=== stack_cpu_v2 ===
stack_cpu_v2, floorplan with the power grid:
Bar = 100 um. Pins as bars on the die edge.
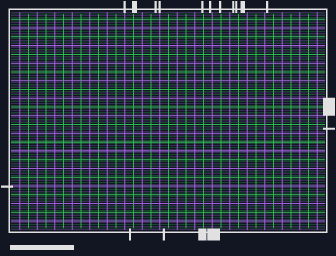
stack_cpu_v2, cell classes on the final placement:
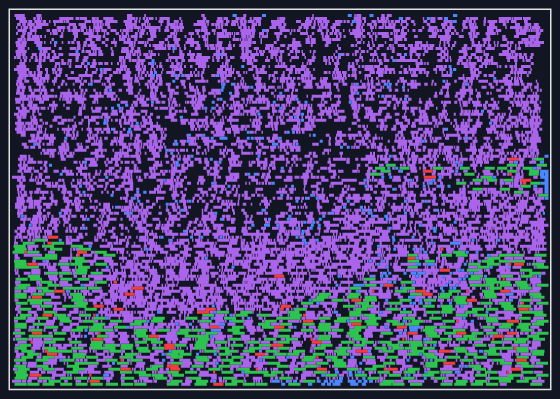
`config.mk`:
```
export PLATFORM = sky130hd
export DESIGN_NAME = stack_cpu_v2
export DESIGN_NICKNAME = d
export VERILOG_FILES = /design/src/rtl/stack_cpu_v2.sv
export SDC_FILE = /design/constraint.sdc
export NUM_CORES = 2
export LEC_CHECK = 0
export CAP_MARGIN = 20
export CORE_ASPECT_RATIO = 0.7
export CORE_MARGIN = 1
export CORE_UTILIZATION = 51
export DETAILED_ROUTE_END_ITERATION = 12
export HOLD_SLACK_MARGIN = 0.02
export PLACE_DENSITY_LB_ADDON = 0.05
export SYNTH_ARGS = -nofsm -noshare
export SYNTH_HDL_FRONTEND = slang
export SYNTH_SLANG_ARGS = --single-unit
```
`constraint.sdc`:
```
create_clock -name clk -period 111.5 [get_ports clk]
set_clock_uncertainty 0.1 [all_clocks]
set_input_delay 22.3 -clock clk [delete_from_list [all_inputs] [get_ports clk]]
set_output_delay 22.3 -clock clk [all_outputs]
set_load 0.01 [all_outputs]
```
`src/rtl/stack_cpu_v2.sv`:
```
// stack_cpu_v2: two-cycle (FETCH/EXEC) stack machine with signed ALU, branches and
// sticky HALTED/FAULT states; a fault leaves stack, depth and pc untouched.
module stack_cpu_v2 #(
   parameter int DATA_WIDTH  = 32,
   parameter int STACK_DEPTH = 16,
   parameter int IMM_WIDTH   = 10,
   parameter int PC_WIDTH    = 10,
   localparam int INSTR_WIDTH = 4 + IMM_WIDTH,
   localparam int DEPTH_W     = $clog2(STACK_DEPTH + 1)
) (
   input  logic                         clk,
   input  logic                         reset,
   input  logic [INSTR_WIDTH-1:0]       instruction,
   output logic [PC_WIDTH-1:0]          pc,
   output logic signed [DATA_WIDTH-1:0] result,
   output logic [DEPTH_W-1:0]           depth,
   output logic                         halt,
   output logic                         error,
   output logic [1:0]                   error_code
);
   localparam int AW = $clog2(STACK_DEPTH);
   localparam logic [1:0] FETCH = 2'd0, EXEC = 2'd1, HALTED = 2'd2, FAULT = 2'd3;
   logic [1:0] state;
   logic [INSTR_WIDTH-1:0] ir;
   logic [DATA_WIDTH-1:0] stk [STACK_DEPTH];
   logic [3:0] op;
   logic [IMM_WIDTH-1:0] imm;
   logic [AW-1:0] t_idx, n_idx, w_idx;
   logic [DATA_WIDTH-1:0] a, b, alu, quot, rem;
   logic [DEPTH_W-1:0] need, nsp;
   logic [PC_WIDTH-1:0] npc;
   logic [1:0] ecode;
   assign op = ir[INSTR_WIDTH-1 -: 4];
   assign imm = ir[IMM_WIDTH-1:0];
   assign t_idx = AW'(depth - DEPTH_W'(1));
   assign n_idx = AW'(depth - DEPTH_W'(2));
   assign a = stk[n_idx];
   assign b = stk[t_idx];
   always_comb begin
      quot = '0;
      rem = '0;
      // divisor -1 is negation; this also wraps most-negative back onto itself
      if (b == '1) quot = '0 - a;
      else if (b != '0) begin
         quot = $signed(a) / $signed(b);
         rem = $signed(a) % $signed(b);
      end
   end
   always_comb begin
      alu = b;
      case (op)
         4'd0: alu = DATA_WIDTH'($signed(imm));
         4'd1: alu = a + b;
         4'd2: alu = a - b;
         4'd3: alu = a * b;
         4'd4: alu = quot;
         4'd5: alu = rem;
         4'd6: alu = a & b;
         4'd7: alu = a | b;
         4'd8: alu = ~b;
         default: alu = b;
      endcase
   end
   assign need = op inside {[4'd1:4'd7], 4'd10} ? DEPTH_W'(2) : op inside {[4'd8:4'd12]} ? DEPTH_W'(1) : DEPTH_W'(0);
   assign ecode = depth < need ? 2'd1 :
                  (op == 4'd0 || op == 4'd9) && depth == DEPTH_W'(STACK_DEPTH) ? 2'd2 :
                  (op == 4'd4 || op == 4'd5) && b == '0 ? 2'd3 : 2'd0;
   assign nsp = (op == 4'd0 || op == 4'd9) ? depth + DEPTH_W'(1) :
                op inside {[4'd1:4'd7], 4'd11, 4'd12} ? depth - DEPTH_W'(1) : depth;
   assign npc = op == 4'd13 || (op == 4'd12 && b == '0) ? PC_WIDTH'(imm) : pc + PC_WIDTH'(1);
   assign w_idx = op inside {[4'd1:4'd7]} ? n_idx : op == 4'd8 ? t_idx : AW'(depth);
   always_ff @(posedge clk) begin
      if (state == EXEC && ecode == 2'd0) begin
         if (op inside {[4'd0:4'd9]}) stk[w_idx] <= alu;
         if (op == 4'd10) begin
            stk[t_idx] <= a;
            stk[n_idx] <= b;
         end
      end
   end
   always_ff @(posedge clk or negedge reset) begin
      if (!reset) begin
         state <= FETCH;
         ir <= '0;
         pc <= '0;
         depth <= '0;
         error_code <= 2'd0;
      end else if (state == FETCH) begin
         ir <= instruction;
         state <= EXEC;
      end else if (state == EXEC) begin
         if (ecode != 2'd0) begin
            error_code <= ecode;
            state <= FAULT;
         end else if (op == 4'd15) state <= HALTED;
         else begin
            pc <= npc;
            depth <= nsp;
            state <= FETCH;
         end
      end
   end
   assign halt = state == HALTED || state == FAULT;
   assign error = state == FAULT;
   assign result = depth == '0 ? '0 : stk[t_idx];
endmodule

```
==> flow_metrics.py <==
# Metrics from the implementation run
metrics = {
    "job": {
        "warnings": 40,
        "drv_cap": 0,
    },
    "yosys": {
        "ys_ff": 545,
        "ys_types": 113,
        "yosys-top-cells-area": "edfxtp_1 (18%), ha_1 (10%), fa_1 (9.7%), mux4_2 (7.7%), a21oi_1 (6.1%)",
        "fp_nets": 11400,
        "compound_area_share_pct": 19.9,
        "synth-main-ff-cell": "edfxtp_1",
        "yosysSeqAreaShare_pct": 19.1,
        "mux_area_share_pct": 9.93,
    },
    "critical_path": {
        "cp_num_buf_inv": 26,
        "endpoint": "stk[0][29]",
        "crit_top_cell": "a21oi_1",
        "end_kind": "register",
        "required_ps": 111730,
        "crit_path_start_kind": "register",
    },
    "detailed_routing": {
        "met3_wirelength_mm": 72.2,
        "drc": 0,
        "first_pass_iters": 8,
    },
    "clocking": {
        "clock-sinks": 545,
        "cts_tree": "yes",
    },
    "cells_and_area": {
        "largest_register_ffs": 512,
        "largest_register": "stk",
        "final_cell_mix": "nor2_1 (1206), nand2_1 (1069), a21oi_1 (1025), inv_1 (707), ha_1 (701)",
        "lay_top_count": "nor2_1",
    },
    "final_timing": {
        "max_freq_mhz": 9.31,
        "maxSlewHeadroom_pct": 15.7,
        "slew_violations": 0,
        "setup_ws_ps": 4110,
        "setup_tns_ps": 0,
    },
    "grt": {
        "grtUsageTotal_pct": 46.9,
        "gr-usage-met2_pct": 60.8,
    },
    "place": {
        "dp_hpwl_mm": 300,
        "placed_area_um2": 88900,
        "portBuffers": 66,
    },
    "status": {
        "outcome": "complete, no violations",
    },
}
Notes on 'floorplan with the power grid' of stack_cpu_v2 above:
green -> VDD
purple -> VSS
met1 rails = 125
signal pins = 67
Core ar.: 164000 um^2
die height: 344 um
Die W: 490 um

Notes on 'cell classes on the final placement' of stack_cpu_v2 above:
red -> clock drivers and dummy loads  # cells 93, share of their area 1.9%
purple -> all other logic  # cells 9056, share of their area 76%
blue -> other buffers and delay cells  # cells 416, share of their area 3.9%
green -> flip-flops  # cells 545, share of their area 18%
sequential cell area share: 17.7%
fin area: 91500 um^2
Util after Layout: 55.7%

==> stage by stage <==
stage                     instances  utilization [%]
after floorplan               10300                -
after global placement        12200             54.1
after detailed placement      12200             54.1
after CTS                     12300             55.2
after global routing          12300             55.7
final                         12300             55.7
==> layout make-up <==
class                      instances  area (um^2)  area share (%)
tap                             2205         2760            3.01
clock buffer                      60         1330            1.45
multi-input combinational       8341        64700            70.7
sequential                       545        16200            17.7
inverter                         715         2690            2.93
timing repair buffer             416         3470            3.79
clock inverter                    33          364           0.398
antenna                           11         27.5          0.0301

=== msi_cpu_controller_flat ===
[config.mk]
export PLATFORM = sky130hd
export DESIGN_NAME = msi_cpu_controller_flat
export DESIGN_NICKNAME = d
export VERILOG_FILES = /design/src/rtl/msi_cpu_controller_pkg.sv /design/src/rtl/msi_cpu_controller_if.sv /design/src/rtl/msi_cpu_controller_line_array.sv /design/src/rtl/msi_cpu_controller.sv /design/src/flat_wrapper.sv
export SDC_FILE = /design/constraint.sdc
export NUM_CORES = 1
export LEC_CHECK = 0
export CELL_PAD_IN_SITES_DETAIL_PLACEMENT = 0
export CELL_PAD_IN_SITES_GLOBAL_PLACEMENT = 2
export CORE_MARGIN = 10
export CORE_UTILIZATION = 38
export DETAILED_ROUTE_END_ITERATION = 12
export PLACE_DENSITY_LB_ADDON = 0.1
export SYNTH_ARGS = -nofsm -noshare
export SYNTH_HDL_FRONTEND = slang
export SYNTH_SLANG_ARGS = --single-unit
export TNS_END_PERCENT = 50
[constraint.sdc]
create_clock -name i_clk -period 3.1 [get_ports i_clk]
set_clock_uncertainty 0.1 [all_clocks]
set_input_delay 0.775 -clock i_clk [delete_from_list [all_inputs] [get_ports i_clk]]
set_output_delay 0.775 -clock i_clk [all_outputs]
set_load 0.01 [all_outputs]
[src/rtl/msi_cpu_controller_pkg.sv]
// Shared types for the processor-side MSI controller: line-state codes, bus action
// codes, FSM states and the per-line record held in the line array.
package msi_cpu_controller_pkg;

    localparam int LINES = 4;
    localparam int IDX_W = 2;
    localparam int TAG_W = 6;

    typedef enum logic [1:0] {
        ST_INVALID   = 2'b00,
        ST_SHARED    = 2'b01,
        ST_EXCLUSIVE = 2'b10
    } line_st_t;

    typedef enum logic [1:0] {
        BA_READ_MISS  = 2'b00,
        BA_INVALIDATE = 2'b01,
        BA_WRITE_MISS = 2'b10,
        BA_NULL       = 2'b11
    } bus_act_t;

    typedef enum logic [2:0] {
        S_IDLE,
        S_ARB,
        S_WB,
        S_ISSUE,
        S_RESP
    } fsm_t;

    typedef struct packed {
        line_st_t         st;
        logic [TAG_W-1:0] tag;
    } line_t;

    // A line "matches" only when it holds valid data for the given tag.
    function automatic logic line_match(line_t l, logic [TAG_W-1:0] t);
        return (l.st != ST_INVALID) && (l.tag == t);
    endfunction

endpackage

[src/rtl/msi_cpu_controller_if.sv]
// CPU port, bus port and snoop-event signals of the MSI controller, grouped as one bundle.
interface msi_cpu_controller_if;
    import msi_cpu_controller_pkg::*;

    logic             cpu_req;
    logic             cpu_we;
    logic [IDX_W-1:0] cpu_index;
    logic [TAG_W-1:0] cpu_tag;
    logic             cpu_ready;
    logic             cpu_hit;
    logic             bus_req;
    logic             bus_grant;
    logic             bus_done;
    logic [1:0]       bus_acao;
    logic [TAG_W-1:0] bus_tag;
    logic             writeback;
    logic             snoop_valid;
    logic [1:0]       snoop_acao;
    logic [IDX_W-1:0] snoop_index;
    logic [TAG_W-1:0] snoop_tag;

    // slave = the controller; master = CPU, arbiter and snoop side driving it
    modport slave (
        input  cpu_req, cpu_we, cpu_index, cpu_tag, bus_grant, bus_done,
               snoop_valid, snoop_acao, snoop_index, snoop_tag,
        output cpu_ready, cpu_hit, bus_req, bus_acao, bus_tag, writeback
    );

    modport master (
        output cpu_req, cpu_we, cpu_index, cpu_tag, bus_grant, bus_done,
               snoop_valid, snoop_acao, snoop_index, snoop_tag,
        input  cpu_ready, cpu_hit, bus_req, bus_acao, bus_tag, writeback
    );

endinterface

[src/rtl/msi_cpu_controller_line_array.sv]
// LINES x {state, tag} storage with one combinational lookup port, one write port and
// one snoop-update port. A local write to the same line overrides a snoop update.
module msi_line_array
    import msi_cpu_controller_pkg::*;
(
    input  logic             i_clk,
    input  logic             i_rst,
    input  logic [IDX_W-1:0] i_lk_idx,
    output line_t            o_lk_line,
    input  logic             i_wr_en,
    input  logic [IDX_W-1:0] i_wr_idx,
    input  line_t            i_wr_line,
    input  logic             i_snp_en,
    input  logic [1:0]       i_snp_acao,
    input  logic [IDX_W-1:0] i_snp_idx,
    input  logic [TAG_W-1:0] i_snp_tag
);

    line_t r_lines [LINES];
    line_t w_snp_line;

    assign o_lk_line  = r_lines[i_lk_idx];
    assign w_snp_line = r_lines[i_snp_idx];

    always_ff @(posedge i_clk or posedge i_rst) begin
        if (i_rst) begin
            for (int i = 0; i < LINES; i++)
                r_lines[i] <= '{st: ST_INVALID, tag: '0};
        end else begin
            if (i_snp_en && line_match(w_snp_line, i_snp_tag)) begin
                // remote read only strips exclusivity; remote write/upgrade kills the line
                if (i_snp_acao == BA_READ_MISS) begin
                    if (w_snp_line.st == ST_EXCLUSIVE)
                        r_lines[i_snp_idx].st <= ST_SHARED;
                end else if (i_snp_acao != BA_NULL) begin
                    r_lines[i_snp_idx].st <= ST_INVALID;
                end
            end
            if (i_wr_en)
                r_lines[i_wr_idx] <= i_wr_line;
        end
    end

endmodule

[src/rtl/msi_cpu_controller.sv]
// Processor-side MSI controller: looks up CPU requests, arbitrates for the bus, writes
// back dirty victims, issues the coherence action and installs the line on completion.
module msi_cpu_controller
    import msi_cpu_controller_pkg::*;
(
    input  logic                 i_clk,
    input  logic                 i_rst,
    msi_cpu_controller_if.slave  bus
);

    fsm_t             r_state;
    bus_act_t         r_pending;
    logic             r_wb_pending;
    logic [IDX_W-1:0] r_idx;
    logic [TAG_W-1:0] r_tag;
    logic [TAG_W-1:0] r_vtag;
    logic             r_cpu_ready;
    logic             r_cpu_hit;
    logic             r_bus_req;
    bus_act_t         r_bus_acao;
    logic [TAG_W-1:0] r_bus_tag;
    logic             r_writeback;

    logic [IDX_W-1:0] w_lk_idx;
    line_t            w_line;
    logic             w_lk_hit;
    logic             w_snp_clash;
    logic             w_snp_kill;
    bus_act_t         w_pending_eff;
    logic             w_wb_eff;
    logic             w_wr_en;
    line_t            w_wr_line;
    logic             w_snp_en;

    assign w_lk_idx    = (r_state == S_IDLE) ? bus.cpu_index : r_idx;
    assign w_lk_hit    = line_match(w_line, bus.cpu_tag);
    assign w_snp_clash = bus.snoop_valid && (bus.snoop_index == bus.cpu_index);

    // A remote write/upgrade hitting our line while we wait for the bus: an upgrade
    // must become a full write miss, and a dirty victim no longer needs writing back.
    assign w_snp_kill    = bus.snoop_valid && (bus.snoop_index == r_idx)
                         && ((bus.snoop_acao == BA_INVALIDATE) || (bus.snoop_acao == BA_WRITE_MISS))
                         && line_match(w_line, bus.snoop_tag);
    assign w_pending_eff = (r_pending == BA_INVALIDATE && w_snp_kill) ? BA_WRITE_MISS : r_pending;
    assign w_wb_eff      = r_wb_pending && !w_snp_kill;

    // While the bus is ours in RESP, the local install wins over snoops on this line.
    assign w_snp_en = bus.snoop_valid && !(r_state == S_RESP && bus.snoop_index == r_idx);
    assign w_wr_en  = (r_state == S_WB) || (r_state == S_RESP && bus.bus_done);

    always_comb begin
        w_wr_line = '{st: ST_INVALID, tag: r_vtag};
        if (r_state == S_RESP)
            w_wr_line = '{st: (r_pending == BA_READ_MISS) ? ST_SHARED : ST_EXCLUSIVE, tag: r_tag};
    end

    msi_line_array u_lines (
        .i_clk      (i_clk),
        .i_rst      (i_rst),
        .i_lk_idx   (w_lk_idx),
        .o_lk_line  (w_line),
        .i_wr_en    (w_wr_en),
        .i_wr_idx   (r_idx),
        .i_wr_line  (w_wr_line),
        .i_snp_en   (w_snp_en),
        .i_snp_acao (bus.snoop_acao),
        .i_snp_idx  (bus.snoop_index),
        .i_snp_tag  (bus.snoop_tag)
    );

    always_ff @(posedge i_clk or posedge i_rst) begin
        if (i_rst) begin
            r_state      <= S_IDLE;
            r_pending    <= BA_NULL;
            r_wb_pending <= 1'b0;
            r_idx        <= '0;
            r_tag        <= '0;
            r_vtag       <= '0;
            r_cpu_ready  <= 1'b0;
            r_cpu_hit    <= 1'b0;
            r_bus_req    <= 1'b0;
            r_bus_acao   <= BA_NULL;
            r_bus_tag    <= '0;
            r_writeback  <= 1'b0;
        end else begin
            r_cpu_ready <= 1'b0;
            r_cpu_hit   <= 1'b0;
            r_writeback <= 1'b0;
            case (r_state)
                S_IDLE: begin
                    // r_cpu_ready guard: the CPU still shows the finished request this cycle
                    if (bus.cpu_req && !r_cpu_ready && !w_snp_clash) begin
                        r_idx        <= bus.cpu_index;
                        r_tag        <= bus.cpu_tag;
                        r_vtag       <= w_line.tag;
                        r_wb_pending <= 1'b0;
                        if (w_lk_hit && (!bus.cpu_we || w_line.st == ST_EXCLUSIVE)) begin
                            r_cpu_ready <= 1'b1;
                            r_cpu_hit   <= 1'b1;
                        end else begin
                            r_bus_req <= 1'b1;
                            r_state   <= S_ARB;
                            if (w_lk_hit) begin
                                r_pending <= BA_INVALIDATE;
                            end else begin
                                r_pending    <= bus.cpu_we ? BA_WRITE_MISS : BA_READ_MISS;
                                r_wb_pending <= (w_line.st == ST_EXCLUSIVE);
                            end
                        end
                    end
                end
                S_ARB: begin
                    r_pending    <= w_pending_eff;
                    r_wb_pending <= w_wb_eff;
                    if (bus.bus_grant) begin
                        if (w_wb_eff) begin
                            r_state     <= S_WB;
                            r_writeback <= 1'b1;
                            r_bus_acao  <= BA_NULL;
                            r_bus_tag   <= r_vtag;
                        end else begin
                            r_state    <= S_ISSUE;
                            r_bus_acao <= w_pending_eff;
                            r_bus_tag  <= r_tag;
                        end
                    end
                end
                S_WB: begin
                    r_state    <= S_ISSUE;
                    r_bus_acao <= r_pending;
                    r_bus_tag  <= r_tag;
                end
                S_ISSUE: begin
                    r_state    <= S_RESP;
                    r_bus_acao <= BA_NULL;
                end
                S_RESP: begin
                    if (bus.bus_done) begin
                        r_cpu_ready <= 1'b1;
                        r_bus_req   <= 1'b0;
                        r_state     <= S_IDLE;
                    end
                end
                default: r_state <= S_IDLE;
            endcase
        end
    end

    assign bus.cpu_ready = r_cpu_ready;
    assign bus.cpu_hit   = r_cpu_hit;
    assign bus.bus_req   = r_bus_req;
    assign bus.bus_acao  = r_bus_acao;
    assign bus.bus_tag   = r_bus_tag;
    assign bus.writeback = r_writeback;

endmodule

[src/flat_wrapper.sv]
// flat-port wrapper written by rule: the top's interface ports become plain ports
module msi_cpu_controller_flat import msi_cpu_controller_pkg::*;
  (i_clk, i_rst, bus_cpu_req, bus_cpu_we, bus_cpu_index, bus_cpu_tag, bus_bus_grant, bus_bus_done, bus_snoop_valid, bus_snoop_acao, bus_snoop_index, bus_snoop_tag, bus_cpu_ready, bus_cpu_hit, bus_bus_req, bus_bus_acao, bus_bus_tag, bus_writeback);
  msi_cpu_controller_if bus_i ();
  input  logic i_clk;
  input  logic i_rst;
  input wire logic [$bits(bus_i.cpu_req)-1:0] bus_cpu_req;
  input wire logic [$bits(bus_i.cpu_we)-1:0] bus_cpu_we;
  input wire logic [$bits(bus_i.cpu_index)-1:0] bus_cpu_index;
  input wire logic [$bits(bus_i.cpu_tag)-1:0] bus_cpu_tag;
  input wire logic [$bits(bus_i.bus_grant)-1:0] bus_bus_grant;
  input wire logic [$bits(bus_i.bus_done)-1:0] bus_bus_done;
  input wire logic [$bits(bus_i.snoop_valid)-1:0] bus_snoop_valid;
  input wire logic [$bits(bus_i.snoop_acao)-1:0] bus_snoop_acao;
  input wire logic [$bits(bus_i.snoop_index)-1:0] bus_snoop_index;
  input wire logic [$bits(bus_i.snoop_tag)-1:0] bus_snoop_tag;
  output wire logic [$bits(bus_i.cpu_ready)-1:0] bus_cpu_ready;
  output wire logic [$bits(bus_i.cpu_hit)-1:0] bus_cpu_hit;
  output wire logic [$bits(bus_i.bus_req)-1:0] bus_bus_req;
  output wire logic [$bits(bus_i.bus_acao)-1:0] bus_bus_acao;
  output wire logic [$bits(bus_i.bus_tag)-1:0] bus_bus_tag;
  output wire logic [$bits(bus_i.writeback)-1:0] bus_writeback;
  assign bus_i.cpu_req = bus_cpu_req;
  assign bus_i.cpu_we = bus_cpu_we;
  assign bus_i.cpu_index = bus_cpu_index;
  assign bus_i.cpu_tag = bus_cpu_tag;
  assign bus_i.bus_grant = bus_bus_grant;
  assign bus_i.bus_done = bus_bus_done;
  assign bus_i.snoop_valid = bus_snoop_valid;
  assign bus_i.snoop_acao = bus_snoop_acao;
  assign bus_i.snoop_index = bus_snoop_index;
  assign bus_i.snoop_tag = bus_snoop_tag;
  assign bus_cpu_ready = bus_i.cpu_ready;
  assign bus_cpu_hit = bus_i.cpu_hit;
  assign bus_bus_req = bus_i.bus_req;
  assign bus_bus_acao = bus_i.bus_acao;
  assign bus_bus_tag = bus_i.bus_tag;
  assign bus_writeback = bus_i.writeback;
  msi_cpu_controller u_core (.i_clk(i_clk), .i_rst(i_rst), .bus(bus_i));
endmodule
msi_cpu_controller_flat, floorplan with the power grid:
Bar = 20 um. Pins as bars on the die edge.
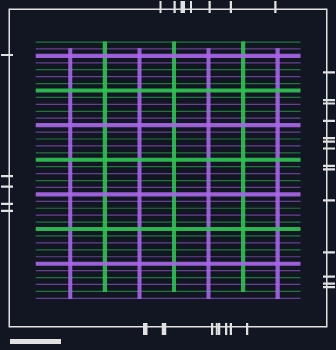
green -> VDD
purple -> VSS
met5 straps = 7
signal pins = 37
Core ar.: 10500 um^2
Die W: 124 um
worst ir drop on vdd: 0.367 mV

==> flow_metrics.py <==
# Metrics from the implementation run
metrics = {
    "place": {
        "place_inst": 583,
        "portBuffers": 36,
        "preCtsSetupSlack_ps": -523,
        "dp_hpwl_mm": 8.68,
        "gp_congestion": 0.827,
    },
    "yosys": {
        "largest_area_cell": "dfrtp_1",
        "synthArstFlopShare_pct": 100,
        "compound_area_share_pct": 14.2,
        "ys_types": 58,
        "xor_share_pct": 6.11,
        "ys_sh_simple_pct": 14.6,
        "yosys-top-cells-area": "dfrtp_1 (36%), mux4_2 (12%), mux2i_1 (5.1%), xnor2_1 (4.5%), nor2_1 (4.3%)",
        "synth-main-ff-cell": "dfrtp_1",
        "synthTopLogicFamily": "multiplexers",
        "yosys_area_um2": 4120,
        "ys_cells": 391,
    },
    "power_and_ir_drop": {
        "power_density_nw_per_um2": 1030,
        "pwr-share-clk_pct": 15.4,
        "p_clk_w": 0.000824,
        "seq_power_w": 0.00163,
        "p_leak_nw": 2.05,
    },
    "detailed_routing": {
        "met3_wirelength_um": 434,
        "dr.max_layer_used": "met4",
        "vias": 3238,
        "drtIter0Drc": 261,
        "via_per_inst": 5.40,
    },
    "grt": {
        "grtUsageTotal_pct": 14.7,
        "grt_start_max_net_pins": 25,
        "grt_pass1_vias": 3237,
        "grtUsageMet1_pct": 20.3,
        "grt_util_met3_pct": 2.17,
        "gr-max-usage-layer": "met2",
    },
    "critical_path": {
        "path_depth": 9,
        "reg2reg_slack_ps": 260,
        "worstSetupPathType": "in2reg",
        "r2r-start": "u_core.r_idx[0]",
        "end_kind": "register",
        "crit_chain": "dlygate4sd2_1 -> or4b_1 -> a32oi_1 -> a32oi_4 -> nor4_4 -> a211oi_4 -> buf_12 -> mux2i_1 -> a21oi_1",
        "reg2reg_to": "u_core.bus.bus_tag[3]",
        "endpoint": "u_core.bus.bus_tag[3]",
    },
    "floorplanning": {
        "initCoreUtil_pct": 39.4,
        "ios": 37,
    },
    "cells_and_area": {
        "diodes": 0,
        "final_cell_count_no_fill": 600,
        "largest_register": "u_core.u_lines.r_lines",
        "syn_to_final_growth_pct": 25.9,
    },
    "final_timing": {
        "rsz0062_at_grt": "false",
        "tightest_slew_ps": 757,
        "hold_ws_ps": 425,
        "period_needed_ps": 2890,
        "hold_violations": 0,
        "setup_ws_ps": 215,
        "max_freq_mhz": 347,
        "setup_tns_ps": 0,
    },
    "status": {
        "outcome": "complete, no violations",
    },
    "clocking": {
        "clkLatencyLatePin_ps": 360,
        "numCtsBuffers": 9,
        "clockRootBuffer": "clkbuf_8",
    },
    "worst_hold_path": {
        "whs_path_depth": 2,
    },
}
==> cell type report <==
class	instances	area, um^2	share of cell area, %
Clock buffer	11	141	2.73
Multi-Input combinational cell	294	2420	46.6
Sequential cell	64	1610	31.0
Timing Repair Buffer	82	739	14.3
Clock inverter	5	80.1	1.54
Tap cell	136	170	3.28
Inverter	8	30.0	0.579
==> worst register-to-register path, delay by kind of cell, from the launching register on <==
family / cells / cell delay (ps)
AND-OR/OR-AND: 4 / 670
XOR/XNOR: 1 / 140
buffers and inverters: 2 / 310
flip-flops: 1 / 670
multiplexers: 2 / 820

=== mac_stream_driver ===
mac_stream_driver, floorplan with the power grid:
Bar = 20 um. Pins as bars on the die edge.
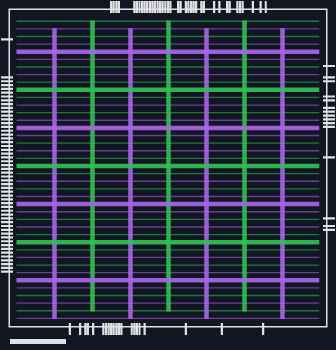
mac_stream_driver, cell classes on the final placement:
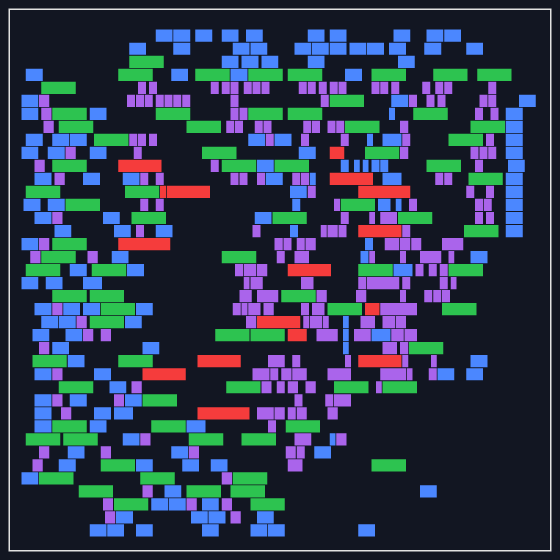
--- config.mk ---
export PLATFORM = sky130hd
export DESIGN_NAME = mac_stream_driver
export DESIGN_NICKNAME = d
export VERILOG_FILES = /design/src/rtl/mac_pkg.sv /design/src/rtl/mac_stream_driver.sv
export SDC_FILE = /design/constraint.sdc
export NUM_CORES = 1
export LEC_CHECK = 0
export CORE_MARGIN = 2
export CORE_UTILIZATION = 25
export CTS_CLUSTER_SIZE = 14
export DETAILED_ROUTE_END_ITERATION = 10
export GPL_ROUTABILITY_DRIVEN = 0
export GPL_TIMING_DRIVEN = 0
export PLACE_DENSITY_LB_ADDON = 0.15
export SYNTH_ARGS = -nofsm -noshare
export SYNTH_HDL_FRONTEND = slang
export SYNTH_SLANG_ARGS = --single-unit
--- constraint.sdc ---
create_clock -name clk -period 4.2 [get_ports clk]
set_clock_uncertainty 0.15 [all_clocks]
set_input_delay 0.84 -clock clk [delete_from_list [all_inputs] [get_ports clk]]
set_output_delay 0.84 -clock clk [all_outputs]
set_load 0.01 [all_outputs]
--- src/rtl/mac_pkg.sv ---
// Shared definitions for the mac_16bit operand-side driver.
package mac_pkg;

  localparam int MAC_OP_W        = 16;
  localparam int MAC_RES_W       = 27;
  localparam int MAC_FRAME_LEN   = 256;
  localparam int MAC_CAPTURE_LAT = 4;

  typedef enum logic [2:0] {
    IDLE,
    CLEAR,
    STREAM,
    DRAIN,
    RESULT
  } mac_drv_state_t;

endpackage

--- src/rtl/mac_stream_driver.sv ---
// Operand-side driver for mac_16bit: frames one operand vector per MAC run,
// zero-pads unused slots and returns the rounded dot product.
// Optional build macro MAC_DRV_STATS_EN adds res_bubbles (bubble slot count).
//
//  state  | meaning
//  IDLE   | waiting for the first pair of a vector (s_ready=0)
//  CLEAR  | one cycle; next cycle mac_rst is low and operands are zero
//  STREAM | FRAME_LEN slots, one per cycle; accepted pair or (0,0)
//  DRAIN  | zero operands while the MAC pipeline settles; latch mac_out on exit
//  RESULT | res_valid high until consumed (and overflow tail discarded)
module mac_stream_driver
  import mac_pkg::*;
#(
  parameter int FRAME_LEN   = MAC_FRAME_LEN,
  parameter int CAPTURE_LAT = MAC_CAPTURE_LAT
) (
  input  logic                 clk,
  input  logic                 rst,
  input  logic                 s_valid,
  output logic                 s_ready,
  input  logic [MAC_OP_W-1:0]  s_md,
  input  logic [MAC_OP_W-1:0]  s_mr,
  input  logic                 s_last,
  output logic                 mac_rst,
  output logic [MAC_OP_W-1:0]  mac_md,
  output logic [MAC_OP_W-1:0]  mac_mr,
  input  logic [MAC_RES_W-1:0] mac_out,
  output logic                 res_valid,
  input  logic                 res_ready,
  output logic [MAC_RES_W-1:0] res_data,
  output logic                 res_err
`ifdef MAC_DRV_STATS_EN
  ,
  output logic [8:0]           res_bubbles
`endif
);

  localparam int SLOT_W  = $clog2(FRAME_LEN + 1);
  localparam int DRAIN_W = $clog2(CAPTURE_LAT + 1);
  localparam logic [SLOT_W-1:0]  SLOT_LAST = SLOT_W'(FRAME_LEN - 1);
  localparam logic [DRAIN_W-1:0] DRAIN_END = DRAIN_W'(CAPTURE_LAT);

  mac_drv_state_t       state_q, state_d;
  logic [SLOT_W-1:0]    slot_cnt_q, slot_cnt_d;
  logic [DRAIN_W-1:0]   drain_cnt_q, drain_cnt_d;
  logic [MAC_OP_W-1:0]  md_q, md_d, mr_q, mr_d;
  logic                 mac_rst_q, mac_rst_d;
  logic                 last_seen_q, last_seen_d;
  logic [MAC_RES_W-1:0] res_data_q, res_data_d;
  logic                 res_err_q, res_err_d;
  logic                 accept;
`ifdef MAC_DRV_STATS_EN
  logic [8:0]           bub_cnt_q, bub_cnt_d;
  logic [8:0]           res_bub_q, res_bub_d;
`endif

  // Next-state, slot framing and handshake decode.
  always_comb begin
    state_d     = state_q;
    slot_cnt_d  = slot_cnt_q;
    drain_cnt_d = drain_cnt_q;
    md_d        = '0;
    mr_d        = '0;
    last_seen_d = last_seen_q;
    res_data_d  = res_data_q;
    res_err_d   = res_err_q;
    s_ready     = 1'b0;
    res_valid   = 1'b0;
`ifdef MAC_DRV_STATS_EN
    bub_cnt_d   = bub_cnt_q;
    res_bub_d   = res_bub_q;
`endif
    // The MAC clear lands in the cycle after CLEAR so that it directly
    // precedes the first slot appearing on mac_md/mac_mr.
    mac_rst_d   = (state_q != CLEAR);

    case (state_q)
      IDLE: begin
        if (s_valid) state_d = CLEAR;
      end
      CLEAR: begin
        state_d     = STREAM;
        slot_cnt_d  = '0;
        last_seen_d = 1'b0;
        res_err_d   = 1'b0;
`ifdef MAC_DRV_STATS_EN
        bub_cnt_d   = '0;
`endif
      end
      STREAM: begin
        s_ready = !last_seen_q;
        if (s_valid && !last_seen_q) begin
          md_d = s_md;
          mr_d = s_mr;
          if (s_last) last_seen_d = 1'b1;
        end
`ifdef MAC_DRV_STATS_EN
        else if (!last_seen_q) begin
          bub_cnt_d = bub_cnt_q + 9'd1;
        end
`endif
        slot_cnt_d = slot_cnt_q + 1'b1;
        if (slot_cnt_q == SLOT_LAST) begin
          state_d     = DRAIN;
          drain_cnt_d = '0;
          if (!last_seen_d) res_err_d = 1'b1;
        end
      end
      DRAIN: begin
        // After an overflow the tail of the vector is drained and dropped.
        s_ready     = res_err_q && !last_seen_q;
        drain_cnt_d = drain_cnt_q + 1'b1;
        if (drain_cnt_q == DRAIN_END) begin
          state_d    = RESULT;
          res_data_d = mac_out;
`ifdef MAC_DRV_STATS_EN
          res_bub_d  = bub_cnt_q;
`endif
        end
      end
      RESULT: begin
        s_ready   = res_err_q && !last_seen_q;
        res_valid = 1'b1;
        if (res_ready && last_seen_q) state_d = IDLE;
      end
      default: state_d = IDLE;
    endcase

    accept = s_valid && s_ready;
    if (accept && s_last) last_seen_d = 1'b1;
  end

  // State, counters and output registers; synchronous active-low reset.
  always_ff @(posedge clk) begin
    if (!rst) begin
      state_q     <= IDLE;
      slot_cnt_q  <= '0;
      drain_cnt_q <= '0;
      md_q        <= '0;
      mr_q        <= '0;
      mac_rst_q   <= 1'b0;
      last_seen_q <= 1'b0;
      res_data_q  <= '0;
      res_err_q   <= 1'b0;
`ifdef MAC_DRV_STATS_EN
      bub_cnt_q   <= '0;
      res_bub_q   <= '0;
`endif
    end else begin
      state_q     <= state_d;
      slot_cnt_q  <= slot_cnt_d;
      drain_cnt_q <= drain_cnt_d;
      md_q        <= md_d;
      mr_q        <= mr_d;
      mac_rst_q   <= mac_rst_d;
      last_seen_q <= last_seen_d;
      res_data_q  <= res_data_d;
      res_err_q   <= res_err_d;
`ifdef MAC_DRV_STATS_EN
      bub_cnt_q   <= bub_cnt_d;
      res_bub_q   <= res_bub_d;
`endif
    end
  end

  assign mac_rst  = mac_rst_q;
  assign mac_md   = md_q;
  assign mac_mr   = mr_q;
  assign res_data = res_data_q;
  assign res_err  = res_err_q;
`ifdef MAC_DRV_STATS_EN
  assign res_bubbles = res_bub_q;
`endif

endmodule

==> flow_metrics.py <==
# Metrics from the implementation run
metrics = {
    "yosys": {
        "netlist_instances": 313,
        "yosys-top-cells-area": "dfxtp_1 (52%), and2_1 (7.4%), a21oi_1 (6.6%), nand3_1 (6.6%), o21ai_0 (5.6%)",
        "synth_adder_area_share_pct": 1.69,
        "synth-edff-count": 0,
        "yosysWarningCount": 0,
        "synthArstFlopShare_pct": 0,
        "ys_sh_simple_pct": 23.5,
        "synth_area_um2": 2960,
        "netlist.area_leader.share_pct": 52.1,
        "ys_types": 36,
        "fp_nets": 381,
        "yosysSeqAreaShare_pct": 52.1,
        "synthTopLogicFamily": "simple AND/OR/NAND/NOR gates",
        "ys_ff": 77,
        "xor_share_pct": 0,
    },
    "power_and_ir_drop": {
        "swShare_pct": 21.0,
        "power_frac_comb_pct": 7.1,
        "p_total_w": 0.00178,
        "cellInternalPower_w": 0.00141,
    },
    "final_timing": {
        "maxSlewHeadroom_pct": 60.9,
        "hold_ws_ps": 325,
        "rsz0062_at_grt": "false",
        "finalSetupViolCount": 0,
        "tightest_slew_ps": 586,
    },
    "floorplanning": {
        "core_area_um2": 11500,
        "initCoreUtil_pct": 25.8,
        "ios": 127,
    },
    "grt": {
        "grt_util_met3_pct": 6.43,
        "antenna_found_initial": 0,
        "grt_start_max_net_pins": 15,
        "grt_pass1_wl_mm": 13.5,
    },
    "clocking": {
        "path_clk_slew_ps": 60,
        "cts_tree": "yes",
        "post_cts_buffers": 0,
        "cts_buffer_depth": 2,
        "htreeDepth": 3,
        "holdBufCountCts": 0,
        "ctsResizeCount": 0,
        "clockRootBuffer": "clkbuf_16",
    },
    "detailed_routing": {
        "met1Wirelength_mm": 3.49,
        "ant_nets": 0,
        "met3_wirelength_um": 786,
        "wl_met2_mm": 3.94,
        "via_per_inst": 4.53,
        "vias": 2709,
        "wl_mm": 8.33,
    },
    "critical_path": {
        "cp_top_family": "buffers and inverters",
        "end_kind": "output pin",
        "required_ps": 3210,
        "reg2reg_slack_ps": 2330,
        "crit_top_cell": "buf_2",
    },
    "cells_and_area": {
        "n_clock_buffer": 10,
        "comb_cells": 206,
        "buffer_area_share_pct": 29.9,
        "inverters": 5,
        "comb_area_share_pct": 26.1,
        "flop_area_um2": 1540,
        "fill_cells": 1137,
        "lay_top_count": "clkdlybuf4s50_1",
        "largest_cell_class": "sequential cells",
        "largest_register_ffs": 27,
        "final_cell_mix": "clkdlybuf4s50_1 (126), dfxtp_1 (77), a21oi_1 (39), nand3_1 (39), and2_1 (35)",
    },
    "status": {
        "outcome": "complete, no violations",
    },
    "worst_hold_path": {
        "min_from": "slot_cnt_q[8]",
        "hp-class": "reg2reg",
        "whs_path_depth": 2,
    },
    "place": {
        "preCtsSetupSlack_ps": 1330,
        "place_inst": 582,
        "portBuffers": 126,
    },
    "job": {
        "drv_cap": 0,
    },
}
## Picture notes: 'floorplan with the power grid' of mac_stream_driver
green -> VDD
purple -> VSS
met4 straps = 7
rows = 39
met5 straps = 7
signal pins = 127
die height: 113 um
Die W: 113 um
worst ir drop on vdd: 0.204 mV

## Picture notes: 'cell classes on the final placement' of mac_stream_driver
green -> flip-flops  # cells 77, share of their area 34%
red -> clock drivers and dummy loads  # cells 16, share of their area 7.6%
blue -> other buffers and delay cells  # cells 151, share of their area 31%
purple -> all other logic  # cells 211, share of their area 28%
Util after Layout: 41.4%
# rows: 39
sequential cell area share: 32.5%
fin area: 4750 um^2

[cells in the mapped netlist, types with 2 or more instances]
library cell,number
o21ai_0,33
nand3_1,39
buf_6,7
inv_1,5
nand2_1,10
nand4_1,3
nand3b_1,2
ha_1,4
a21o_1,3
clkbuf_1,9
and4_1,3
mux2i_1,6
nor2b_1,3
dfxtp_1,77
and2_1,35
buf_2,7
nor3b_1,2
o21bai_1,2
nand2b_1,7
nor2_1,2
a21oi_1,39

=== uart_rx_periph ===
uart_rx_periph, floorplan with the power grid:
Bar = 50 um. Pins as bars on the die edge.
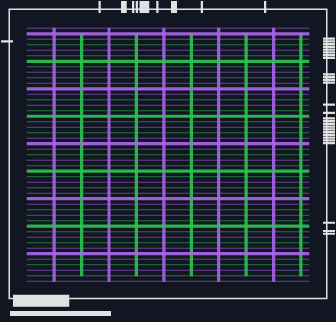
--- config.mk ---
export PLATFORM = sky130hd
export DESIGN_NAME = uart_rx_periph
export DESIGN_NICKNAME = d
export VERILOG_FILES = /design/src/rtl/uart_pkg.sv /design/src/rtl/sync_fifo.sv /design/src/rtl/uart_rx_periph.sv
export SDC_FILE = /design/constraint.sdc
export NUM_CORES = 1
export LEC_CHECK = 0
export CORE_ASPECT_RATIO = 0.9
export CORE_MARGIN = 8
export CORE_UTILIZATION = 45
export DETAILED_ROUTE_END_ITERATION = 7
export GPL_TIMING_DRIVEN = 0
export PLACE_DENSITY = 0.66
export SETUP_SLACK_MARGIN = 0.5
export SYNTH_ARGS = -nofsm -noshare
export SYNTH_HDL_FRONTEND = slang
export SYNTH_SLANG_ARGS = --single-unit
--- constraint.sdc ---
create_clock -name clk_i -period 2.53 [get_ports clk_i]
set_input_delay 0.3795 -clock clk_i [delete_from_list [all_inputs] [get_ports clk_i]]
set_output_delay 0.3795 -clock clk_i [all_outputs]
set_load 0.005 [all_outputs]
--- src/rtl/uart_pkg.sv ---
// ============================================================================
// Module   : uart_pkg
// Brief    : Register map, bit indices and RX FSM encoding for uart_rx_periph.
//            The PARITY state exists only when UART_RX_PARITY_EN is defined.
// Revision : 1.0
// ============================================================================
`default_nettype none

package uart_pkg;

    localparam logic [1:0] UART_RXDATA = 2'd0;
    localparam logic [1:0] UART_STATUS = 2'd1;
    localparam logic [1:0] UART_CTRL   = 2'd2;

    localparam int STAT_NOT_EMPTY  = 0;
    localparam int STAT_FULL       = 1;
    localparam int STAT_OVERRUN    = 2;
    localparam int STAT_FRAME_ERR  = 3;
    localparam int STAT_PARITY_ERR = 4;

    localparam int CTRL_RX_EN  = 0;
    localparam int CTRL_IRQ_EN = 1;

    localparam logic [1:0] CTRL_RESET = 2'b01;

    typedef enum logic [2:0] {
        RX_IDLE   = 3'd0,
        RX_START  = 3'd1,
        RX_DATA   = 3'd2,
`ifdef UART_RX_PARITY_EN
        RX_PARITY = 3'd3,
`endif
        RX_STOP   = 3'd4
    } rx_state_e;

    // Even parity: the parity bit that makes the total count of ones even.
    function automatic logic even_parity(input logic [7:0] b);
        return ^b;
    endfunction

endpackage

`default_nettype wire

--- src/rtl/sync_fifo.sv ---
// ============================================================================
// Module   : sync_fifo
// Brief    : Single-clock first-word-fall-through FIFO. A push into a full FIFO
//            is accepted when a pop happens in the same cycle.
// Revision : 1.0
// ============================================================================
`default_nettype none

module sync_fifo #(
    parameter int WIDTH = 8,
    parameter int DEPTH = 16
) (
    input  logic                     clk,
    input  logic                     rst_n,
    input  logic                     push,
    input  logic                     pop,
    input  logic [WIDTH-1:0]         wdata,
    output logic [WIDTH-1:0]         rdata,
    output logic                     full,
    output logic                     empty,
    output logic [$clog2(DEPTH):0]   count
);

    localparam int AW = $clog2(DEPTH);

    logic [WIDTH-1:0] mem [DEPTH];
    logic [AW-1:0]    wr_ptr;
    logic [AW-1:0]    rd_ptr;
    logic             do_push;
    logic             do_pop;

    assign empty   = (count == '0);
    assign full    = (count == (AW+1)'(DEPTH));
    assign do_pop  = pop & ~empty;
    assign do_push = push & (~full | do_pop);
    assign rdata   = mem[rd_ptr];

    always_ff @(posedge clk or negedge rst_n) begin
        if (!rst_n) begin
            wr_ptr <= '0;
            rd_ptr <= '0;
            count  <= '0;
        end else begin
            if (do_push) wr_ptr <= wr_ptr + AW'(1);
            if (do_pop)  rd_ptr <= rd_ptr + AW'(1);
            case ({do_push, do_pop})
                2'b10:   count <= count + (AW+1)'(1);
                2'b01:   count <= count - (AW+1)'(1);
                default: count <= count;
            endcase
        end
    end

    always_ff @(posedge clk) begin
        if (do_push) mem[wr_ptr] <= wdata;
    end

endmodule

`default_nettype wire

--- src/rtl/uart_rx_periph.sv ---
// ============================================================================
// Module   : uart_rx_periph
// Brief    : Memory-mapped UART receiver (8N1, or 8E1 with UART_RX_PARITY_EN)
//            feeding an RX FIFO, with RXDATA/STATUS/CTRL registers and an IRQ.
// Revision : 1.0
// ============================================================================
`default_nettype none

module uart_rx_periph #(
    parameter int CLKS_PER_BIT = 868,
    parameter int FIFO_DEPTH   = 16
) (
    input  logic        clk_i,
    input  logic        rst_ni,
    input  logic        enable_i,
    input  logic        load_enable_i,
    input  logic        store_enable_i,
    input  logic [3:0]  address_i,
    input  logic [31:0] data_i,
    input  logic        uart_rxd_i,
    output logic [31:0] data_o,
    output logic        irq_o
);

    import uart_pkg::*;

    localparam int CNT_W = $clog2(CLKS_PER_BIT);
    localparam logic [CNT_W-1:0] CNT_LAST = CNT_W'(CLKS_PER_BIT - 1);
    localparam logic [CNT_W-1:0] CNT_HALF = CNT_W'(CLKS_PER_BIT / 2 - 1);

    // Line synchroniser and previous-sample register for edge detection.
    logic rxd_meta;
    logic rxd_sync;
    logic rxd_prev;

    always_ff @(posedge clk_i or negedge rst_ni) begin
        if (!rst_ni) begin
            rxd_meta <= 1'b1;
            rxd_sync <= 1'b1;
            rxd_prev <= 1'b1;
        end else begin
            rxd_meta <= uart_rxd_i;
            rxd_sync <= rxd_meta;
            rxd_prev <= rxd_sync;
        end
    end

    logic [1:0] ctrl;
    logic       rx_en;
    logic       irq_en;

    assign rx_en  = ctrl[CTRL_RX_EN];
    assign irq_en = ctrl[CTRL_IRQ_EN];

    rx_state_e       state, state_n;
    logic [CNT_W-1:0] cnt, cnt_n;
    logic [7:0]      shreg, shreg_n;
    logic [2:0]      bit_idx, bit_n;
    logic            push_req;
    logic            set_frame;
    logic            set_parity;
`ifdef UART_RX_PARITY_EN
    logic            parity_bad, parity_bad_n;
`endif

    always_ff @(posedge clk_i or negedge rst_ni) begin
        if (!rst_ni) begin
            state   <= RX_IDLE;
            cnt     <= '0;
            shreg   <= '0;
            bit_idx <= '0;
`ifdef UART_RX_PARITY_EN
            parity_bad <= 1'b0;
`endif
        end else begin
            state   <= state_n;
            cnt     <= cnt_n;
            shreg   <= shreg_n;
            bit_idx <= bit_n;
`ifdef UART_RX_PARITY_EN
            parity_bad <= parity_bad_n;
`endif
        end
    end

    always_comb begin
        state_n    = state;
        cnt_n      = cnt;
        shreg_n    = shreg;
        bit_n      = bit_idx;
        push_req   = 1'b0;
        set_frame  = 1'b0;
        set_parity = 1'b0;
`ifdef UART_RX_PARITY_EN
        parity_bad_n = parity_bad;
`endif
        if (!rx_en) begin
            state_n = RX_IDLE;
            cnt_n   = '0;
        end else begin
            case (state)
                RX_IDLE: begin
                    if (rxd_prev && !rxd_sync) begin
                        state_n = RX_START;
                        cnt_n   = '0;
                    end
                end
                RX_START: begin
                    if (cnt == CNT_HALF) begin
                        cnt_n   = '0;
                        bit_n   = '0;
                        state_n = rxd_sync ? RX_IDLE : RX_DATA;
                    end else begin
                        cnt_n = cnt + CNT_W'(1);
                    end
                end
                RX_DATA: begin
                    if (cnt == CNT_LAST) begin
                        cnt_n   = '0;
                        shreg_n = {rxd_sync, shreg[7:1]};
                        bit_n   = bit_idx + 3'd1;
                        if (bit_idx == 3'd7) begin
`ifdef UART_RX_PARITY_EN
                            state_n = RX_PARITY;
`else
                            state_n = RX_STOP;
`endif
                        end
                    end else begin
                        cnt_n = cnt + CNT_W'(1);
                    end
                end
`ifdef UART_RX_PARITY_EN
                RX_PARITY: begin
                    if (cnt == CNT_LAST) begin
                        cnt_n        = '0;
                        parity_bad_n = rxd_sync ^ even_parity(shreg);
                        state_n      = RX_STOP;
                    end else begin
                        cnt_n = cnt + CNT_W'(1);
                    end
                end
`endif
                RX_STOP: begin
                    if (cnt == CNT_LAST) begin
                        cnt_n   = '0;
                        state_n = RX_IDLE;
                        if (rxd_sync) begin
                            push_req = 1'b1;
`ifdef UART_RX_PARITY_EN
                            set_parity = parity_bad;
`endif
                        end else begin
                            set_frame = 1'b1;
                        end
                    end else begin
                        cnt_n = cnt + CNT_W'(1);
                    end
                end
                default: state_n = RX_IDLE;
            endcase
        end
    end

    // One bus instruction holds its strobes for several cycles; act on the rising edge only.
    logic load_now, store_now;
    logic load_q, store_q;
    logic load_fire, store_fire;
    logic [1:0] reg_sel;

    assign load_now   = enable_i & load_enable_i;
    assign store_now  = enable_i & store_enable_i;
    assign load_fire  = load_now & ~load_q;
    assign store_fire = store_now & ~store_q;
    assign reg_sel    = address_i[3:2];

    logic [7:0]                  fifo_rdata;
    logic                        fifo_full;
    logic                        fifo_empty;
    logic [$clog2(FIFO_DEPTH):0] fifo_count;
    logic                        fifo_pop;
    logic                        set_overrun;

    assign fifo_pop    = load_fire & (reg_sel == UART_RXDATA) & ~fifo_empty;
    assign set_overrun = push_req & fifo_full & ~fifo_pop;

    sync_fifo #(
        .WIDTH (8),
        .DEPTH (FIFO_DEPTH)
    ) u_fifo (
        .clk   (clk_i),
        .rst_n (rst_ni),
        .push  (push_req),
        .pop   (fifo_pop),
        .wdata (shreg),
        .rdata (fifo_rdata),
        .full  (fifo_full),
        .empty (fifo_empty),
        .count (fifo_count)
    );

    logic overrun;
    logic frame_err;
    logic parity_err;
    logic clr_status;

    assign clr_status = store_fire & (reg_sel == UART_STATUS);

`ifdef UART_RX_PARITY_EN
    logic parity_err_q;

    always_ff @(posedge clk_i or negedge rst_ni) begin
        if (!rst_ni) parity_err_q <= 1'b0;
        else         parity_err_q <= set_parity |
                                     (parity_err_q & ~(clr_status & data_i[STAT_PARITY_ERR]));
    end

    assign parity_err = parity_err_q;
`else
    assign parity_err = 1'b0;
`endif

    logic [31:0] rd_data;

    always_comb begin
        rd_data = '0;
        case (reg_sel)
            UART_RXDATA: if (!fifo_empty) rd_data = {23'b0, 1'b1, fifo_rdata};
            UART_STATUS: rd_data = {27'b0, parity_err, frame_err, overrun, fifo_full, ~fifo_empty};
            UART_CTRL:   rd_data = {30'b0, ctrl};
            default:     rd_data = '0;
        endcase
    end

    // A set in the same cycle as a write-1-to-clear wins.
    always_ff @(posedge clk_i or negedge rst_ni) begin
        if (!rst_ni) begin
            load_q    <= 1'b0;
            store_q   <= 1'b0;
            ctrl      <= CTRL_RESET;
            overrun   <= 1'b0;
            frame_err <= 1'b0;
            data_o    <= '0;
            irq_o     <= 1'b0;
        end else begin
            load_q    <= load_now;
            store_q   <= store_now;
            overrun   <= set_overrun | (overrun & ~(clr_status & data_i[STAT_OVERRUN]));
            frame_err <= set_frame | (frame_err & ~(clr_status & data_i[STAT_FRAME_ERR]));
            if (store_fire && reg_sel == UART_CTRL) ctrl <= data_i[1:0];
            if (load_fire) data_o <= rd_data;
            irq_o <= irq_en & (~fifo_empty | overrun | frame_err | parity_err);
        end
    end

    logic unused_bits;
    assign unused_bits = ^{address_i[1:0], data_i[31:4], data_i[1:0], fifo_count, set_parity};

endmodule

`default_nettype wire

==> flow_metrics.py <==
# Metrics from the implementation run
metrics = {
    "status": {
        "outcome": "finished, violations left",
        "violations": "setup timing",
    },
    "power_and_ir_drop": {
        "p_leak_nw": 4.19,
        "p_clk_w": 0.00264,
    },
    "yosys": {
        "synthArstFlopShare_pct": 30.4,
        "yosys_area_um2": 7980,
        "compound_area_share_pct": 5.63,
        "largest_area_cell": "edfxtp_1",
        "netlist.area_leader.share_pct": 48.2,
        "ys_types": 60,
        "mux_area_share_pct": 12.5,
    },
    "clocking": {
        "clkLatencyLatePin_ps": 430,
        "clockRootBuffer": "clkbuf_16",
        "cts_buffer_depth": 2,
    },
    "critical_path": {
        "reg2reg_slack_ps": -100,
        "r2r-start": "cnt[2]",
    },
    "grt": {
        "grt_remaining_overflow": 0,
        "grt_pass1_wl_mm": 25.6,
        "grt_start_max_net_pins": 34,
    },
    "cells_and_area": {
        "stdcell_area_um2": 10100,
        "diodes": 0,
    },
    "place": {
        "dp_hpwl_mm": 10.9,
    },
    "final_timing": {
        "finalCritPeriodShare_pct": 104,
        "finalSetupViolCount": 1,
        "setup_ws_ps": -95.9,
    },
}
## Picture notes: 'floorplan with the power grid' of uart_rx_periph
green -> VDD
purple -> VSS
rows = 46
signal pins = 75
Core ar.: 17500 um^2
worst ir drop on vdd: 0.574 mV
Die W: 156 um
die height: 142 um

==> area by class of cell <==
cell class	instances	area, um^2	area share (%)
Sequential cell	184	5260	51.9
Multi-Input combinational cell	276	2840	28.0
Timing Repair Buffer	78	739	7.30
Clock buffer	20	437	4.31
Buffer	42	347	3.42
Tap cell	240	300	2.97
Clock inverter	12	151	1.50
Inverter	14	56.3	0.556
==> state kept, by name (all words and copies together), names as in the netlist, 2 cells and up <==
name / cells
data_o: 9
u_fifo.mem: 128
bit_idx: 3
u_fifo.wr_ptr: 4
u_fifo.rd_ptr: 4
ctrl: 2
u_fifo.count: 5
cnt: 10
state: 3
shreg: 8

=== fixed_div ===
`src/rtl/fixed_pkg.sv`:
```
// Shared definitions for the fixed-point arithmetic blocks (Q(M.N) sign-magnitude).
package fixed_pkg;

    // Divider control states
    typedef enum logic [1:0] {
        IDLE = 2'd0,
        CALC = 2'd1,
        DONE = 2'd2
    } fixed_div_state_t;

    // Full word width: sign bit plus magnitude
    function automatic int word_width(input int n, input int m);
        return n + m + 1;
    endfunction

    // Magnitude width: integer plus fraction bits
    function automatic int mag_width(input int n, input int m);
        return n + m;
    endfunction

    // Saturated magnitude source; slice the low MW bits where needed
    localparam logic [63:0] SAT_ONES = {64{1'b1}};

endpackage

```
`src/rtl/fixed_div_step.sv`:
```
// One restoring-division cell: shift in the next dividend bit and subtract
// the divisor when the trial remainder is large enough.
module fixed_div_step #(
    parameter int MW = 31
) (
    input  logic [MW-1:0] rem_i,
    input  logic          bit_i,
    input  logic [MW-1:0] div_i,
    output logic [MW-1:0] rem_o,
    output logic          qbit_o
);

    logic [MW:0] trial;
    logic [MW:0] diff;

    // Trial subtraction; the remainder is always below the divisor so the
    // restored/updated value fits back into MW bits.
    always_comb begin
        trial  = {rem_i, bit_i};
        diff   = trial - {1'b0, div_i};
        qbit_o = (trial >= {1'b0, div_i});
        rem_o  = qbit_o ? diff[MW-1:0] : trial[MW-1:0];
    end

endmodule

```
`src/rtl/fixed_div.sv`:
```
// Sequential signed fixed-point divider, one quotient bit per cycle.
// Optional build macro: FIXED_DIV_ROUND_EN (one extra iteration, round half up).
module fixed_div
    import fixed_pkg::*;
#(
    parameter int N = 23,
    parameter int M = 8
) (
    input  logic           clk,
    input  logic           rst_n,
    input  logic           in_valid,
    output logic           in_ready,
    input  logic [N+M:0]   a,
    input  logic [N+M:0]   b,
    output logic           out_valid,
    input  logic           out_ready,
    output logic [N+M:0]   q,
    output logic           ovf,
    output logic           dbz
);

    localparam int W  = word_width(N, M);
    localparam int MW = mag_width(N, M);
`ifdef FIXED_DIV_ROUND_EN
    localparam int K  = MW + N + 1;
`else
    localparam int K  = MW + N;
`endif
    localparam int CW = $clog2(K);
    localparam logic [CW-1:0] LAST = CW'(K - 1);
    localparam logic [MW-1:0] SAT  = SAT_ONES[MW-1:0];

    fixed_div_state_t state_q, state_d;
    logic            alive_q;
    logic [CW-1:0]   cnt_q,  cnt_d;
    logic [MW-1:0]   rem_q,  rem_d;
    logic [K-1:0]    dvd_q,  dvd_d;
    logic [MW-1:0]   div_q,  div_d;
    logic [K-2:0]    quo_q,  quo_d;
    logic            sign_q, sign_d;
    logic [W-1:0]    q_q,    q_d;
    logic            ovf_q,  ovf_d;
    logic            dbz_q,  dbz_d;

    logic [MW-1:0]   step_rem;
    logic            step_qbit;
    logic [K-1:0]    quo_nxt;
    logic [MW-1:0]   mag_raw;
    logic [MW-1:0]   res_mag;
    logic            res_ovf;
    logic            res_sign;

    fixed_div_step #(.MW(MW)) u_step (
        .rem_i  (rem_q),
        .bit_i  (dvd_q[K-1]),
        .div_i  (div_q),
        .rem_o  (step_rem),
        .qbit_o (step_qbit)
    );

    // Final result formatting from the quotient including this cycle's bit
    always_comb begin
        quo_nxt = {quo_q, step_qbit};
`ifdef FIXED_DIV_ROUND_EN
        begin
            logic [MW:0] rnd_sum;
            rnd_sum = {1'b0, quo_nxt[MW:1]} + {{MW{1'b0}}, quo_nxt[0]};
            res_ovf = (|quo_nxt[K-1:MW+1]) | rnd_sum[MW];
            mag_raw = rnd_sum[MW-1:0];
        end
`else
        res_ovf = |quo_nxt[K-1:MW];
        mag_raw = quo_nxt[MW-1:0];
`endif
        res_mag  = res_ovf ? SAT : mag_raw;
        res_sign = (res_mag == '0) ? 1'b0 : sign_q;
    end

    // Next-state and datapath update; handshake outputs decode the state
    always_comb begin
        state_d   = state_q;
        cnt_d     = cnt_q;
        rem_d     = rem_q;
        dvd_d     = dvd_q;
        div_d     = div_q;
        quo_d     = quo_q;
        sign_d    = sign_q;
        q_d       = q_q;
        ovf_d     = ovf_q;
        dbz_d     = dbz_q;
        in_ready  = (state_q == IDLE) && alive_q;
        out_valid = (state_q == DONE);
        unique case (state_q)
            IDLE: begin
                if (in_valid && alive_q) begin
                    div_d  = b[MW-1:0];
                    dvd_d  = {a[MW-1:0], {(K-MW){1'b0}}};
                    rem_d  = '0;
                    quo_d  = '0;
                    cnt_d  = '0;
                    sign_d = a[W-1] ^ b[W-1];
                    if (b[MW-1:0] == '0) begin
                        state_d = DONE;
                        q_d     = {a[W-1], SAT};
                        ovf_d   = 1'b0;
                        dbz_d   = 1'b1;
                    end else begin
                        state_d = CALC;
                    end
                end
            end
            CALC: begin
                rem_d = step_rem;
                dvd_d = {dvd_q[K-2:0], 1'b0};
                quo_d = quo_nxt[K-2:0];
                cnt_d = cnt_q + 1'b1;
                if (cnt_q == LAST) begin
                    state_d = DONE;
                    q_d     = {res_sign, res_mag};
                    ovf_d   = res_ovf;
                    dbz_d   = 1'b0;
                end
            end
            DONE: begin
                if (out_ready) begin
                    state_d = IDLE;
                end
            end
            default: state_d = IDLE;
        endcase
    end

    // State and datapath registers; reset abandons any in-flight division
    always_ff @(posedge clk or negedge rst_n) begin
        if (!rst_n) begin
            state_q <= IDLE;
            alive_q <= 1'b0;
            cnt_q   <= '0;
            rem_q   <= '0;
            dvd_q   <= '0;
            div_q   <= '0;
            quo_q   <= '0;
            sign_q  <= 1'b0;
            q_q     <= '0;
            ovf_q   <= 1'b0;
            dbz_q   <= 1'b0;
        end else begin
            state_q <= state_d;
            alive_q <= 1'b1;
            cnt_q   <= cnt_d;
            rem_q   <= rem_d;
            dvd_q   <= dvd_d;
            div_q   <= div_d;
            quo_q   <= quo_d;
            sign_q  <= sign_d;
            q_q     <= q_d;
            ovf_q   <= ovf_d;
            dbz_q   <= dbz_d;
        end
    end

    assign q   = q_q;
    assign ovf = ovf_q;
    assign dbz = dbz_q;

endmodule

```
`config.mk`:
```
export PLATFORM = sky130hd
export DESIGN_NAME = fixed_div
export DESIGN_NICKNAME = d
export VERILOG_FILES = /design/src/rtl/fixed_pkg.sv /design/src/rtl/fixed_div_step.sv /design/src/rtl/fixed_div.sv
export SDC_FILE = /design/constraint.sdc
export NUM_CORES = 1
export LEC_CHECK = 0
export CORE_MARGIN = 3
export CORE_UTILIZATION = 35
export DETAILED_ROUTE_END_ITERATION = 12
export GPL_TIMING_DRIVEN = 0
export PLACE_DENSITY_LB_ADDON = 0.08
export SLEW_MARGIN = 40
export SYNTH_ARGS = -nofsm -noshare
export SYNTH_HDL_FRONTEND = slang
export SYNTH_SLANG_ARGS = --single-unit
```
`constraint.sdc`:
```
create_clock -name clk -period 2.5 [get_ports clk]
set_input_delay 0.5 -clock clk [delete_from_list [all_inputs] [get_ports clk]]
set_output_delay 0.5 -clock clk [all_outputs]
set_load 0.03 [all_outputs]
```
fixed_div, floorplan with the power grid:
Bar = 50 um. Pins as bars on the die edge.
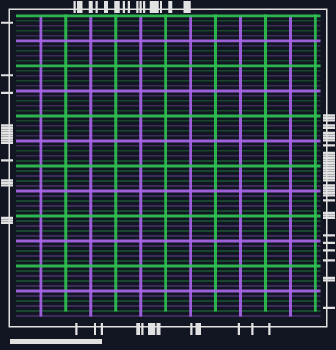
purple -> VSS
green -> VDD
rows = 60
met4 straps = 12
met5 straps = 12
met1 rails = 61
signal pins = 104
Die W: 172 um
die height: 172 um
Core ar.: 27000 um^2

fixed_div, cell classes on the final placement:
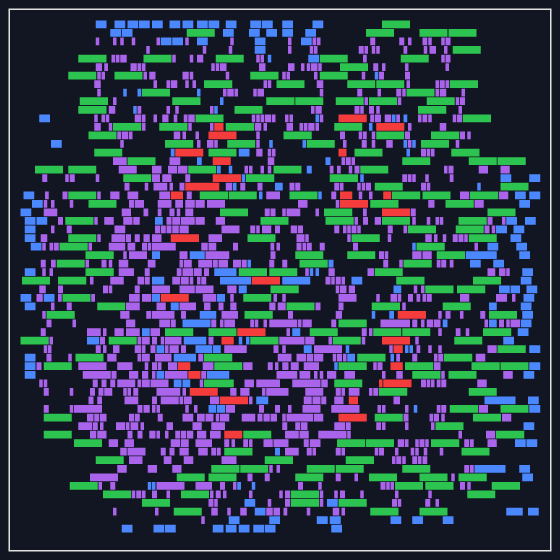
green -> flip-flops  # cells 190, share of their area 39%
red -> clock drivers and dummy loads  # cells 32, share of their area 4.9%
blue -> other buffers and delay cells  # cells 191, share of their area 14%
purple -> all other logic  # cells 850, share of their area 42%
fin area: 12700 um^2
sequential cell area share: 37.5%
Util after Layout: 46.9%
# rows: 60

==> flow_metrics.py <==
# Metrics from the implementation run
metrics = {
    "clocking": {
        "clkLatencyLatePin_ps": 440,
        "cts_buffer_depth": 2,
        "cts_tree": "yes",
        "path_clk_slew_ps": 80,
        "ctsResizeCount": 70,
        "numCtsBuffers": 17,
    },
    "final_timing": {
        "finalSetupViolCount": 34,
        "finalCritPeriodShare_pct": 108,
        "hold_violations": 0,
        "rsz0062_at_grt": "true",
        "fin_skew_ps": 11.9,
        "hold_ws_ps": 505,
        "period_needed_ps": 2690,
        "setup_ws_ps": -189,
    },
    "power_and_ir_drop": {
        "p_clk_w": 0.00282,
        "pwr-share-clk_pct": 46.3,
        "p_switching_w": 0.00148,
        "seqPwrFrac_pct": 50.4,
        "swShare_pct": 24.2,
        "seq_power_w": 0.00307,
        "cellInternalPower_w": 0.00462,
        "pg_comb_w": 0.000205,
    },
    "yosys": {
        "yosysWarningCount": 0,
        "largest_area_cell": "dfrtp_1",
        "synth-main-ff-cell": "dfrtp_1",
        "compound_area_share_pct": 18.9,
        "fp_nets": 1201,
        "netlist.area_leader.share_pct": 49.4,
        "ys_ff": 190,
        "synth_adder_area_share_pct": 4.50,
        "synth_area_um2": 9630,
        "ys_types": 56,
    },
    "critical_path": {
        "crit_chain": "inv_2 -> ha_4 -> fa_2 -> nand2b_4 -> a21oi_4 -> nor4b_4 -> o211ai_1 -> a21oi_2 -> o21ai_4 -> buf_12 -> buf_12 -> buf_12 -> nand2_8 -> o21ai_2",
        "slowest_stage": "dfrtp_1",
        "worstSetupPathType": "reg2reg",
        "endpoint": "rem_q[15]",
        "end_kind": "register",
        "slowest_delay_ps": 420,
        "ff2ff_path_depth": 14,
    },
    "grt": {
        "antenna_found_initial": 0,
        "grt_remaining_overflow": 0,
        "gr-usage-met2_pct": 31.5,
        "grtUsageMet1_pct": 27.5,
        "grt_util_met3_pct": 2.39,
    },
    "place": {
        "dp_hpwl_mm": 20.1,
        "gp_congestion": 0.858,
        "placed_area_um2": 11200,
        "portBuffers": 103,
        "place_inst": 1547,
    },
    "detailed_routing": {
        "met3_wirelength_mm": 1.01,
        "dr.max_layer_used": "met4",
        "ant_nets": 0,
        "wl_met2_mm": 13.4,
        "wl_mm": 28.4,
        "wl_per_cell_um": 17.7,
        "drtIter0Drc": 536,
        "first_pass_iters": 5,
    },
    "floorplanning": {
        "ios": 104,
        "dieArea_um2": 29500,
        "initCoreUtil_pct": 35.6,
    },
    "cells_and_area": {
        "final_cell_mix": "nand2_1 (245), dfrtp_1 (189), o21ai_0 (106), clkdlybuf4s50_1 (101), nor2_1 (82)",
        "drive_gt1_share_pct": 13.3,
        "nets": 1352,
    },
    "worst_hold_path": {
        "whs_path_depth": 2,
        "hp-class": "reg2reg",
        "hold-path-endpoint": "rem_q[30]",
        "min_from": "rem_q[30]",
    },
    "status": {
        "violations": "setup timing",
        "outcome": "finished, violations left",
    },
}
-- worst max-delay path: cells and delay by family (launching register included) --
family / cells / cell delay (ps)
and+or+nand+nor: 3 / 570
buffers and inverters: 4 / 530
DFF: 1 / 420
adders and majority gates: 2 / 330
AOI/OAI and AO/OA: 5 / 730
-- final cells by class --
| cell class | count | area (um^2) |
|---|---|---|
| buffer | 56 | 289 |
| clock buffer | 18 | 429 |
| clock inverter | 14 | 171 |
| fill | 2627 | 14300 |
| inverter | 42 | 158 |
| multi-input combinational | 808 | 5020 |
| sequential | 190 | 4760 |
| tap | 341 | 427 |
| timing repair buffer | 135 | 1430 |

=== seg_display_ctrl ===
<file path="src/rtl/seg_display_ctrl.sv">
// rtl/seg_display_ctrl.sv - round-robin scheduler sharing a 4-digit seven-segment display among four 16-bit sources
module seg_display_ctrl #(
    parameter int DWELL = 25000000,
    parameter int CNT_W = 25,
    parameter bit LIVE  = 1'b1
) (
    input  logic        clock,
    input  logic        reset,
    input  logic [3:0]  req,
    input  logic [15:0] val0,
    input  logic [15:0] val1,
    input  logic [15:0] val2,
    input  logic [15:0] val3,
    input  logic        hold,
    output logic [3:0]  in0,
    output logic [3:0]  in1,
    output logic [3:0]  in2,
    output logic [3:0]  in3,
    output logic [3:0]  grant,
    output logic [1:0]  active_src,
    output logic        blank
);

    typedef enum logic [1:0] {IDLE, SELECT, SHOW} state_t;

    localparam logic [CNT_W-1:0] DWELL_LOAD = CNT_W'(DWELL - 1);

    state_t           state, state_d;
    logic [CNT_W-1:0] timer, timer_d;
    logic [1:0]       rr_ptr, rr_ptr_d;
    logic [15:0]      digits, digits_d;
    logic [3:0]       grant_d;
    logic [1:0]       src_d;
    logic             blank_d;

    logic [1:0]       winner;
    logic [1:0]       idx;
    logic             found;
    logic [15:0]      val_src;
    logic [15:0]      val_win;

    function automatic logic [15:0] pick(input logic [1:0] sel, input logic [15:0] a,
                                         input logic [15:0] b, input logic [15:0] c,
                                         input logic [15:0] d);
        logic [15:0] r;
        case (sel)
            2'd0:    r = a;
            2'd1:    r = b;
            2'd2:    r = c;
            default: r = d;
        endcase
        return r;
    endfunction

    // Scan starts just past the last winner; the last slot visited is rr_ptr itself,
    // so a lone requester re-wins every period.
    always_comb begin
        winner = rr_ptr;
        found  = 1'b0;
        idx    = '0;
        for (int i = 1; i <= 4; i++) begin
            idx = rr_ptr + 2'(i);
            if (!found && req[idx]) begin
                winner = idx;
                found  = 1'b1;
            end
        end
    end

    assign val_src = pick(active_src, val0, val1, val2, val3);
    assign val_win = pick(winner, val0, val1, val2, val3);

    always_comb begin
        state_d  = state;
        timer_d  = timer;
        rr_ptr_d = rr_ptr;
        digits_d = digits;
        grant_d  = grant;
        src_d    = active_src;
        blank_d  = blank;
        case (state)
            IDLE: begin
                if (|req) begin
                    state_d = SELECT;
                end
            end
            SELECT: begin
                if (found) begin
                    state_d  = SHOW;
                    grant_d  = 4'b0001 << winner;
                    src_d    = winner;
                    digits_d = val_win;
                    blank_d  = 1'b0;
                    rr_ptr_d = winner;
                    timer_d  = DWELL_LOAD;
                end else begin
                    state_d  = IDLE;
                    grant_d  = '0;
                    src_d    = '0;
                    digits_d = '0;
                    blank_d  = 1'b1;
                    timer_d  = '0;
                end
            end
            SHOW: begin
                if (LIVE) begin
                    digits_d = val_src;
                end
                if (timer != '0) begin
                    timer_d = timer - 1'b1;
                end
                // A dropped request ends the grant immediately; hold only stretches an expired dwell.
                if (!req[active_src] || ((timer == '0) && !hold)) begin
                    state_d = SELECT;
                end
            end
            default: begin
                state_d = IDLE;
            end
        endcase
    end

    always_ff @(posedge clock) begin
        if (!reset) begin
            state      <= IDLE;
            timer      <= '0;
            rr_ptr     <= 2'd3;
            digits     <= '0;
            grant      <= '0;
            active_src <= '0;
            blank      <= 1'b1;
        end else begin
            state      <= state_d;
            timer      <= timer_d;
            rr_ptr     <= rr_ptr_d;
            digits     <= digits_d;
            grant      <= grant_d;
            active_src <= src_d;
            blank      <= blank_d;
        end
    end

    assign in0 = digits[3:0];
    assign in1 = digits[7:4];
    assign in2 = digits[11:8];
    assign in3 = digits[15:12];

endmodule

</file>
<file path="config.mk">
export PLATFORM = sky130hd
export DESIGN_NAME = seg_display_ctrl
export DESIGN_NICKNAME = d
export VERILOG_FILES = /design/src/rtl/seg_display_ctrl.sv
export SDC_FILE = /design/constraint.sdc
export NUM_CORES = 1
export LEC_CHECK = 0
export ABC_AREA = 1
export CORE_ASPECT_RATIO = 1.5
export CORE_MARGIN = 3
export CORE_UTILIZATION = 45
export DETAILED_ROUTE_END_ITERATION = 8
export GPL_ROUTABILITY_DRIVEN = 0
export GPL_TIMING_DRIVEN = 0
export PLACE_DENSITY_LB_ADDON = 0.12
export SYNTH_ARGS = -nofsm -noshare
export SYNTH_HDL_FRONTEND = slang
export SYNTH_SLANG_ARGS = --single-unit
</file>
<file path="constraint.sdc">
create_clock -name clock -period 2.1 [get_ports clock]
set_input_delay 0.42 -clock clock [delete_from_list [all_inputs] [get_ports clock]]
set_output_delay 0.42 -clock clock [all_outputs]
set_load 0.02 [all_outputs]
</file>
seg_display_ctrl, floorplan with the power grid:
Bar = 20 um. Pins as bars on the die edge.
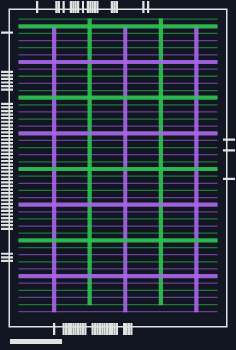
purple -> VSS
green -> VDD
met4 straps = 5
signal pins = 94
met5 straps = 8
met1 rails = 42
Die W: 82.3 um
worst ir drop on vdd: 1.07 mV

==> flow_metrics.py <==
# Metrics from the implementation run
metrics = {
    "status": {
        "outcome": "complete, no violations",
    },
    "cells_and_area": {
        "largest_cell_class": "multi-input combinational cells",
        "comb_cells": 477,
        "inverters": 70,
        "clkCellAreaFrac_pct": 2.88,
        "syn_to_final_growth_pct": 34.8,
        "reg_top3": "timer: 25 flops, digits: 16 flops, grant: 4 flops",
        "fill_cells": 820,
    },
    "detailed_routing": {
        "wl_met2_mm": 7.37,
        "met3_wirelength_um": 923,
        "via_per_inst": 5.81,
        "vias": 4905,
        "wl_mm": 14.0,
        "met1Wirelength_mm": 5.13,
    },
    "power_and_ir_drop": {
        "seqPwrFrac_pct": 19.4,
        "p_leak_nw": 2.29,
        "cellInternalPower_w": 0.00403,
        "power_density_nw_per_um2": 1580,
        "power_frac_comb_pct": 70.0,
    },
    "yosys": {
        "yosys-top-cells-area": "dfxtp_1 (26%), nand2_1 (15%), a21oi_1 (7.5%), nand3_1 (6.7%), inv_1 (6.1%)",
        "synth-edff-count": 0,
        "synth_area_um2": 3930,
        "yosysWarningCount": 0,
        "synthArstFlopShare_pct": 0,
        "ys_sh_simple_pct": 36.3,
        "top_cells_by_count": "nand2_1 (155), inv_1 (64), a21oi_1 (59), nor2_1 (57), nand3_1 (53)",
        "ys_types": 38,
        "ys_cells": 629,
        "mux_area_share_pct": 0,
    },
    "clocking": {
        "numCtsBuffers": 5,
        "ctsResizeCount": 13,
        "cts_buffer_depth": 2,
        "clkLatencyLatePin_ps": 300,
        "clockRootBuffer": "clkbuf_16",
        "cts_tree": "yes",
    },
    "critical_path": {
        "reg2reg_slack_ps": 120,
        "r2r-start": "state[0]",
        "endpoint": "digits[1]",
    },
    "job": {
        "drv_cap": 0,
        "warnings": 30,
    },
    "grt": {
        "gr-max-usage-layer": "met2",
        "grt_remaining_overflow": 0,
        "grt_pass1_vias": 4892,
        "grt_pass1_wl_mm": 22.0,
    },
    "floorplanning": {
        "rows": 41,
        "core_area_um2": 8460,
        "initCoreUtil_pct": 46.4,
    },
    "worst_hold_path": {
        "min_from": "grant[0]",
    },
    "place": {
        "placed_area_um2": 4990,
    },
    "final_timing": {
        "slew_violations": 0,
        "fin_skew_ps": 12.0,
        "maxSlewHeadroom_pct": 58.0,
        "finalSetupViolCount": 0,
        "period_needed_ps": 1980,
    },
}
critical path: stages, from the launching register on:
cell and delay, ps:
dfxtp_1 360, inv_1 90, ha_1 440, inv_1 260
clkbuf_1 480, a21oi_1 100, a21oi_1 170
metrics by stage:
step | setup TNS (ps) | hold slack (ps) | setup slack, ps | power, W
global route | -25.6 | 502 | -9.25 | 0.00896
CTS | 0 | 473 | 7.66 | 0.00805
global placement | -18050 | 455 | -619 | 0.00686
detailed placement | -20620 | 462 | -678 | 0.00697
floorplan | 0 | 437 | 249 | 0.00532
finish | 0 | 468 | 120 | 0.00837

=== ex_lsu1p_skid ===
### src/rtl/gemini_pipe_pkg.sv
// Shared definitions for the EX->LSU1 pipeline stage.
// Payload layout per lane (104 bits, MSB first):
//   pc[103:72] alu_res[71:40] in_delay_slot[39] w_reg_ena[38]
//   w_reg_dst[37:33] wb_reg_sel[32] rt_data[31:0]
package gemini_pipe_pkg;

  localparam int unsigned PAYLOAD_W     = 104;
  localparam int unsigned LANES_DEFAULT = 2;

  localparam int unsigned PC_LSB    = 72;
  localparam int unsigned PC_W      = 32;
  localparam int unsigned ALU_LSB   = 40;
  localparam int unsigned ALU_W     = 32;
  localparam int unsigned DLY_BIT   = 39;
  localparam int unsigned WENA_BIT  = 38;
  localparam int unsigned DST_LSB   = 33;
  localparam int unsigned DST_W     = 5;
  localparam int unsigned WBSEL_BIT = 32;
  localparam int unsigned RT_LSB    = 0;
  localparam int unsigned RT_W      = 32;

  // One lane of instruction payload; bit positions match the constants above.
  typedef struct packed {
    logic [PC_W-1:0]  pc;
    logic [ALU_W-1:0] alu_res;
    logic             in_delay_slot;
    logic             w_reg_ena;
    logic [DST_W-1:0] w_reg_dst;
    logic             wb_reg_sel;
    logic [RT_W-1:0]  rt_data;
  } lane_payload_t;

  // Extract the pc field from a raw lane payload.
  function automatic logic [PC_W-1:0] payload_pc(input logic [PAYLOAD_W-1:0] p);
    return p[PC_LSB +: PC_W];
  endfunction

endpackage

### src/rtl/pipe_slot.sv
// One storage entry of the EX->LSU1 stage: valid bit, per-lane mask and data.
// Ports:
//   clk, rst   : clock, asynchronous active-high reset
//   load       : capture in_mask/in_data and mark valid
//   clear      : drop contents to invalid/zero (wins over load)
//   in_mask    : LANES per-lane valid of the beat being loaded
//   in_data    : LANES*DATA_W payload being loaded
//   vld, mask, data : registered contents
module pipe_slot
  import gemini_pipe_pkg::*;
#(
  parameter int unsigned LANES  = LANES_DEFAULT,
  parameter int unsigned DATA_W = PAYLOAD_W
) (
  input  logic                    clk,
  input  logic                    rst,
  input  logic                    load,
  input  logic                    clear,
  input  logic [LANES-1:0]        in_mask,
  input  logic [LANES*DATA_W-1:0] in_data,
  output logic                    vld,
  output logic [LANES-1:0]        mask,
  output logic [LANES*DATA_W-1:0] data
);

  // Entry register; cleared contents are all zero, not just invalid.
  always_ff @(posedge clk or posedge rst) begin
    if (rst) begin
      vld  <= 1'b0;
      mask <= '0;
      data <= '0;
    end else if (clear) begin
      vld  <= 1'b0;
      mask <= '0;
      data <= '0;
    end else if (load) begin
      vld  <= 1'b1;
      mask <= in_mask;
      data <= in_data;
    end
  end

endmodule

### src/rtl/ex_lsu1p_skid.sv
// EX->LSU1 stage register with valid/ready handshake and optional skid entry.
// Ports:
//   clk, rst            : clock, asynchronous active-high reset
//   flush               : discard the incoming beat this cycle (stored beats kept)
//   exception_flush     : clear all stored beats (highest priority)
//   up_valid / up_ready : upstream handshake
//   up_lane_vld/kill    : per-lane valid and squash of the incoming beat
//   up_data             : lane i payload at [i*DATA_W +: DATA_W]
//   dn_valid / dn_ready : downstream handshake towards LSU1
//   dn_lane_vld, dn_data: presented beat
//   occ                 : number of stored beats (0..2)
module ex_lsu1p_skid
  import gemini_pipe_pkg::*;
#(
  parameter int unsigned LANES   = LANES_DEFAULT,
  parameter int unsigned DATA_W  = PAYLOAD_W,
  parameter bit          SKID_EN = 1'b1
) (
  input  logic                    clk,
  input  logic                    rst,
  input  logic                    flush,
  input  logic                    exception_flush,
  input  logic                    up_valid,
  output logic                    up_ready,
  input  logic [LANES-1:0]        up_lane_vld,
  input  logic [LANES-1:0]        up_lane_kill,
  input  logic [LANES*DATA_W-1:0] up_data,
  output logic                    dn_valid,
  input  logic                    dn_ready,
  output logic [LANES-1:0]        dn_lane_vld,
  output logic [LANES*DATA_W-1:0] dn_data,
  output logic [1:0]              occ
);

  localparam int unsigned BEAT_W = LANES * DATA_W;

  logic [LANES-1:0]  eff_c;
  logic [BEAT_W-1:0] eff_data_c;
  logic              accept_c;
  logic              pop_c;
  logic              main_free_c;

  logic              main_load_c;
  logic              main_clear_c;
  logic              skid_load_c;
  logic              skid_clear_c;
  logic [LANES-1:0]  main_in_mask_c;
  logic [BEAT_W-1:0] main_in_data_c;

  logic              main_vld;
  logic [LANES-1:0]  main_mask;
  logic [BEAT_W-1:0] main_data;
  logic              skid_vld;
  logic [LANES-1:0]  skid_mask;
  logic [BEAT_W-1:0] skid_data;

  // Killed or invalid lanes are stored as zeros so they can never write back.
  always_comb begin
    eff_c      = up_lane_vld & ~up_lane_kill;
    eff_data_c = '0;
    for (int i = 0; i < int'(LANES); i++) begin
      if (eff_c[i]) begin
        eff_data_c[i*DATA_W +: DATA_W] = up_data[i*DATA_W +: DATA_W];
      end
    end
  end

  // Flushed or fully-killed beats are consumed by the handshake but not stored.
  assign accept_c    = up_valid & up_ready & ~flush & ~exception_flush & (|eff_c);
  assign pop_c       = main_vld & dn_ready;
  assign main_free_c = ~main_vld | pop_c;

  // Entry steering: skid is always older than a new beat, keeping FIFO order.
  always_comb begin
    main_load_c    = 1'b0;
    main_clear_c   = 1'b0;
    skid_load_c    = 1'b0;
    skid_clear_c   = 1'b0;
    main_in_mask_c = eff_c;
    main_in_data_c = eff_data_c;

    if (exception_flush) begin
      main_clear_c = 1'b1;
      skid_clear_c = 1'b1;
    end else if (main_free_c) begin
      if (skid_vld) begin
        main_load_c    = 1'b1;
        main_in_mask_c = skid_mask;
        main_in_data_c = skid_data;
        if (accept_c) begin
          skid_load_c = 1'b1;
        end else begin
          skid_clear_c = 1'b1;
        end
      end else if (accept_c) begin
        main_load_c = 1'b1;
      end else begin
        main_clear_c = 1'b1;
      end
    end else if (accept_c) begin
      skid_load_c = 1'b1;
    end
  end

  pipe_slot #(
    .LANES  (LANES),
    .DATA_W (DATA_W)
  ) u_main (
    .clk     (clk),
    .rst     (rst),
    .load    (main_load_c),
    .clear   (main_clear_c),
    .in_mask (main_in_mask_c),
    .in_data (main_in_data_c),
    .vld     (main_vld),
    .mask    (main_mask),
    .data    (main_data)
  );

  generate
    if (SKID_EN) begin : g_skid
      pipe_slot #(
        .LANES  (LANES),
        .DATA_W (DATA_W)
      ) u_skid (
        .clk     (clk),
        .rst     (rst),
        .load    (skid_load_c),
        .clear   (skid_clear_c),
        .in_mask (eff_c),
        .in_data (eff_data_c),
        .vld     (skid_vld),
        .mask    (skid_mask),
        .data    (skid_data)
      );

      // Ready comes straight from a flop: no input-to-output path upstream.
      assign up_ready = ~skid_vld;
    end else begin : g_noskid
      logic unused_skid_ctl;

      assign skid_vld        = 1'b0;
      assign skid_mask       = '0;
      assign skid_data       = '0;
      assign unused_skid_ctl = skid_load_c | skid_clear_c;

      // Single entry: can take a beat when empty or draining this cycle.
      assign up_ready = ~main_vld | dn_ready;
    end
  endgenerate

  assign dn_valid    = main_vld;
  assign dn_lane_vld = main_mask;
  assign dn_data     = main_data;
  assign occ         = {1'b0, main_vld} + {1'b0, skid_vld};

endmodule

### config.mk
export PLATFORM = sky130hd
export DESIGN_NAME = ex_lsu1p_skid
export DESIGN_NICKNAME = d
export VERILOG_FILES = /design/src/rtl/gemini_pipe_pkg.sv /design/src/rtl/pipe_slot.sv /design/src/rtl/ex_lsu1p_skid.sv
export SDC_FILE = /design/constraint.sdc
export NUM_CORES = 1
export LEC_CHECK = 0
export ABC_AREA = 1
export CORE_MARGIN = 2
export CORE_UTILIZATION = 41
export DETAILED_ROUTE_END_ITERATION = 8
export GPL_TIMING_DRIVEN = 0
export PLACE_DENSITY_LB_ADDON = 0.1
export SLEW_MARGIN = 20
export SYNTH_ARGS = -nofsm -noshare
export SYNTH_HDL_FRONTEND = slang
export SYNTH_SLANG_ARGS = --single-unit
### constraint.sdc
create_clock -name clk -period 27.4 [get_ports clk]
set_clock_uncertainty 0.05 [all_clocks]
set_input_delay 5.48 -clock clk [delete_from_list [all_inputs] [get_ports clk]]
set_output_delay 5.48 -clock clk [all_outputs]
set_load 0.005 [all_outputs]
ex_lsu1p_skid, floorplan with the power grid:
Bar = 50 um. Pins as bars on the die edge.
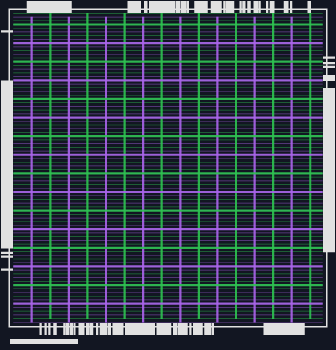
purple -> VSS
green -> VDD
met4 straps = 16
rows = 83
signal pins = 432
met1 rails = 84
met5 straps = 16
Core ar.: 51100 um^2
Die W: 231 um
worst ir drop on vdd: 0.0391 mV
die height: 231 um

ex_lsu1p_skid, clock network drawn from the DEF:
Bar = 50 um.
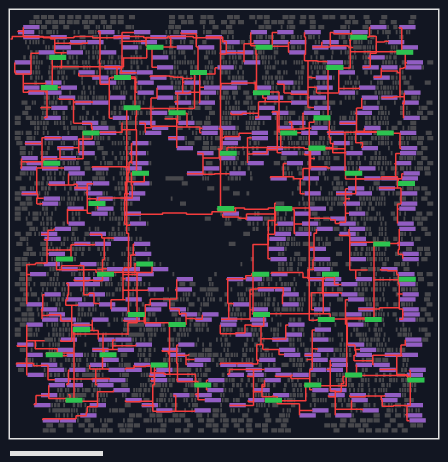
red -> clock wires  # length 5900 um
purple -> flip-flops  # count 422
green -> cells driving clock nets  # count 47
routed clock nets = 48
flops lie = all over the die
Clock Power: 0.000650 W
clock power share: 46.8%

==> Yosys cell counts, drive strengths merged <==
library cell,count,share of area [%]
ha,1,0.059
clkinv,1,0.018
nand2,722,13
dfrtp,422,50
o21ai,282,6.7
nor2,210,3.8
o21bai,135,5.1
inv,427,7.6
nand4,137,4.1
clkbuf,94,1.7
buf,116,2.9
nand3,215,5.2
==> critical path: cells and delay by family <==
family	cells	cell delay, ps
AND/OR/NAND/NOR	5	1230
buffers and inverters	3	950
AND-OR/OR-AND	1	120
==> flow_metrics.py <==
# Metrics from the implementation run
metrics = {
    "yosys": {
        "synth_area_um2": 21100,
        "ys_types": 24,
        "ys_sh_simple_pct": 25.9,
        "yosysWarningCount": 0,
        "netlist_instances": 2762,
        "compound_area_share_pct": 11.8,
        "synthTopLogicFamily": "simple AND/OR/NAND/NOR gates",
        "fp_nets": 2981,
        "synth_adder_area_share_pct": 0.0593,
        "mux_area_share_pct": 0,
        "yosys_area_um2": 21100,
        "yosysSeqAreaShare_pct": 50.0,
    },
    "floorplanning": {
        "nWellTaps": 680,
        "rows": 83,
        "initCoreUtil_pct": 41.3,
        "dieArea_um2": 53300,
    },
    "critical_path": {
        "crit_chain": "clkdlybuf4s50_1 -> inv_1 -> nand2_1 -> nand2_1 -> nand2_1 -> nand2_2 -> nand2_2 -> buf_1 -> o21bai_1",
        "reg2reg_slack_ps": 25020,
        "startpoint": "up_lane_kill[1]",
        "slowest_delay_ps": 470,
        "crit_top_cell": "nand2_1",
        "ff2ff_path_depth": 7,
        "cp.arrival_ps": 7810,
        "crit_path_start_kind": "input pin",
    },
    "detailed_routing": {
        "drtIter0Drc": 1572,
        "wl_met2_mm": 32.2,
        "vias": 19900,
        "via_per_inst": 5.01,
    },
    "final_timing": {
        "hold_violations": 0,
        "rsz0062_at_grt": "false",
        "tightest_slew_ps": 1030,
        "setup_tns_ps": 0,
        "slew_violations": 0,
    },
    "power_and_ir_drop": {
        "p_switching_w": 0.000327,
        "swShare_pct": 23.5,
        "pg_comb_w": 0.000112,
        "power_frac_comb_pct": 8.1,
        "seq_power_w": 0.000628,
        "power_leader": "the clock network",
    },
    "cells_and_area": {
        "n_clock_buffer": 74,
        "final_core_util_pct": 54.8,
        "clkCellAreaFrac_pct": 5.66,
        "final_cell_count_no_fill": 3968,
        "syn_to_final_growth_pct": 32.7,
        "flop_area_um2": 10600,
        "seq_cell_count": 422,
        "inverters": 428,
        "final_cell_mix": "nand2_1 (718), clkdlybuf4s50_1 (431), inv_1 (423), dfrtp_1 (422), nand3_1 (214)",
        "diodes": 7,
        "lay_top_count": "nand2_1",
    },
    "clocking": {
        "numCtsBuffers": 47,
        "ctsResizeCount": 0,
        "htreeDepth": 2,
        "cts_buffer_depth": 3,
        "clockRootBuffer": "clkbuf_16",
    },
    "grt": {
        "grt_util_met3_pct": 4.79,
        "grt_pass1_wl_mm": 107,
        "gr-max-usage-layer": "met2",
        "grt_start_max_net_pins": 104,
        "gr-usage-met2_pct": 41.1,
        "grtUsageTotal_pct": 25.4,
    },
    "place": {
        "placed_area_um2": 26400,
        "preCtsSetupSlack_ps": 19360,
        "place_inst": 3878,
        "gp_congestion": 0.873,
    },
    "status": {
        "outcome": "complete, no violations",
    },
    "worst_hold_path": {
        "hold-path-endpoint": "u_main.data[170]",
    },
    "job": {
        "drv_cap": 0,
    },
}

=== risc16_ifetch ===
risc16_ifetch, floorplan with the power grid:
Bar = 20 um. Pins as bars on the die edge.
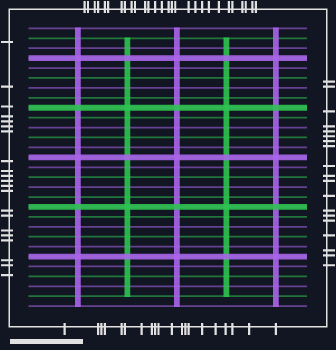
risc16_ifetch, cell classes on the final placement:
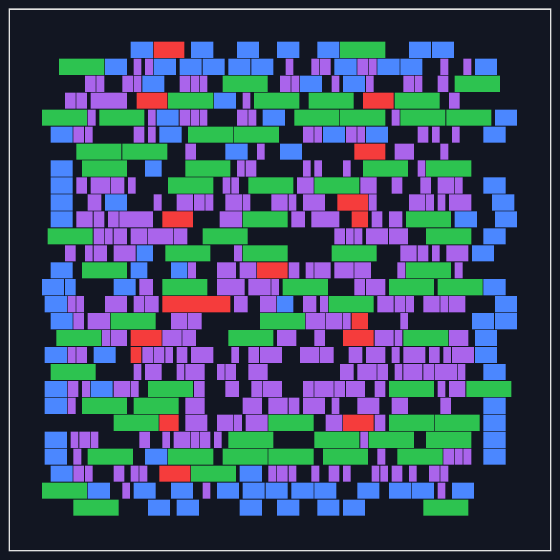
==> src/rtl/risc16_ifetch.sv <==
// RISC-16 instruction fetch unit: one outstanding word read over req/ack,
// presents the fetched word on ir/ir_pc/ir_valid and honours execute-stage redirects.
module risc16_ifetch #(
   parameter int unsigned          ADDR_W   = 16,
   parameter logic [ADDR_W-1:0]    RESET_PC = '0
) (
   input  logic              clk,
   input  logic              rst,
   output logic              imem_req,
   output logic [ADDR_W-1:0] imem_addr,
   input  logic              imem_ack,
   input  logic [15:0]       imem_rdata,
   output logic [15:0]       ir,
   output logic [ADDR_W-1:0] ir_pc,
   output logic              ir_valid,
   input  logic              ir_ready,
   input  logic              redirect_en,
   input  logic [ADDR_W-1:0] redirect_pc,
   input  logic              halt
);

   typedef enum logic [1:0] {
      IDLE = 2'd0,
      REQ  = 2'd1,
      HOLD = 2'd2
   } state_t;

   state_t              r_state;
   logic [ADDR_W-1:0]   r_fetch_pc;
   logic                r_squash;
   logic                r_imem_req;
   logic [ADDR_W-1:0]   r_imem_addr;
   logic [15:0]         r_ir;
   logic [ADDR_W-1:0]   r_ir_pc;
   logic                r_ir_valid;
   logic [ADDR_W-1:0]   w_next_pc;

   assign w_next_pc = r_imem_addr + 1'b1;

   always_ff @(posedge clk) begin
      if (rst) begin
         r_state     <= IDLE;
         r_fetch_pc  <= RESET_PC;
         r_squash    <= 1'b0;
         r_imem_req  <= 1'b0;
         r_imem_addr <= '0;
         r_ir        <= '0;
         r_ir_pc     <= '0;
         r_ir_valid  <= 1'b0;
      end else begin
         case (r_state)
            IDLE: begin
               if (halt) begin
                  if (redirect_en) r_fetch_pc <= redirect_pc;
               end else begin
                  r_imem_req  <= 1'b1;
                  r_imem_addr <= redirect_en ? redirect_pc : r_fetch_pc;
                  r_state     <= REQ;
               end
            end
            REQ: begin
               if (imem_ack) begin
                  r_imem_req <= 1'b0;
                  if (r_squash || redirect_en) begin
                     r_squash <= 1'b0;
                     r_state  <= IDLE;
                     if (redirect_en) r_fetch_pc <= redirect_pc;
                  end else begin
                     r_ir       <= imem_rdata;
                     r_ir_pc    <= r_imem_addr;
                     r_ir_valid <= 1'b1;
                     r_fetch_pc <= w_next_pc;
                     r_state    <= HOLD;
                  end
               end else if (redirect_en) begin
                  // Request stays on the bus; its data is dropped when it completes.
                  r_fetch_pc <= redirect_pc;
                  r_squash   <= 1'b1;
               end
            end
            HOLD: begin
               if (redirect_en) begin
                  r_ir_valid <= 1'b0;
                  r_fetch_pc <= redirect_pc;
                  r_state    <= IDLE;
               end else if (ir_ready) begin
                  r_ir_valid <= 1'b0;
                  r_state    <= IDLE;
               end
            end
            default: begin
               r_imem_req <= 1'b0;
               r_ir_valid <= 1'b0;
               r_state    <= IDLE;
            end
         endcase
      end
   end

   assign imem_req  = r_imem_req;
   assign imem_addr = r_imem_addr;
   assign ir        = r_ir;
   assign ir_pc     = r_ir_pc;
   assign ir_valid  = r_ir_valid;

endmodule

==> config.mk <==
export PLATFORM = sky130hd
export DESIGN_NAME = risc16_ifetch
export DESIGN_NICKNAME = d
export VERILOG_FILES = /design/src/rtl/risc16_ifetch.sv
export SDC_FILE = /design/constraint.sdc
export NUM_CORES = 1
export LEC_CHECK = 0
export CAP_MARGIN = 20
export CORE_MARGIN = 5
export CORE_UTILIZATION = 51
export CTS_CLUSTER_SIZE = 14
export DETAILED_ROUTE_END_ITERATION = 8
export PLACE_DENSITY_LB_ADDON = 0.08
export SETUP_SLACK_MARGIN = 0.02
export SLEW_MARGIN = 20
export SYNTH_ARGS = -nofsm -noshare
export SYNTH_HDL_FRONTEND = slang
export SYNTH_SLANG_ARGS = --single-unit
==> constraint.sdc <==
create_clock -name clk -period 4.65 [get_ports clk]
set_clock_uncertainty 0.1 [all_clocks]
set_input_delay 1.1625 -clock clk [delete_from_list [all_inputs] [get_ports clk]]
set_output_delay 1.1625 -clock clk [all_outputs]
set_load 0.005 [all_outputs]
==> flow_metrics.py <==
# Metrics from the implementation run
metrics = {
    "status": {
        "outcome": "complete, no violations",
    },
    "cells_and_area": {
        "fill_cells": 523,
        "comb_area_share_pct": 35.9,
        "lay_top_count": "clkdlybuf4s50_1",
        "clkCellAreaFrac_pct": 5.16,
        "diodes": 0,
        "comb_area_um2": 1460,
        "seq_cell_count": 69,
        "comb_cells": 256,
    },
    "power_and_ir_drop": {
        "p_total_w": 0.00136,
        "swShare_pct": 26.1,
        "power_frac_comb_pct": 14.3,
        "seq_power_w": 0.000660,
        "power_leader": "sequential cells",
    },
    "clocking": {
        "numCtsBuffers": 9,
        "post_cts_buffers": 0,
        "clkLatencyLatePin_ps": 340,
        "path_clk_slew_ps": 70,
        "holdBufCountCts": 0,
        "clockRootBuffer": "clkbuf_8",
    },
    "yosys": {
        "netlist.area_leader.share_pct": 46.1,
        "postSynthAreaPerCell_um2": 8.39,
        "ys_cells": 357,
        "yosysSeqAreaShare_pct": 46.1,
        "yosys-top-cells-area": "dfxtp_1 (46%), nand2_1 (10%), a21oi_1 (7.9%), mux2i_1 (5.3%), a211oi_1 (4.8%)",
        "top_cells_by_count": "nand2_1 (80), dfxtp_1 (69), a21oi_1 (47), nor2_1 (21), a211oi_1 (19)",
    },
    "grt": {
        "gr-usage-met2_pct": 33.6,
        "grt_start_max_net_pins": 54,
    },
    "place": {
        "portBuffers": 87,
        "preCtsSetupSlack_ps": 1200,
        "placed_area_um2": 3860,
    },
    "detailed_routing": {
        "vias": 2746,
        "first_pass_iters": 4,
        "wl_per_cell_um": 14.4,
    },
    "critical_path": {
        "reg2reg_slack_ps": 2500,
        "crit_path_start_kind": "input pin",
        "endpoint": "r_fetch_pc[2]",
        "worstSetupPathType": "in2reg",
        "crit_fanout": 50,
        "r2r-start": "r_state[0]",
    },
    "final_timing": {
        "slew_violations": 0,
        "setup_ws_ps": 1580,
        "rsz0062_at_grt": "false",
        "hold_violations": 0,
    },
    "worst_hold_path": {
        "hp-class": "reg2reg",
        "min_from": "ir_pc[1]",
    },
    "floorplanning": {
        "nWellTaps": 75,
        "ios": 88,
        "initCoreUtil_pct": 51.5,
    },
}
About 'floorplan with the power grid' of risc16_ifetch:
green -> VDD
purple -> VSS
signal pins = 88
met4 straps = 5
met5 straps = 5
Die W: 86.6 um
worst ir drop on vdd: 0.213 mV
die height: 86.6 um

About 'cell classes on the final placement' of risc16_ifetch:
red -> clock drivers and dummy loads  # cells 16, share of their area 5.3%
green -> flip-flops  # cells 69, share of their area 35%
purple -> all other logic  # cells 261, share of their area 37%
blue -> other buffers and delay cells  # cells 92, share of their area 23%
fin area: 4070 um^2
# rows: 28
sequential cell area share: 33.9%
Util after Layout: 70.0%
Core ar.: 5820 um^2

-- state kept, by name, indices dropped and copies added, names as in the netlist --
name,flops
r_state,2
imem_req,1
r_fetch_pc,16
ir_pc,16
ir_valid,1
ir,16
imem_addr,16
r_squash,1
-- cell families (layout without fill, tap and decap cells) --
logic type	Yosys count	count (layout)	synth area share [%]
DFF	69	69	46.1
AOI/OAI and AO/OA	93	93	19.3
adders and majority gates	1	1	0.418
xor gates and xnor gates	13	13	3.80
and+or+nand+nor	133	133	19.7
muxes	16	16	5.35
buffers and inverters	32	113	5.26

=== bio_ext ===
<file path="src/rtl/bio_ext.sv">
// Board I/O block: switches, keys, LEDs and 7-seg digits behind a 4-register bus map with key-event IRQ.
// Optional key debouncing is enabled by defining BIO_DEBOUNCE_EN.
`timescale 1ns/1ps
module bio_ext #(
    parameter int unsigned NUM_SW    = 18,
    parameter int unsigned NUM_KEY   = 3,
    parameter int unsigned NUM_LEDG  = 9,
    parameter int unsigned NUM_LEDR  = 18,
    parameter int unsigned NUM_HEX   = 8,
    parameter int unsigned DB_CYCLES = 50000
) (
    input  logic                   clk,
    input  logic                   rst,
    input  logic                   en,
    input  logic                   wr,
    input  logic [1:0]             addr,
    input  logic [31:0]            din,
    output logic [31:0]            dout,
    input  logic [NUM_SW-1:0]      sw_in,
    input  logic [NUM_KEY-1:0]     key_in_n,
    output logic [NUM_LEDG-1:0]    led_g,
    output logic [NUM_LEDR-1:0]    led_r,
    output logic [7*NUM_HEX-1:0]   hex_n,
    output logic                   irq
);

    localparam int unsigned SEG_W = 7;

    logic [NUM_SW-1:0]   r_sw_p;
    logic [NUM_SW-1:0]   r_sw_s;
    logic [NUM_KEY-1:0]  r_key_p;
    logic [NUM_KEY-1:0]  r_key_s;
    logic [NUM_KEY-1:0]  r_key_prev;
    logic [NUM_KEY-1:0]  r_key_evt;
    logic                r_irq_en;
    logic [NUM_LEDG-1:0] r_led_g;
    logic [NUM_LEDR-1:0] r_led_r;
    logic [SEG_W-1:0]    r_hex [NUM_HEX];

    logic                w_wr_en;
    logic [2:0]          w_hex_idx;
    logic [NUM_KEY-1:0]  w_key_lvl;
    logic [NUM_KEY-1:0]  w_w1c;
    logic [NUM_KEY-1:0]  w_key_rise;
    logic [NUM_HEX-1:0]  w_nonblank;
    logic                w_unused;

    assign w_wr_en    = en & wr;
    assign w_hex_idx  = din[18:16];
    assign w_w1c      = (w_wr_en && addr == 2'd1) ? din[16 +: NUM_KEY] : '0;
    assign w_key_rise = w_key_lvl & ~r_key_prev;
    assign w_unused   = ^din;

    // Two-flop synchronisers; keys are inverted to active-high first.
    always_ff @(posedge clk) begin
        if (rst) begin
            r_sw_p  <= '0;
            r_sw_s  <= '0;
            r_key_p <= '0;
            r_key_s <= '0;
        end else begin
            r_sw_p  <= sw_in;
            r_sw_s  <= r_sw_p;
            r_key_p <= ~key_in_n;
            r_key_s <= r_key_p;
        end
    end

`ifdef BIO_DEBOUNCE_EN
    localparam int unsigned CNT_W = (DB_CYCLES > 2) ? $clog2(DB_CYCLES) : 1;

    logic [CNT_W-1:0]   r_db_cnt [NUM_KEY];
    logic [NUM_KEY-1:0] r_key_lvl;

    // A key level flips only after DB_CYCLES consecutive cycles of disagreement.
    always_ff @(posedge clk) begin
        if (rst) begin
            r_key_lvl <= '0;
            for (int i = 0; i < int'(NUM_KEY); i++) r_db_cnt[i] <= '0;
        end else begin
            for (int i = 0; i < int'(NUM_KEY); i++) begin
                if (r_key_s[i] != r_key_lvl[i]) begin
                    if (r_db_cnt[i] == CNT_W'(DB_CYCLES - 1)) begin
                        r_key_lvl[i] <= ~r_key_lvl[i];
                        r_db_cnt[i]  <= '0;
                    end else begin
                        r_db_cnt[i]  <= r_db_cnt[i] + CNT_W'(1);
                    end
                end else begin
                    r_db_cnt[i] <= '0;
                end
            end
        end
    end

    assign w_key_lvl = r_key_lvl;
`else
    assign w_key_lvl = r_key_s;
`endif

    // Press events: a concurrent set overrides the write-1-to-clear.
    always_ff @(posedge clk) begin
        if (rst) begin
            r_key_prev <= '0;
            r_key_evt  <= '0;
            r_irq_en   <= 1'b0;
        end else begin
            r_key_prev <= w_key_lvl;
            r_key_evt  <= (r_key_evt & ~w_w1c) | w_key_rise;
            if (w_wr_en && addr == 2'd1) r_irq_en <= din[31];
        end
    end

    always_ff @(posedge clk) begin
        if (rst) begin
            r_led_g <= '0;
            r_led_r <= '0;
            for (int i = 0; i < int'(NUM_HEX); i++) r_hex[i] <= '1;
        end else if (w_wr_en) begin
            case (addr)
                2'd0: r_led_g <= din[NUM_LEDG-1:0];
                2'd2: r_led_r <= din[NUM_LEDR-1:0];
                2'd3: begin
                    for (int i = 0; i < int'(NUM_HEX); i++)
                        if (w_hex_idx == 3'(i)) r_hex[i] <= ~din[SEG_W-1:0];
                end
                default: ;
            endcase
        end
    end

    always_comb begin
        hex_n      = '1;
        w_nonblank = '0;
        for (int i = 0; i < int'(NUM_HEX); i++) begin
            hex_n[SEG_W*i +: SEG_W] = r_hex[i];
            w_nonblank[i]           = ~&r_hex[i];
        end
    end

    // Read mux is combinational and side-effect free.
    always_comb begin
        dout = '0;
        case (addr)
            2'd0: dout = 32'(r_sw_s);
            2'd1: begin
                dout[31]             = r_irq_en;
                dout[16 +: NUM_KEY]  = r_key_evt;
                dout[8]              = rst;
                dout[NUM_KEY-1:0]    = w_key_lvl;
            end
            2'd2: dout = 32'(r_led_r);
            default: dout = 32'(w_nonblank);
        endcase
    end

    assign led_g = r_led_g;
    assign led_r = r_led_r;
    assign irq   = r_irq_en & (|r_key_evt);

endmodule

</file>
<file path="config.mk">
export PLATFORM = sky130hd
export DESIGN_NAME = bio_ext
export DESIGN_NICKNAME = d
export VERILOG_FILES = /design/src/rtl/bio_ext.sv
export SDC_FILE = /design/constraint.sdc
export NUM_CORES = 1
export LEC_CHECK = 0
export CORE_ASPECT_RATIO = 1.4
export CORE_MARGIN = 1.5
export CORE_UTILIZATION = 48
export DETAILED_ROUTE_END_ITERATION = 7
export PLACE_DENSITY_LB_ADDON = 0.12
export SLEW_MARGIN = 20
export SYNTH_ARGS = -nofsm -noshare
export SYNTH_HDL_FRONTEND = slang
export SYNTH_SLANG_ARGS = --single-unit
</file>
<file path="constraint.sdc">
create_clock -name clk -period 3.2 [get_ports clk]
set_clock_uncertainty 0.05 [all_clocks]
set_input_delay 0.64 -clock clk [delete_from_list [all_inputs] [get_ports clk]]
set_output_delay 0.64 -clock clk [all_outputs]
set_load 0.005 [all_outputs]
</file>
==> flow_metrics.py <==
# Metrics from the implementation run
metrics = {
    "yosys": {
        "synth-main-ff-cell": "dfxtp_1",
        "yosysWarningCount": 0,
        "top_cells_by_count": "nand2_1 (114), dfxtp_1 (76), edfxtp_1 (56), nor2b_1 (50), a21oi_1 (27)",
        "netlist_instances": 464,
    },
    "grt": {
        "gr-usage-met2_pct": 39.6,
        "grtUsageMet1_pct": 24.2,
        "grtUsageTotal_pct": 22.5,
        "grt_pass1_vias": 3707,
        "grt_util_met3_pct": 6.76,
    },
    "final_timing": {
        "rsz0062_at_grt": "false",
        "finalCritPeriodShare_pct": 97.1,
        "max_freq_mhz": 322,
        "hold_ws_ps": 378,
        "period_needed_ps": 3110,
        "slew_violations": 0,
    },
    "critical_path": {
        "endpoint": "dout[2]",
        "cp_top_family": "buffers and inverters",
        "cp.arrival_ps": 2420,
        "worstSetupPathType": "in2out",
        "end_kind": "output pin",
        "crit_top_cell": "clkdlybuf4s50_1",
        "reg2reg_slack_ps": 2370,
    },
    "detailed_routing": {
        "ant_nets": 0,
        "dr.max_layer_used": "met4",
    },
    "place": {
        "gp_congestion": 0.831,
        "portBuffers": 150,
        "dp_hpwl_mm": 8.97,
        "place_inst": 742,
    },
    "cells_and_area": {
        "flop_area_um2": 3200,
        "comb_area_share_pct": 22.2,
        "diodes": 0,
        "lay_top_count": "clkdlybuf4s50_1",
        "clkCellAreaFrac_pct": 7.87,
        "comb_area_um2": 1610,
        "drive_gt1_share_pct": 9.28,
    },
    "clocking": {
        "clock-sinks": 132,
        "post_cts_buffers": 0,
        "cts_tree": "yes",
    },
    "floorplanning": {
        "ios": 175,
        "initCoreUtil_pct": 48.7,
    },
    "power_and_ir_drop": {
        "seqPwrFrac_pct": 46.4,
        "p_switching_w": 0.000840,
        "p_total_w": 0.00404,
        "seq_power_w": 0.00187,
    },
    "worst_hold_path": {
        "hold-path-endpoint": "r_key_s[2]",
        "hp-class": "reg2reg",
    },
    "status": {
        "outcome": "complete, no violations",
    },
}
-- cells by family (layout without fill, tap and decap cells) --
logic type	Yosys count	after routing	synth area share [%]
AOI/OAI and AO/OA	51	51	6.56
buffers and inverters	48	209	5.02
other	1	12	0.0748
DFF	132	132	63.9
and+or+nand+nor	218	218	21.6
muxes	14	14	2.87
-- sequential cells by signal (all words and copies together), names as in the netlist --
name        flops
led_r          18
r_key_p         3
led_g           9
r_sw_p         18
r_irq_en        1
r_key_prev      3
r_hex          56
r_key_evt       3
r_sw_s         18
r_key_s         3
bio_ext, floorplan with the power grid:
Bar = 20 um. Pins as bars on the die edge.
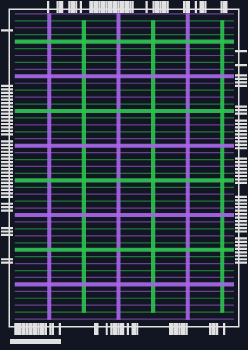
green -> VDD
purple -> VSS
rows = 44
met4 straps = 6
met1 rails = 45
signal pins = 175
die height: 124 um
worst ir drop on vdd: 0.457 mV
Die W: 89.4 um

bio_ext, cell classes on the final placement:
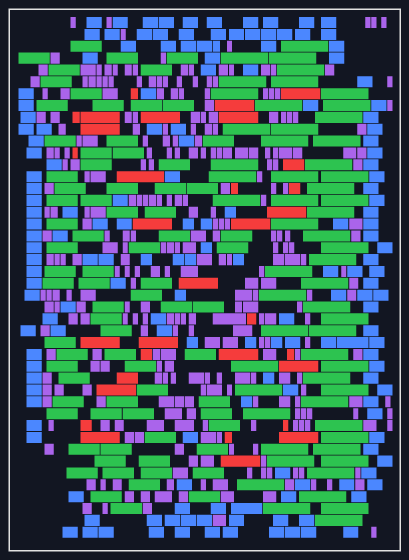
green -> flip-flops  # cells 132, share of their area 45%
red -> clock drivers and dummy loads  # cells 32, share of their area 8.1%
purple -> all other logic  # cells 306, share of their area 23%
blue -> other buffers and delay cells  # cells 166, share of their area 23%
# rows: 44
Core ar.: 10300 um^2
fin area: 7240 um^2
sequential cell area share: 44.3%
Util after Layout: 70.3%

bio_ext, clock network drawn from the DEF:
Bar = 20 um.
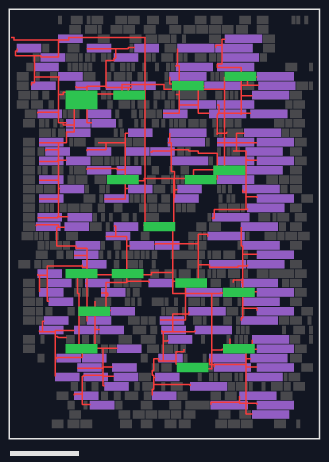
red -> clock wires  # length 1350 um
green -> cells driving clock nets  # count 17
purple -> flip-flops  # count 132
flops lie = all over the die
clock power share: 44.8%
Latency at later pin: 410 ps


=== wallace_pipe ===
wallace_pipe, clock nets:
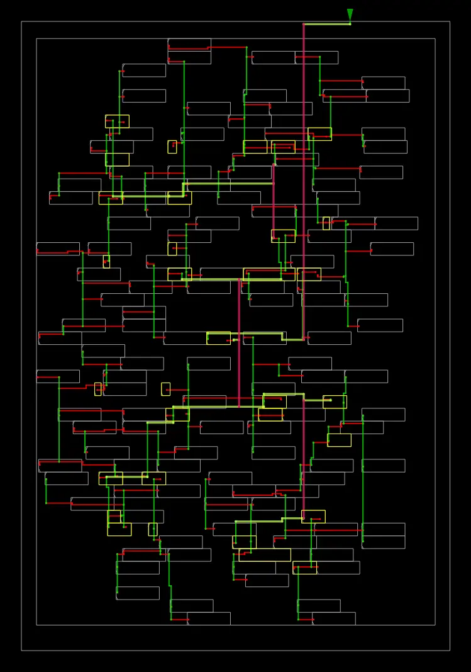
wallace_pipe, clock network drawn from the DEF:
Bar = 20 um.
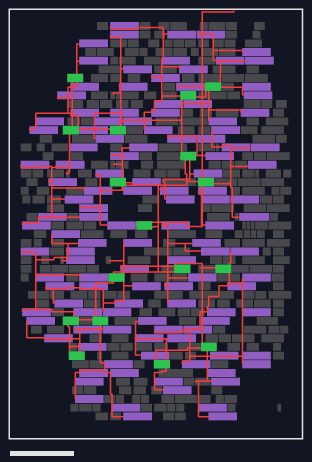
wallace_pipe, cell classes on the final placement:
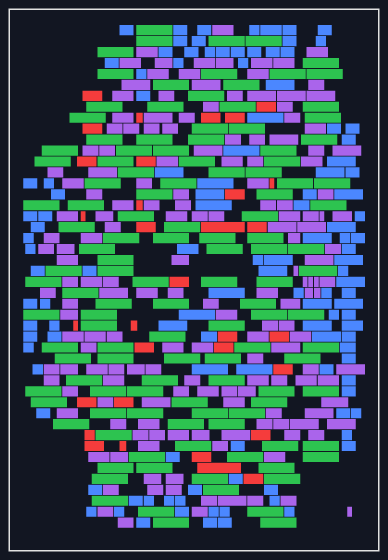
==> src/rtl/wallace_pipe.sv <==
// wallace_pipe
//   Pipelined Wallace-tree reducer for the radix-4 Booth multiplier datapath.
//   Takes SIZE/2 Booth partial-product rows plus one correction vector and
//   compresses them with 3:2 carry-save levels down to a sum/carry pair,
//   optionally resolved to one product by a final carry-propagate adder.
//   Everything is modulo 2^(2*SIZE).
//
// Parameters
//   SIZE       multiplicand width (even, >= 4); NROW = SIZE/2 rows of SIZE+1 bits
//   PIPE       1: register after every CSA level; 0: one register after the tree
//   FINAL_ADD  1: extra stage adds sum+carry, out_carry forced to 0
//
// Ports
//   clk, rst_n           clock (rising edge), asynchronous active-low reset
//   in_valid / in_ready  input handshake for pp/cor
//   pp                   row i = pp[i*(SIZE+1) +: SIZE+1], weight 2^(2i)
//   cor                  Booth sign/negate correction vector, weight 2^0
//   flush                synchronous drop of everything in flight
//   out_valid/out_ready  output handshake
//   out_sum, out_carry   result pair (carry already at its true weight)
//   busy                 any stage holds valid data
module wallace_pipe #(
  parameter int SIZE      = 8,
  parameter int PIPE      = 1,
  parameter int FINAL_ADD = 0
) (
  input  logic                            clk,
  input  logic                            rst_n,
  input  logic                            in_valid,
  output logic                            in_ready,
  input  logic [(SIZE/2)*(SIZE+1)-1:0]    pp,
  input  logic [2*SIZE-1:0]               cor,
  input  logic                            flush,
  output logic                            out_valid,
  input  logic                            out_ready,
  output logic [2*SIZE-1:0]               out_sum,
  output logic [2*SIZE-1:0]               out_carry,
  output logic                            busy
);

  localparam int NROW = SIZE / 2;
  localparam int PPW  = SIZE + 1;
  localparam int W    = 2 * SIZE;
  localparam int NOPS = NROW + 1;

  // Operand count entering level lvl of the tree.
  function automatic int ops_at(input int lvl);
    int n;
    n = NOPS;
    for (int i = 0; i < lvl; i++) n = 2 * (n / 3) + n % 3;
    return n;
  endfunction

  // Number of 3:2 levels needed to reach a pair.
  function automatic int num_levels(input int n0);
    int n;
    int c;
    n = n0;
    c = 0;
    while (n > 2) begin
      n = 2 * (n / 3) + n % 3;
      c++;
    end
    return c;
  endfunction

  localparam int LEVELS = num_levels(NOPS);
  localparam int TSTG   = (PIPE != 0) ? LEVELS : 1;
  localparam int STG    = TSTG + ((FINAL_ADD != 0) ? 1 : 0);

  // ---------------------------------------------------------------------
  // Handshake / valid pipeline
  //   vld_pipe[0] is the accept strobe, vld_pipe[k] the valid of stage k.
  //   One global enable: the whole pipe shifts or the whole pipe holds.
  // ---------------------------------------------------------------------
  logic           w_adv;
  logic           w_acc;
  logic [STG:1]   r_vld;
  logic [STG:0]   vld_pipe;

  assign w_adv     = !out_valid || out_ready;
  assign in_ready  = w_adv && !flush;
  assign w_acc     = in_valid && in_ready;
  assign vld_pipe  = {r_vld, w_acc};
  assign out_valid = r_vld[STG];
  assign busy      = |r_vld;

  always_ff @(posedge clk or negedge rst_n) begin
    if (!rst_n)      r_vld <= '0;
    else if (flush)  r_vld <= '0;
    else if (w_adv)  r_vld <= vld_pipe[STG-1:0];
  end

  // ---------------------------------------------------------------------
  // Level-0 operands: rows zero-extended and placed at weight 2^(2i);
  // the correction vector rides as the last operand.
  // ---------------------------------------------------------------------
  logic [NOPS-1:0][W-1:0] w_ops0;

  for (genvar i = 0; i < NROW; i++) begin : g_row
    assign w_ops0[i] = {{(W-PPW){1'b0}}, pp[i*PPW +: PPW]} << (2*i);
  end
  assign w_ops0[NROW] = cor;

  // ---------------------------------------------------------------------
  // CSA levels. Each group of three operands becomes a sum vector and a
  // carry vector shifted up one place (top carry discarded, modulo 2^W).
  // A column with only two live bits degenerates into a half adder since
  // the third operand bit is zero; a lone bit passes straight through.
  // ---------------------------------------------------------------------
  logic [W-1:0] w_tree_s;
  logic [W-1:0] w_tree_c;

  for (genvar l = 0; l < LEVELS; l++) begin : g_lvl
    localparam int NI = ops_at(l);
    localparam int NO = ops_at(l + 1);
    localparam int NG = NI / 3;
    // valid bit that qualifies this level's input register load
    localparam int VI = (PIPE != 0) ? l + 1 : 1;

    logic [NI-1:0][W-1:0] w_i;
    logic [NO-1:0][W-1:0] w_c;
    logic [NO-1:0][W-1:0] w_o;

    if (l == 0) begin : g_src0
      assign w_i = w_ops0;
    end else begin : g_srcn
      assign w_i = g_lvl[l-1].w_o;
    end

    for (genvar g = 0; g < NG; g++) begin : g_fa
      logic [W-2:0] w_maj;
      assign w_maj = (w_i[3*g][W-2:0]   & w_i[3*g+1][W-2:0]) |
                     (w_i[3*g][W-2:0]   & w_i[3*g+2][W-2:0]) |
                     (w_i[3*g+1][W-2:0] & w_i[3*g+2][W-2:0]);
      assign w_c[2*g]   = w_i[3*g] ^ w_i[3*g+1] ^ w_i[3*g+2];
      assign w_c[2*g+1] = {w_maj, 1'b0};
    end

    // leftover operands (NI % 3) pass to the next level unchanged
    for (genvar k = 0; k < NI % 3; k++) begin : g_pass
      assign w_c[2*NG+k] = w_i[3*NG+k];
    end

    if (PIPE != 0 || l == LEVELS - 1) begin : g_reg
      logic [NO-1:0][W-1:0] r_q;
      // loads only when a valid op moves in; bubbles leave data untouched
      always_ff @(posedge clk or negedge rst_n) begin
        if (!rst_n)                        r_q <= '0;
        else if (w_adv && vld_pipe[VI-1]) r_q <= w_c;
      end
      assign w_o = r_q;
    end else begin : g_cmb
      assign w_o = w_c;
    end

    if (l == LEVELS - 1) begin : g_last
      assign w_tree_s = w_o[0];
      assign w_tree_c = w_o[1];
    end
  end

  // ---------------------------------------------------------------------
  // Optional carry-propagate stage
  // ---------------------------------------------------------------------
  if (FINAL_ADD != 0) begin : g_cpa
    logic [W-1:0] r_prod;
    always_ff @(posedge clk or negedge rst_n) begin
      if (!rst_n)                          r_prod <= '0;
      else if (w_adv && vld_pipe[STG-1])   r_prod <= w_tree_s + w_tree_c;
    end
    assign out_sum   = r_prod;
    assign out_carry = '0;
  end else begin : g_nocpa
    assign out_sum   = w_tree_s;
    assign out_carry = w_tree_c;
  end

endmodule
==> config.mk <==
export PLATFORM = sky130hd
export DESIGN_NAME = wallace_pipe
export DESIGN_NICKNAME = d
export VERILOG_FILES = /design/src/rtl/wallace_pipe.sv
export SDC_FILE = /design/constraint.sdc
export NUM_CORES = 1
export LEC_CHECK = 0
export CORE_ASPECT_RATIO = 1.5
export CORE_MARGIN = 3
export CORE_UTILIZATION = 47
export CTS_BUF_LIST = sky130_fd_sc_hd__clkbuf_8
export CTS_CLUSTER_SIZE = 30
export DETAILED_ROUTE_END_ITERATION = 8
export MAX_ROUTING_LAYER = met4
export PLACE_DENSITY = 0.85
export SKIP_CTS_REPAIR_TIMING = 1
export SYNTH_ARGS = -nofsm -noshare
export SYNTH_HDL_FRONTEND = slang
export SYNTH_SLANG_ARGS = --single-unit
==> constraint.sdc <==
create_clock -name clk -period 1.4 [get_ports clk]
set_input_delay 0.14 -clock clk [delete_from_list [all_inputs] [get_ports clk]]
set_output_delay 0.14 -clock clk [all_outputs]
set_load 0.05 [all_outputs]
==> flow_metrics.py <==
# Metrics from the implementation run
metrics = {
    "detailed_routing": {
        "wl_per_cell_um": 19.3,
        "drc": 0,
    },
    "cells_and_area": {
        "largest_register": "g_lvl.g_reg.r_q",
        "flop_area_um2": 3050,
    },
    "yosys": {
        "synthTopLogicFamily": "multiplexers",
        "yosys_area_um2": 5150,
    },
    "status": {
        "outcome": "finished, violations left",
        "violations": "setup timing",
    },
    "critical_path": {
        "crit_fanout": 8,
        "endpoint": "g_lvl[0].g_reg.r_q[5]",
    },
    "final_timing": {
        "finalSetupViolCount": 121,
        "setup_ws_ps": -236,
    },
    "job": {
        "drv_cap": 0,
    },
    "grt": {
        "grt_util_met3_pct": 5.05,
        "grtUsageMet1_pct": 20.2,
    },
    "power_and_ir_drop": {
        "p_leak_nw": 3.33,
    },
}
Notes on 'clock nets' of wallace_pipe above:
Setup Skew: 10.3 ps
TritonCTS Buffers: 17
flop count: 122
clock sinks: 122

Notes on 'clock network drawn from the DEF' of wallace_pipe above:
purple -> flip-flops  # count 122
red -> clock wires  # length 1450 um
green -> cells driving clock nets  # count 17
flops lie = all over the die
routed clock nets = 18
Latency at later pin: 420 ps
Clock Power: 0.00309 W
clock power share: 23.3%

Notes on 'cell classes on the final placement' of wallace_pipe above:
blue -> other buffers and delay cells  # cells 118, share of their area 20%
red -> clock drivers and dummy loads  # cells 32, share of their area 5.7%
purple -> all other logic  # cells 168, share of their area 31%
green -> flip-flops  # cells 122, share of their area 43%
Core ar.: 10600 um^2
sequential cell area share: 42.0%
# rows: 46
fin area: 7280 um^2

logic make-up after synthesis:
kind of cell    Yosys count
compound gates            2
fa+ha+maj                34
buf+inv                  13
flops                   122
mux                     119
other cells               1
simple gates             12
metrics by stage:
step | hold WS [ps] | std cells
4_1_cts | -484 | 567
5_1_grt | 64.4 | 584
3_5_place_dp | -17.1 | 535
6_report | 81.2 | 584
3_3_place_gp | -17.6 | 535
2_1_floorplan | -156 | 303
critical path: cells and delay by family, from the launching register on:
kind          cells  cell delay [ps]
simple gates      2              420
flops             1              420
buf+inv           2              380
mux               1              300


==> gallery <==
Clock network drawn from the DEF.
(a)
Bar = 20 um.
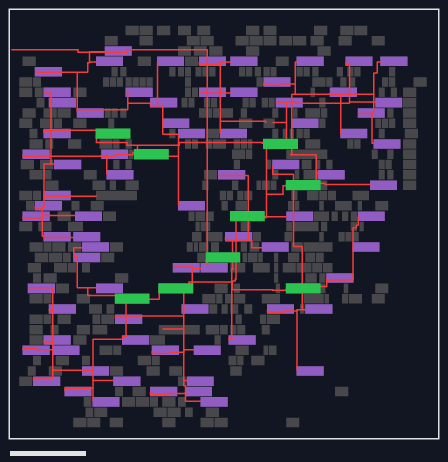
(b)
Bar = 100 um.
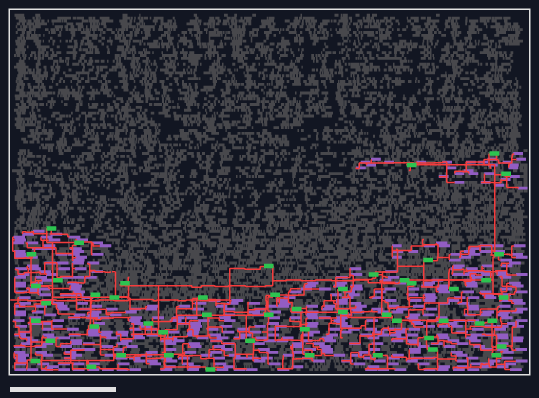
(c)
Bar = 50 um.
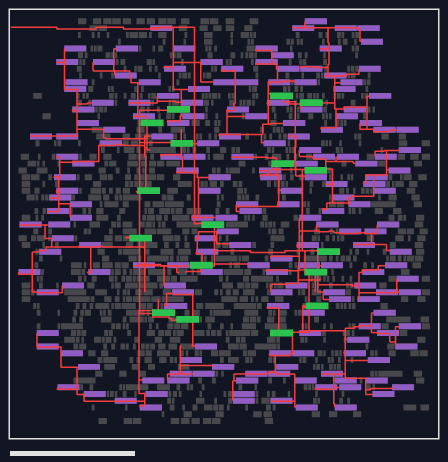
(d)
Bar = 20 um.
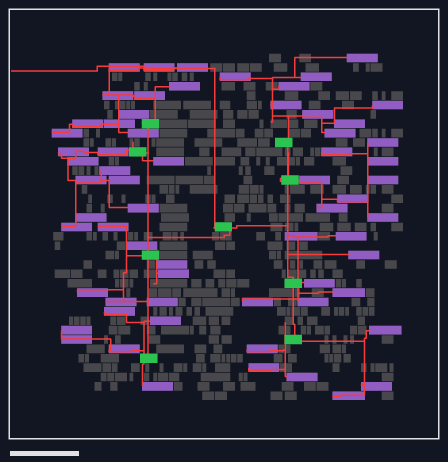
(e)
Bar = 20 um.
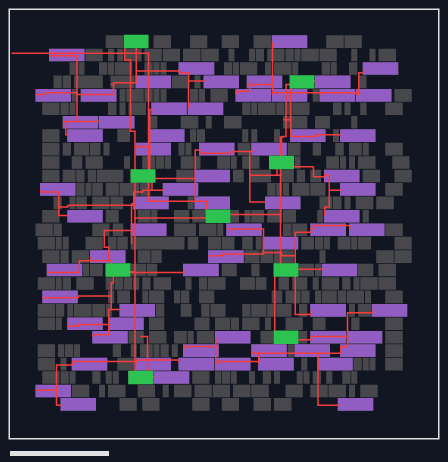
(f)
Bar = 20 um.
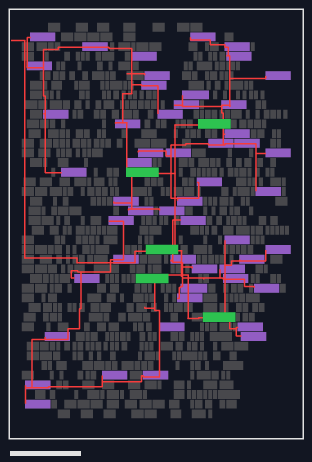
The one with the smallest die is (e).
The one with the most sequential cells is (b).
- (a) = mac_stream_driver
- (c) = fixed_div
- (b) = stack_cpu_v2
- (d) = msi_cpu_controller_flat
- (f) = seg_display_ctrl
- (e) = risc16_ifetch

Key to (d):
purple -> flip-flops  # count 64
green -> cells driving clock nets  # count 9
red -> clock wires  # length 999 um
routed clock nets = 10


==> gallery <==
Routed metal, one color a layer.
shot_01.png
Bar = 20 um.
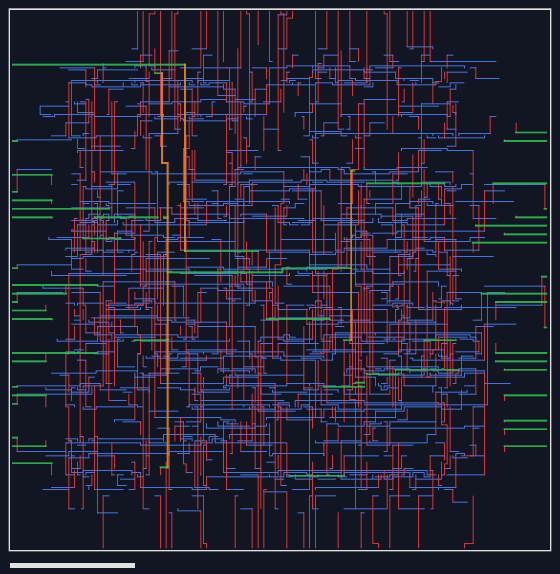
shot_02.png
Bar = 50 um.
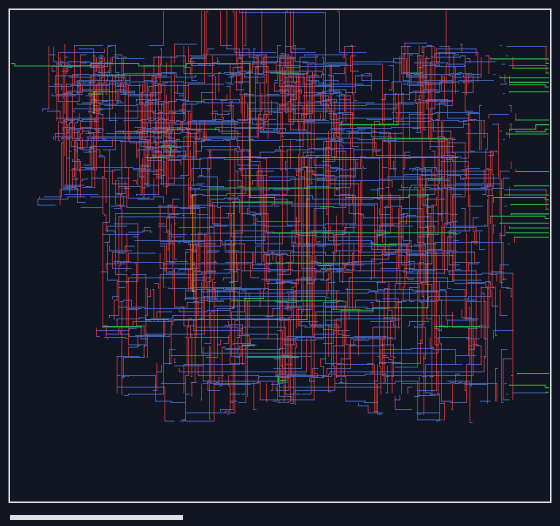
shot_03.png
Bar = 20 um.
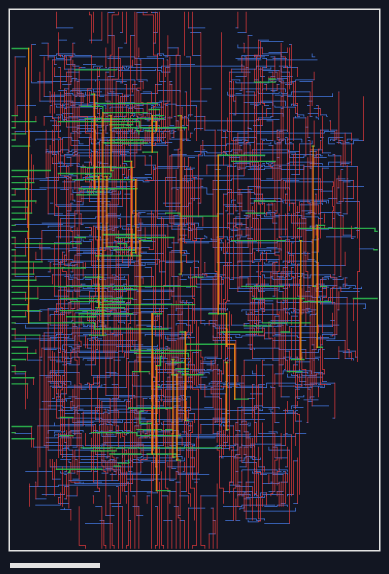
shot_04.png
Bar = 100 um.
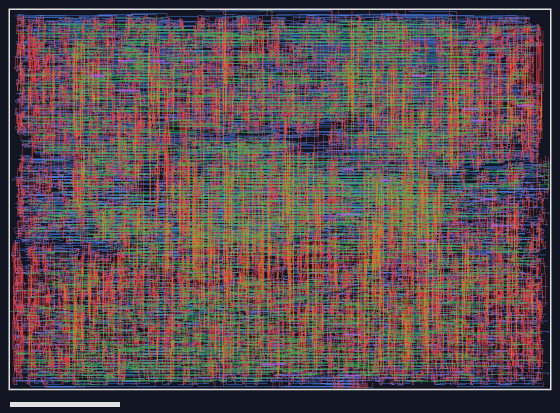
shot_05.png
Bar = 50 um.
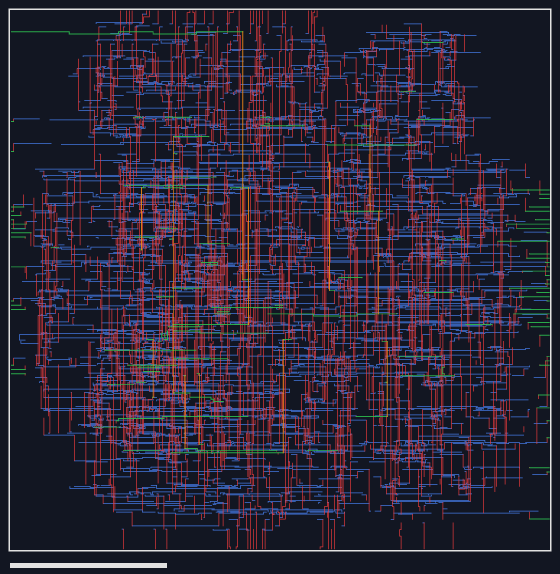
shot_06.png
Bar = 50 um.
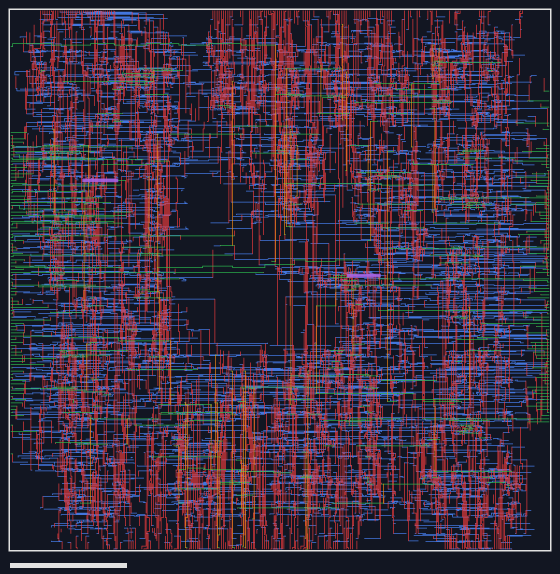
shot_04.png: stack_cpu_v2
shot_01.png: risc16_ifetch
shot_06.png: ex_lsu1p_skid
shot_05.png: fixed_div
shot_03.png: seg_display_ctrl
shot_02.png: uart_rx_periph
Of these, largest die: shot_04.png
Of these, smallest die: shot_01.png

No activity file was given, so power comes from the tool's default toggle rates.
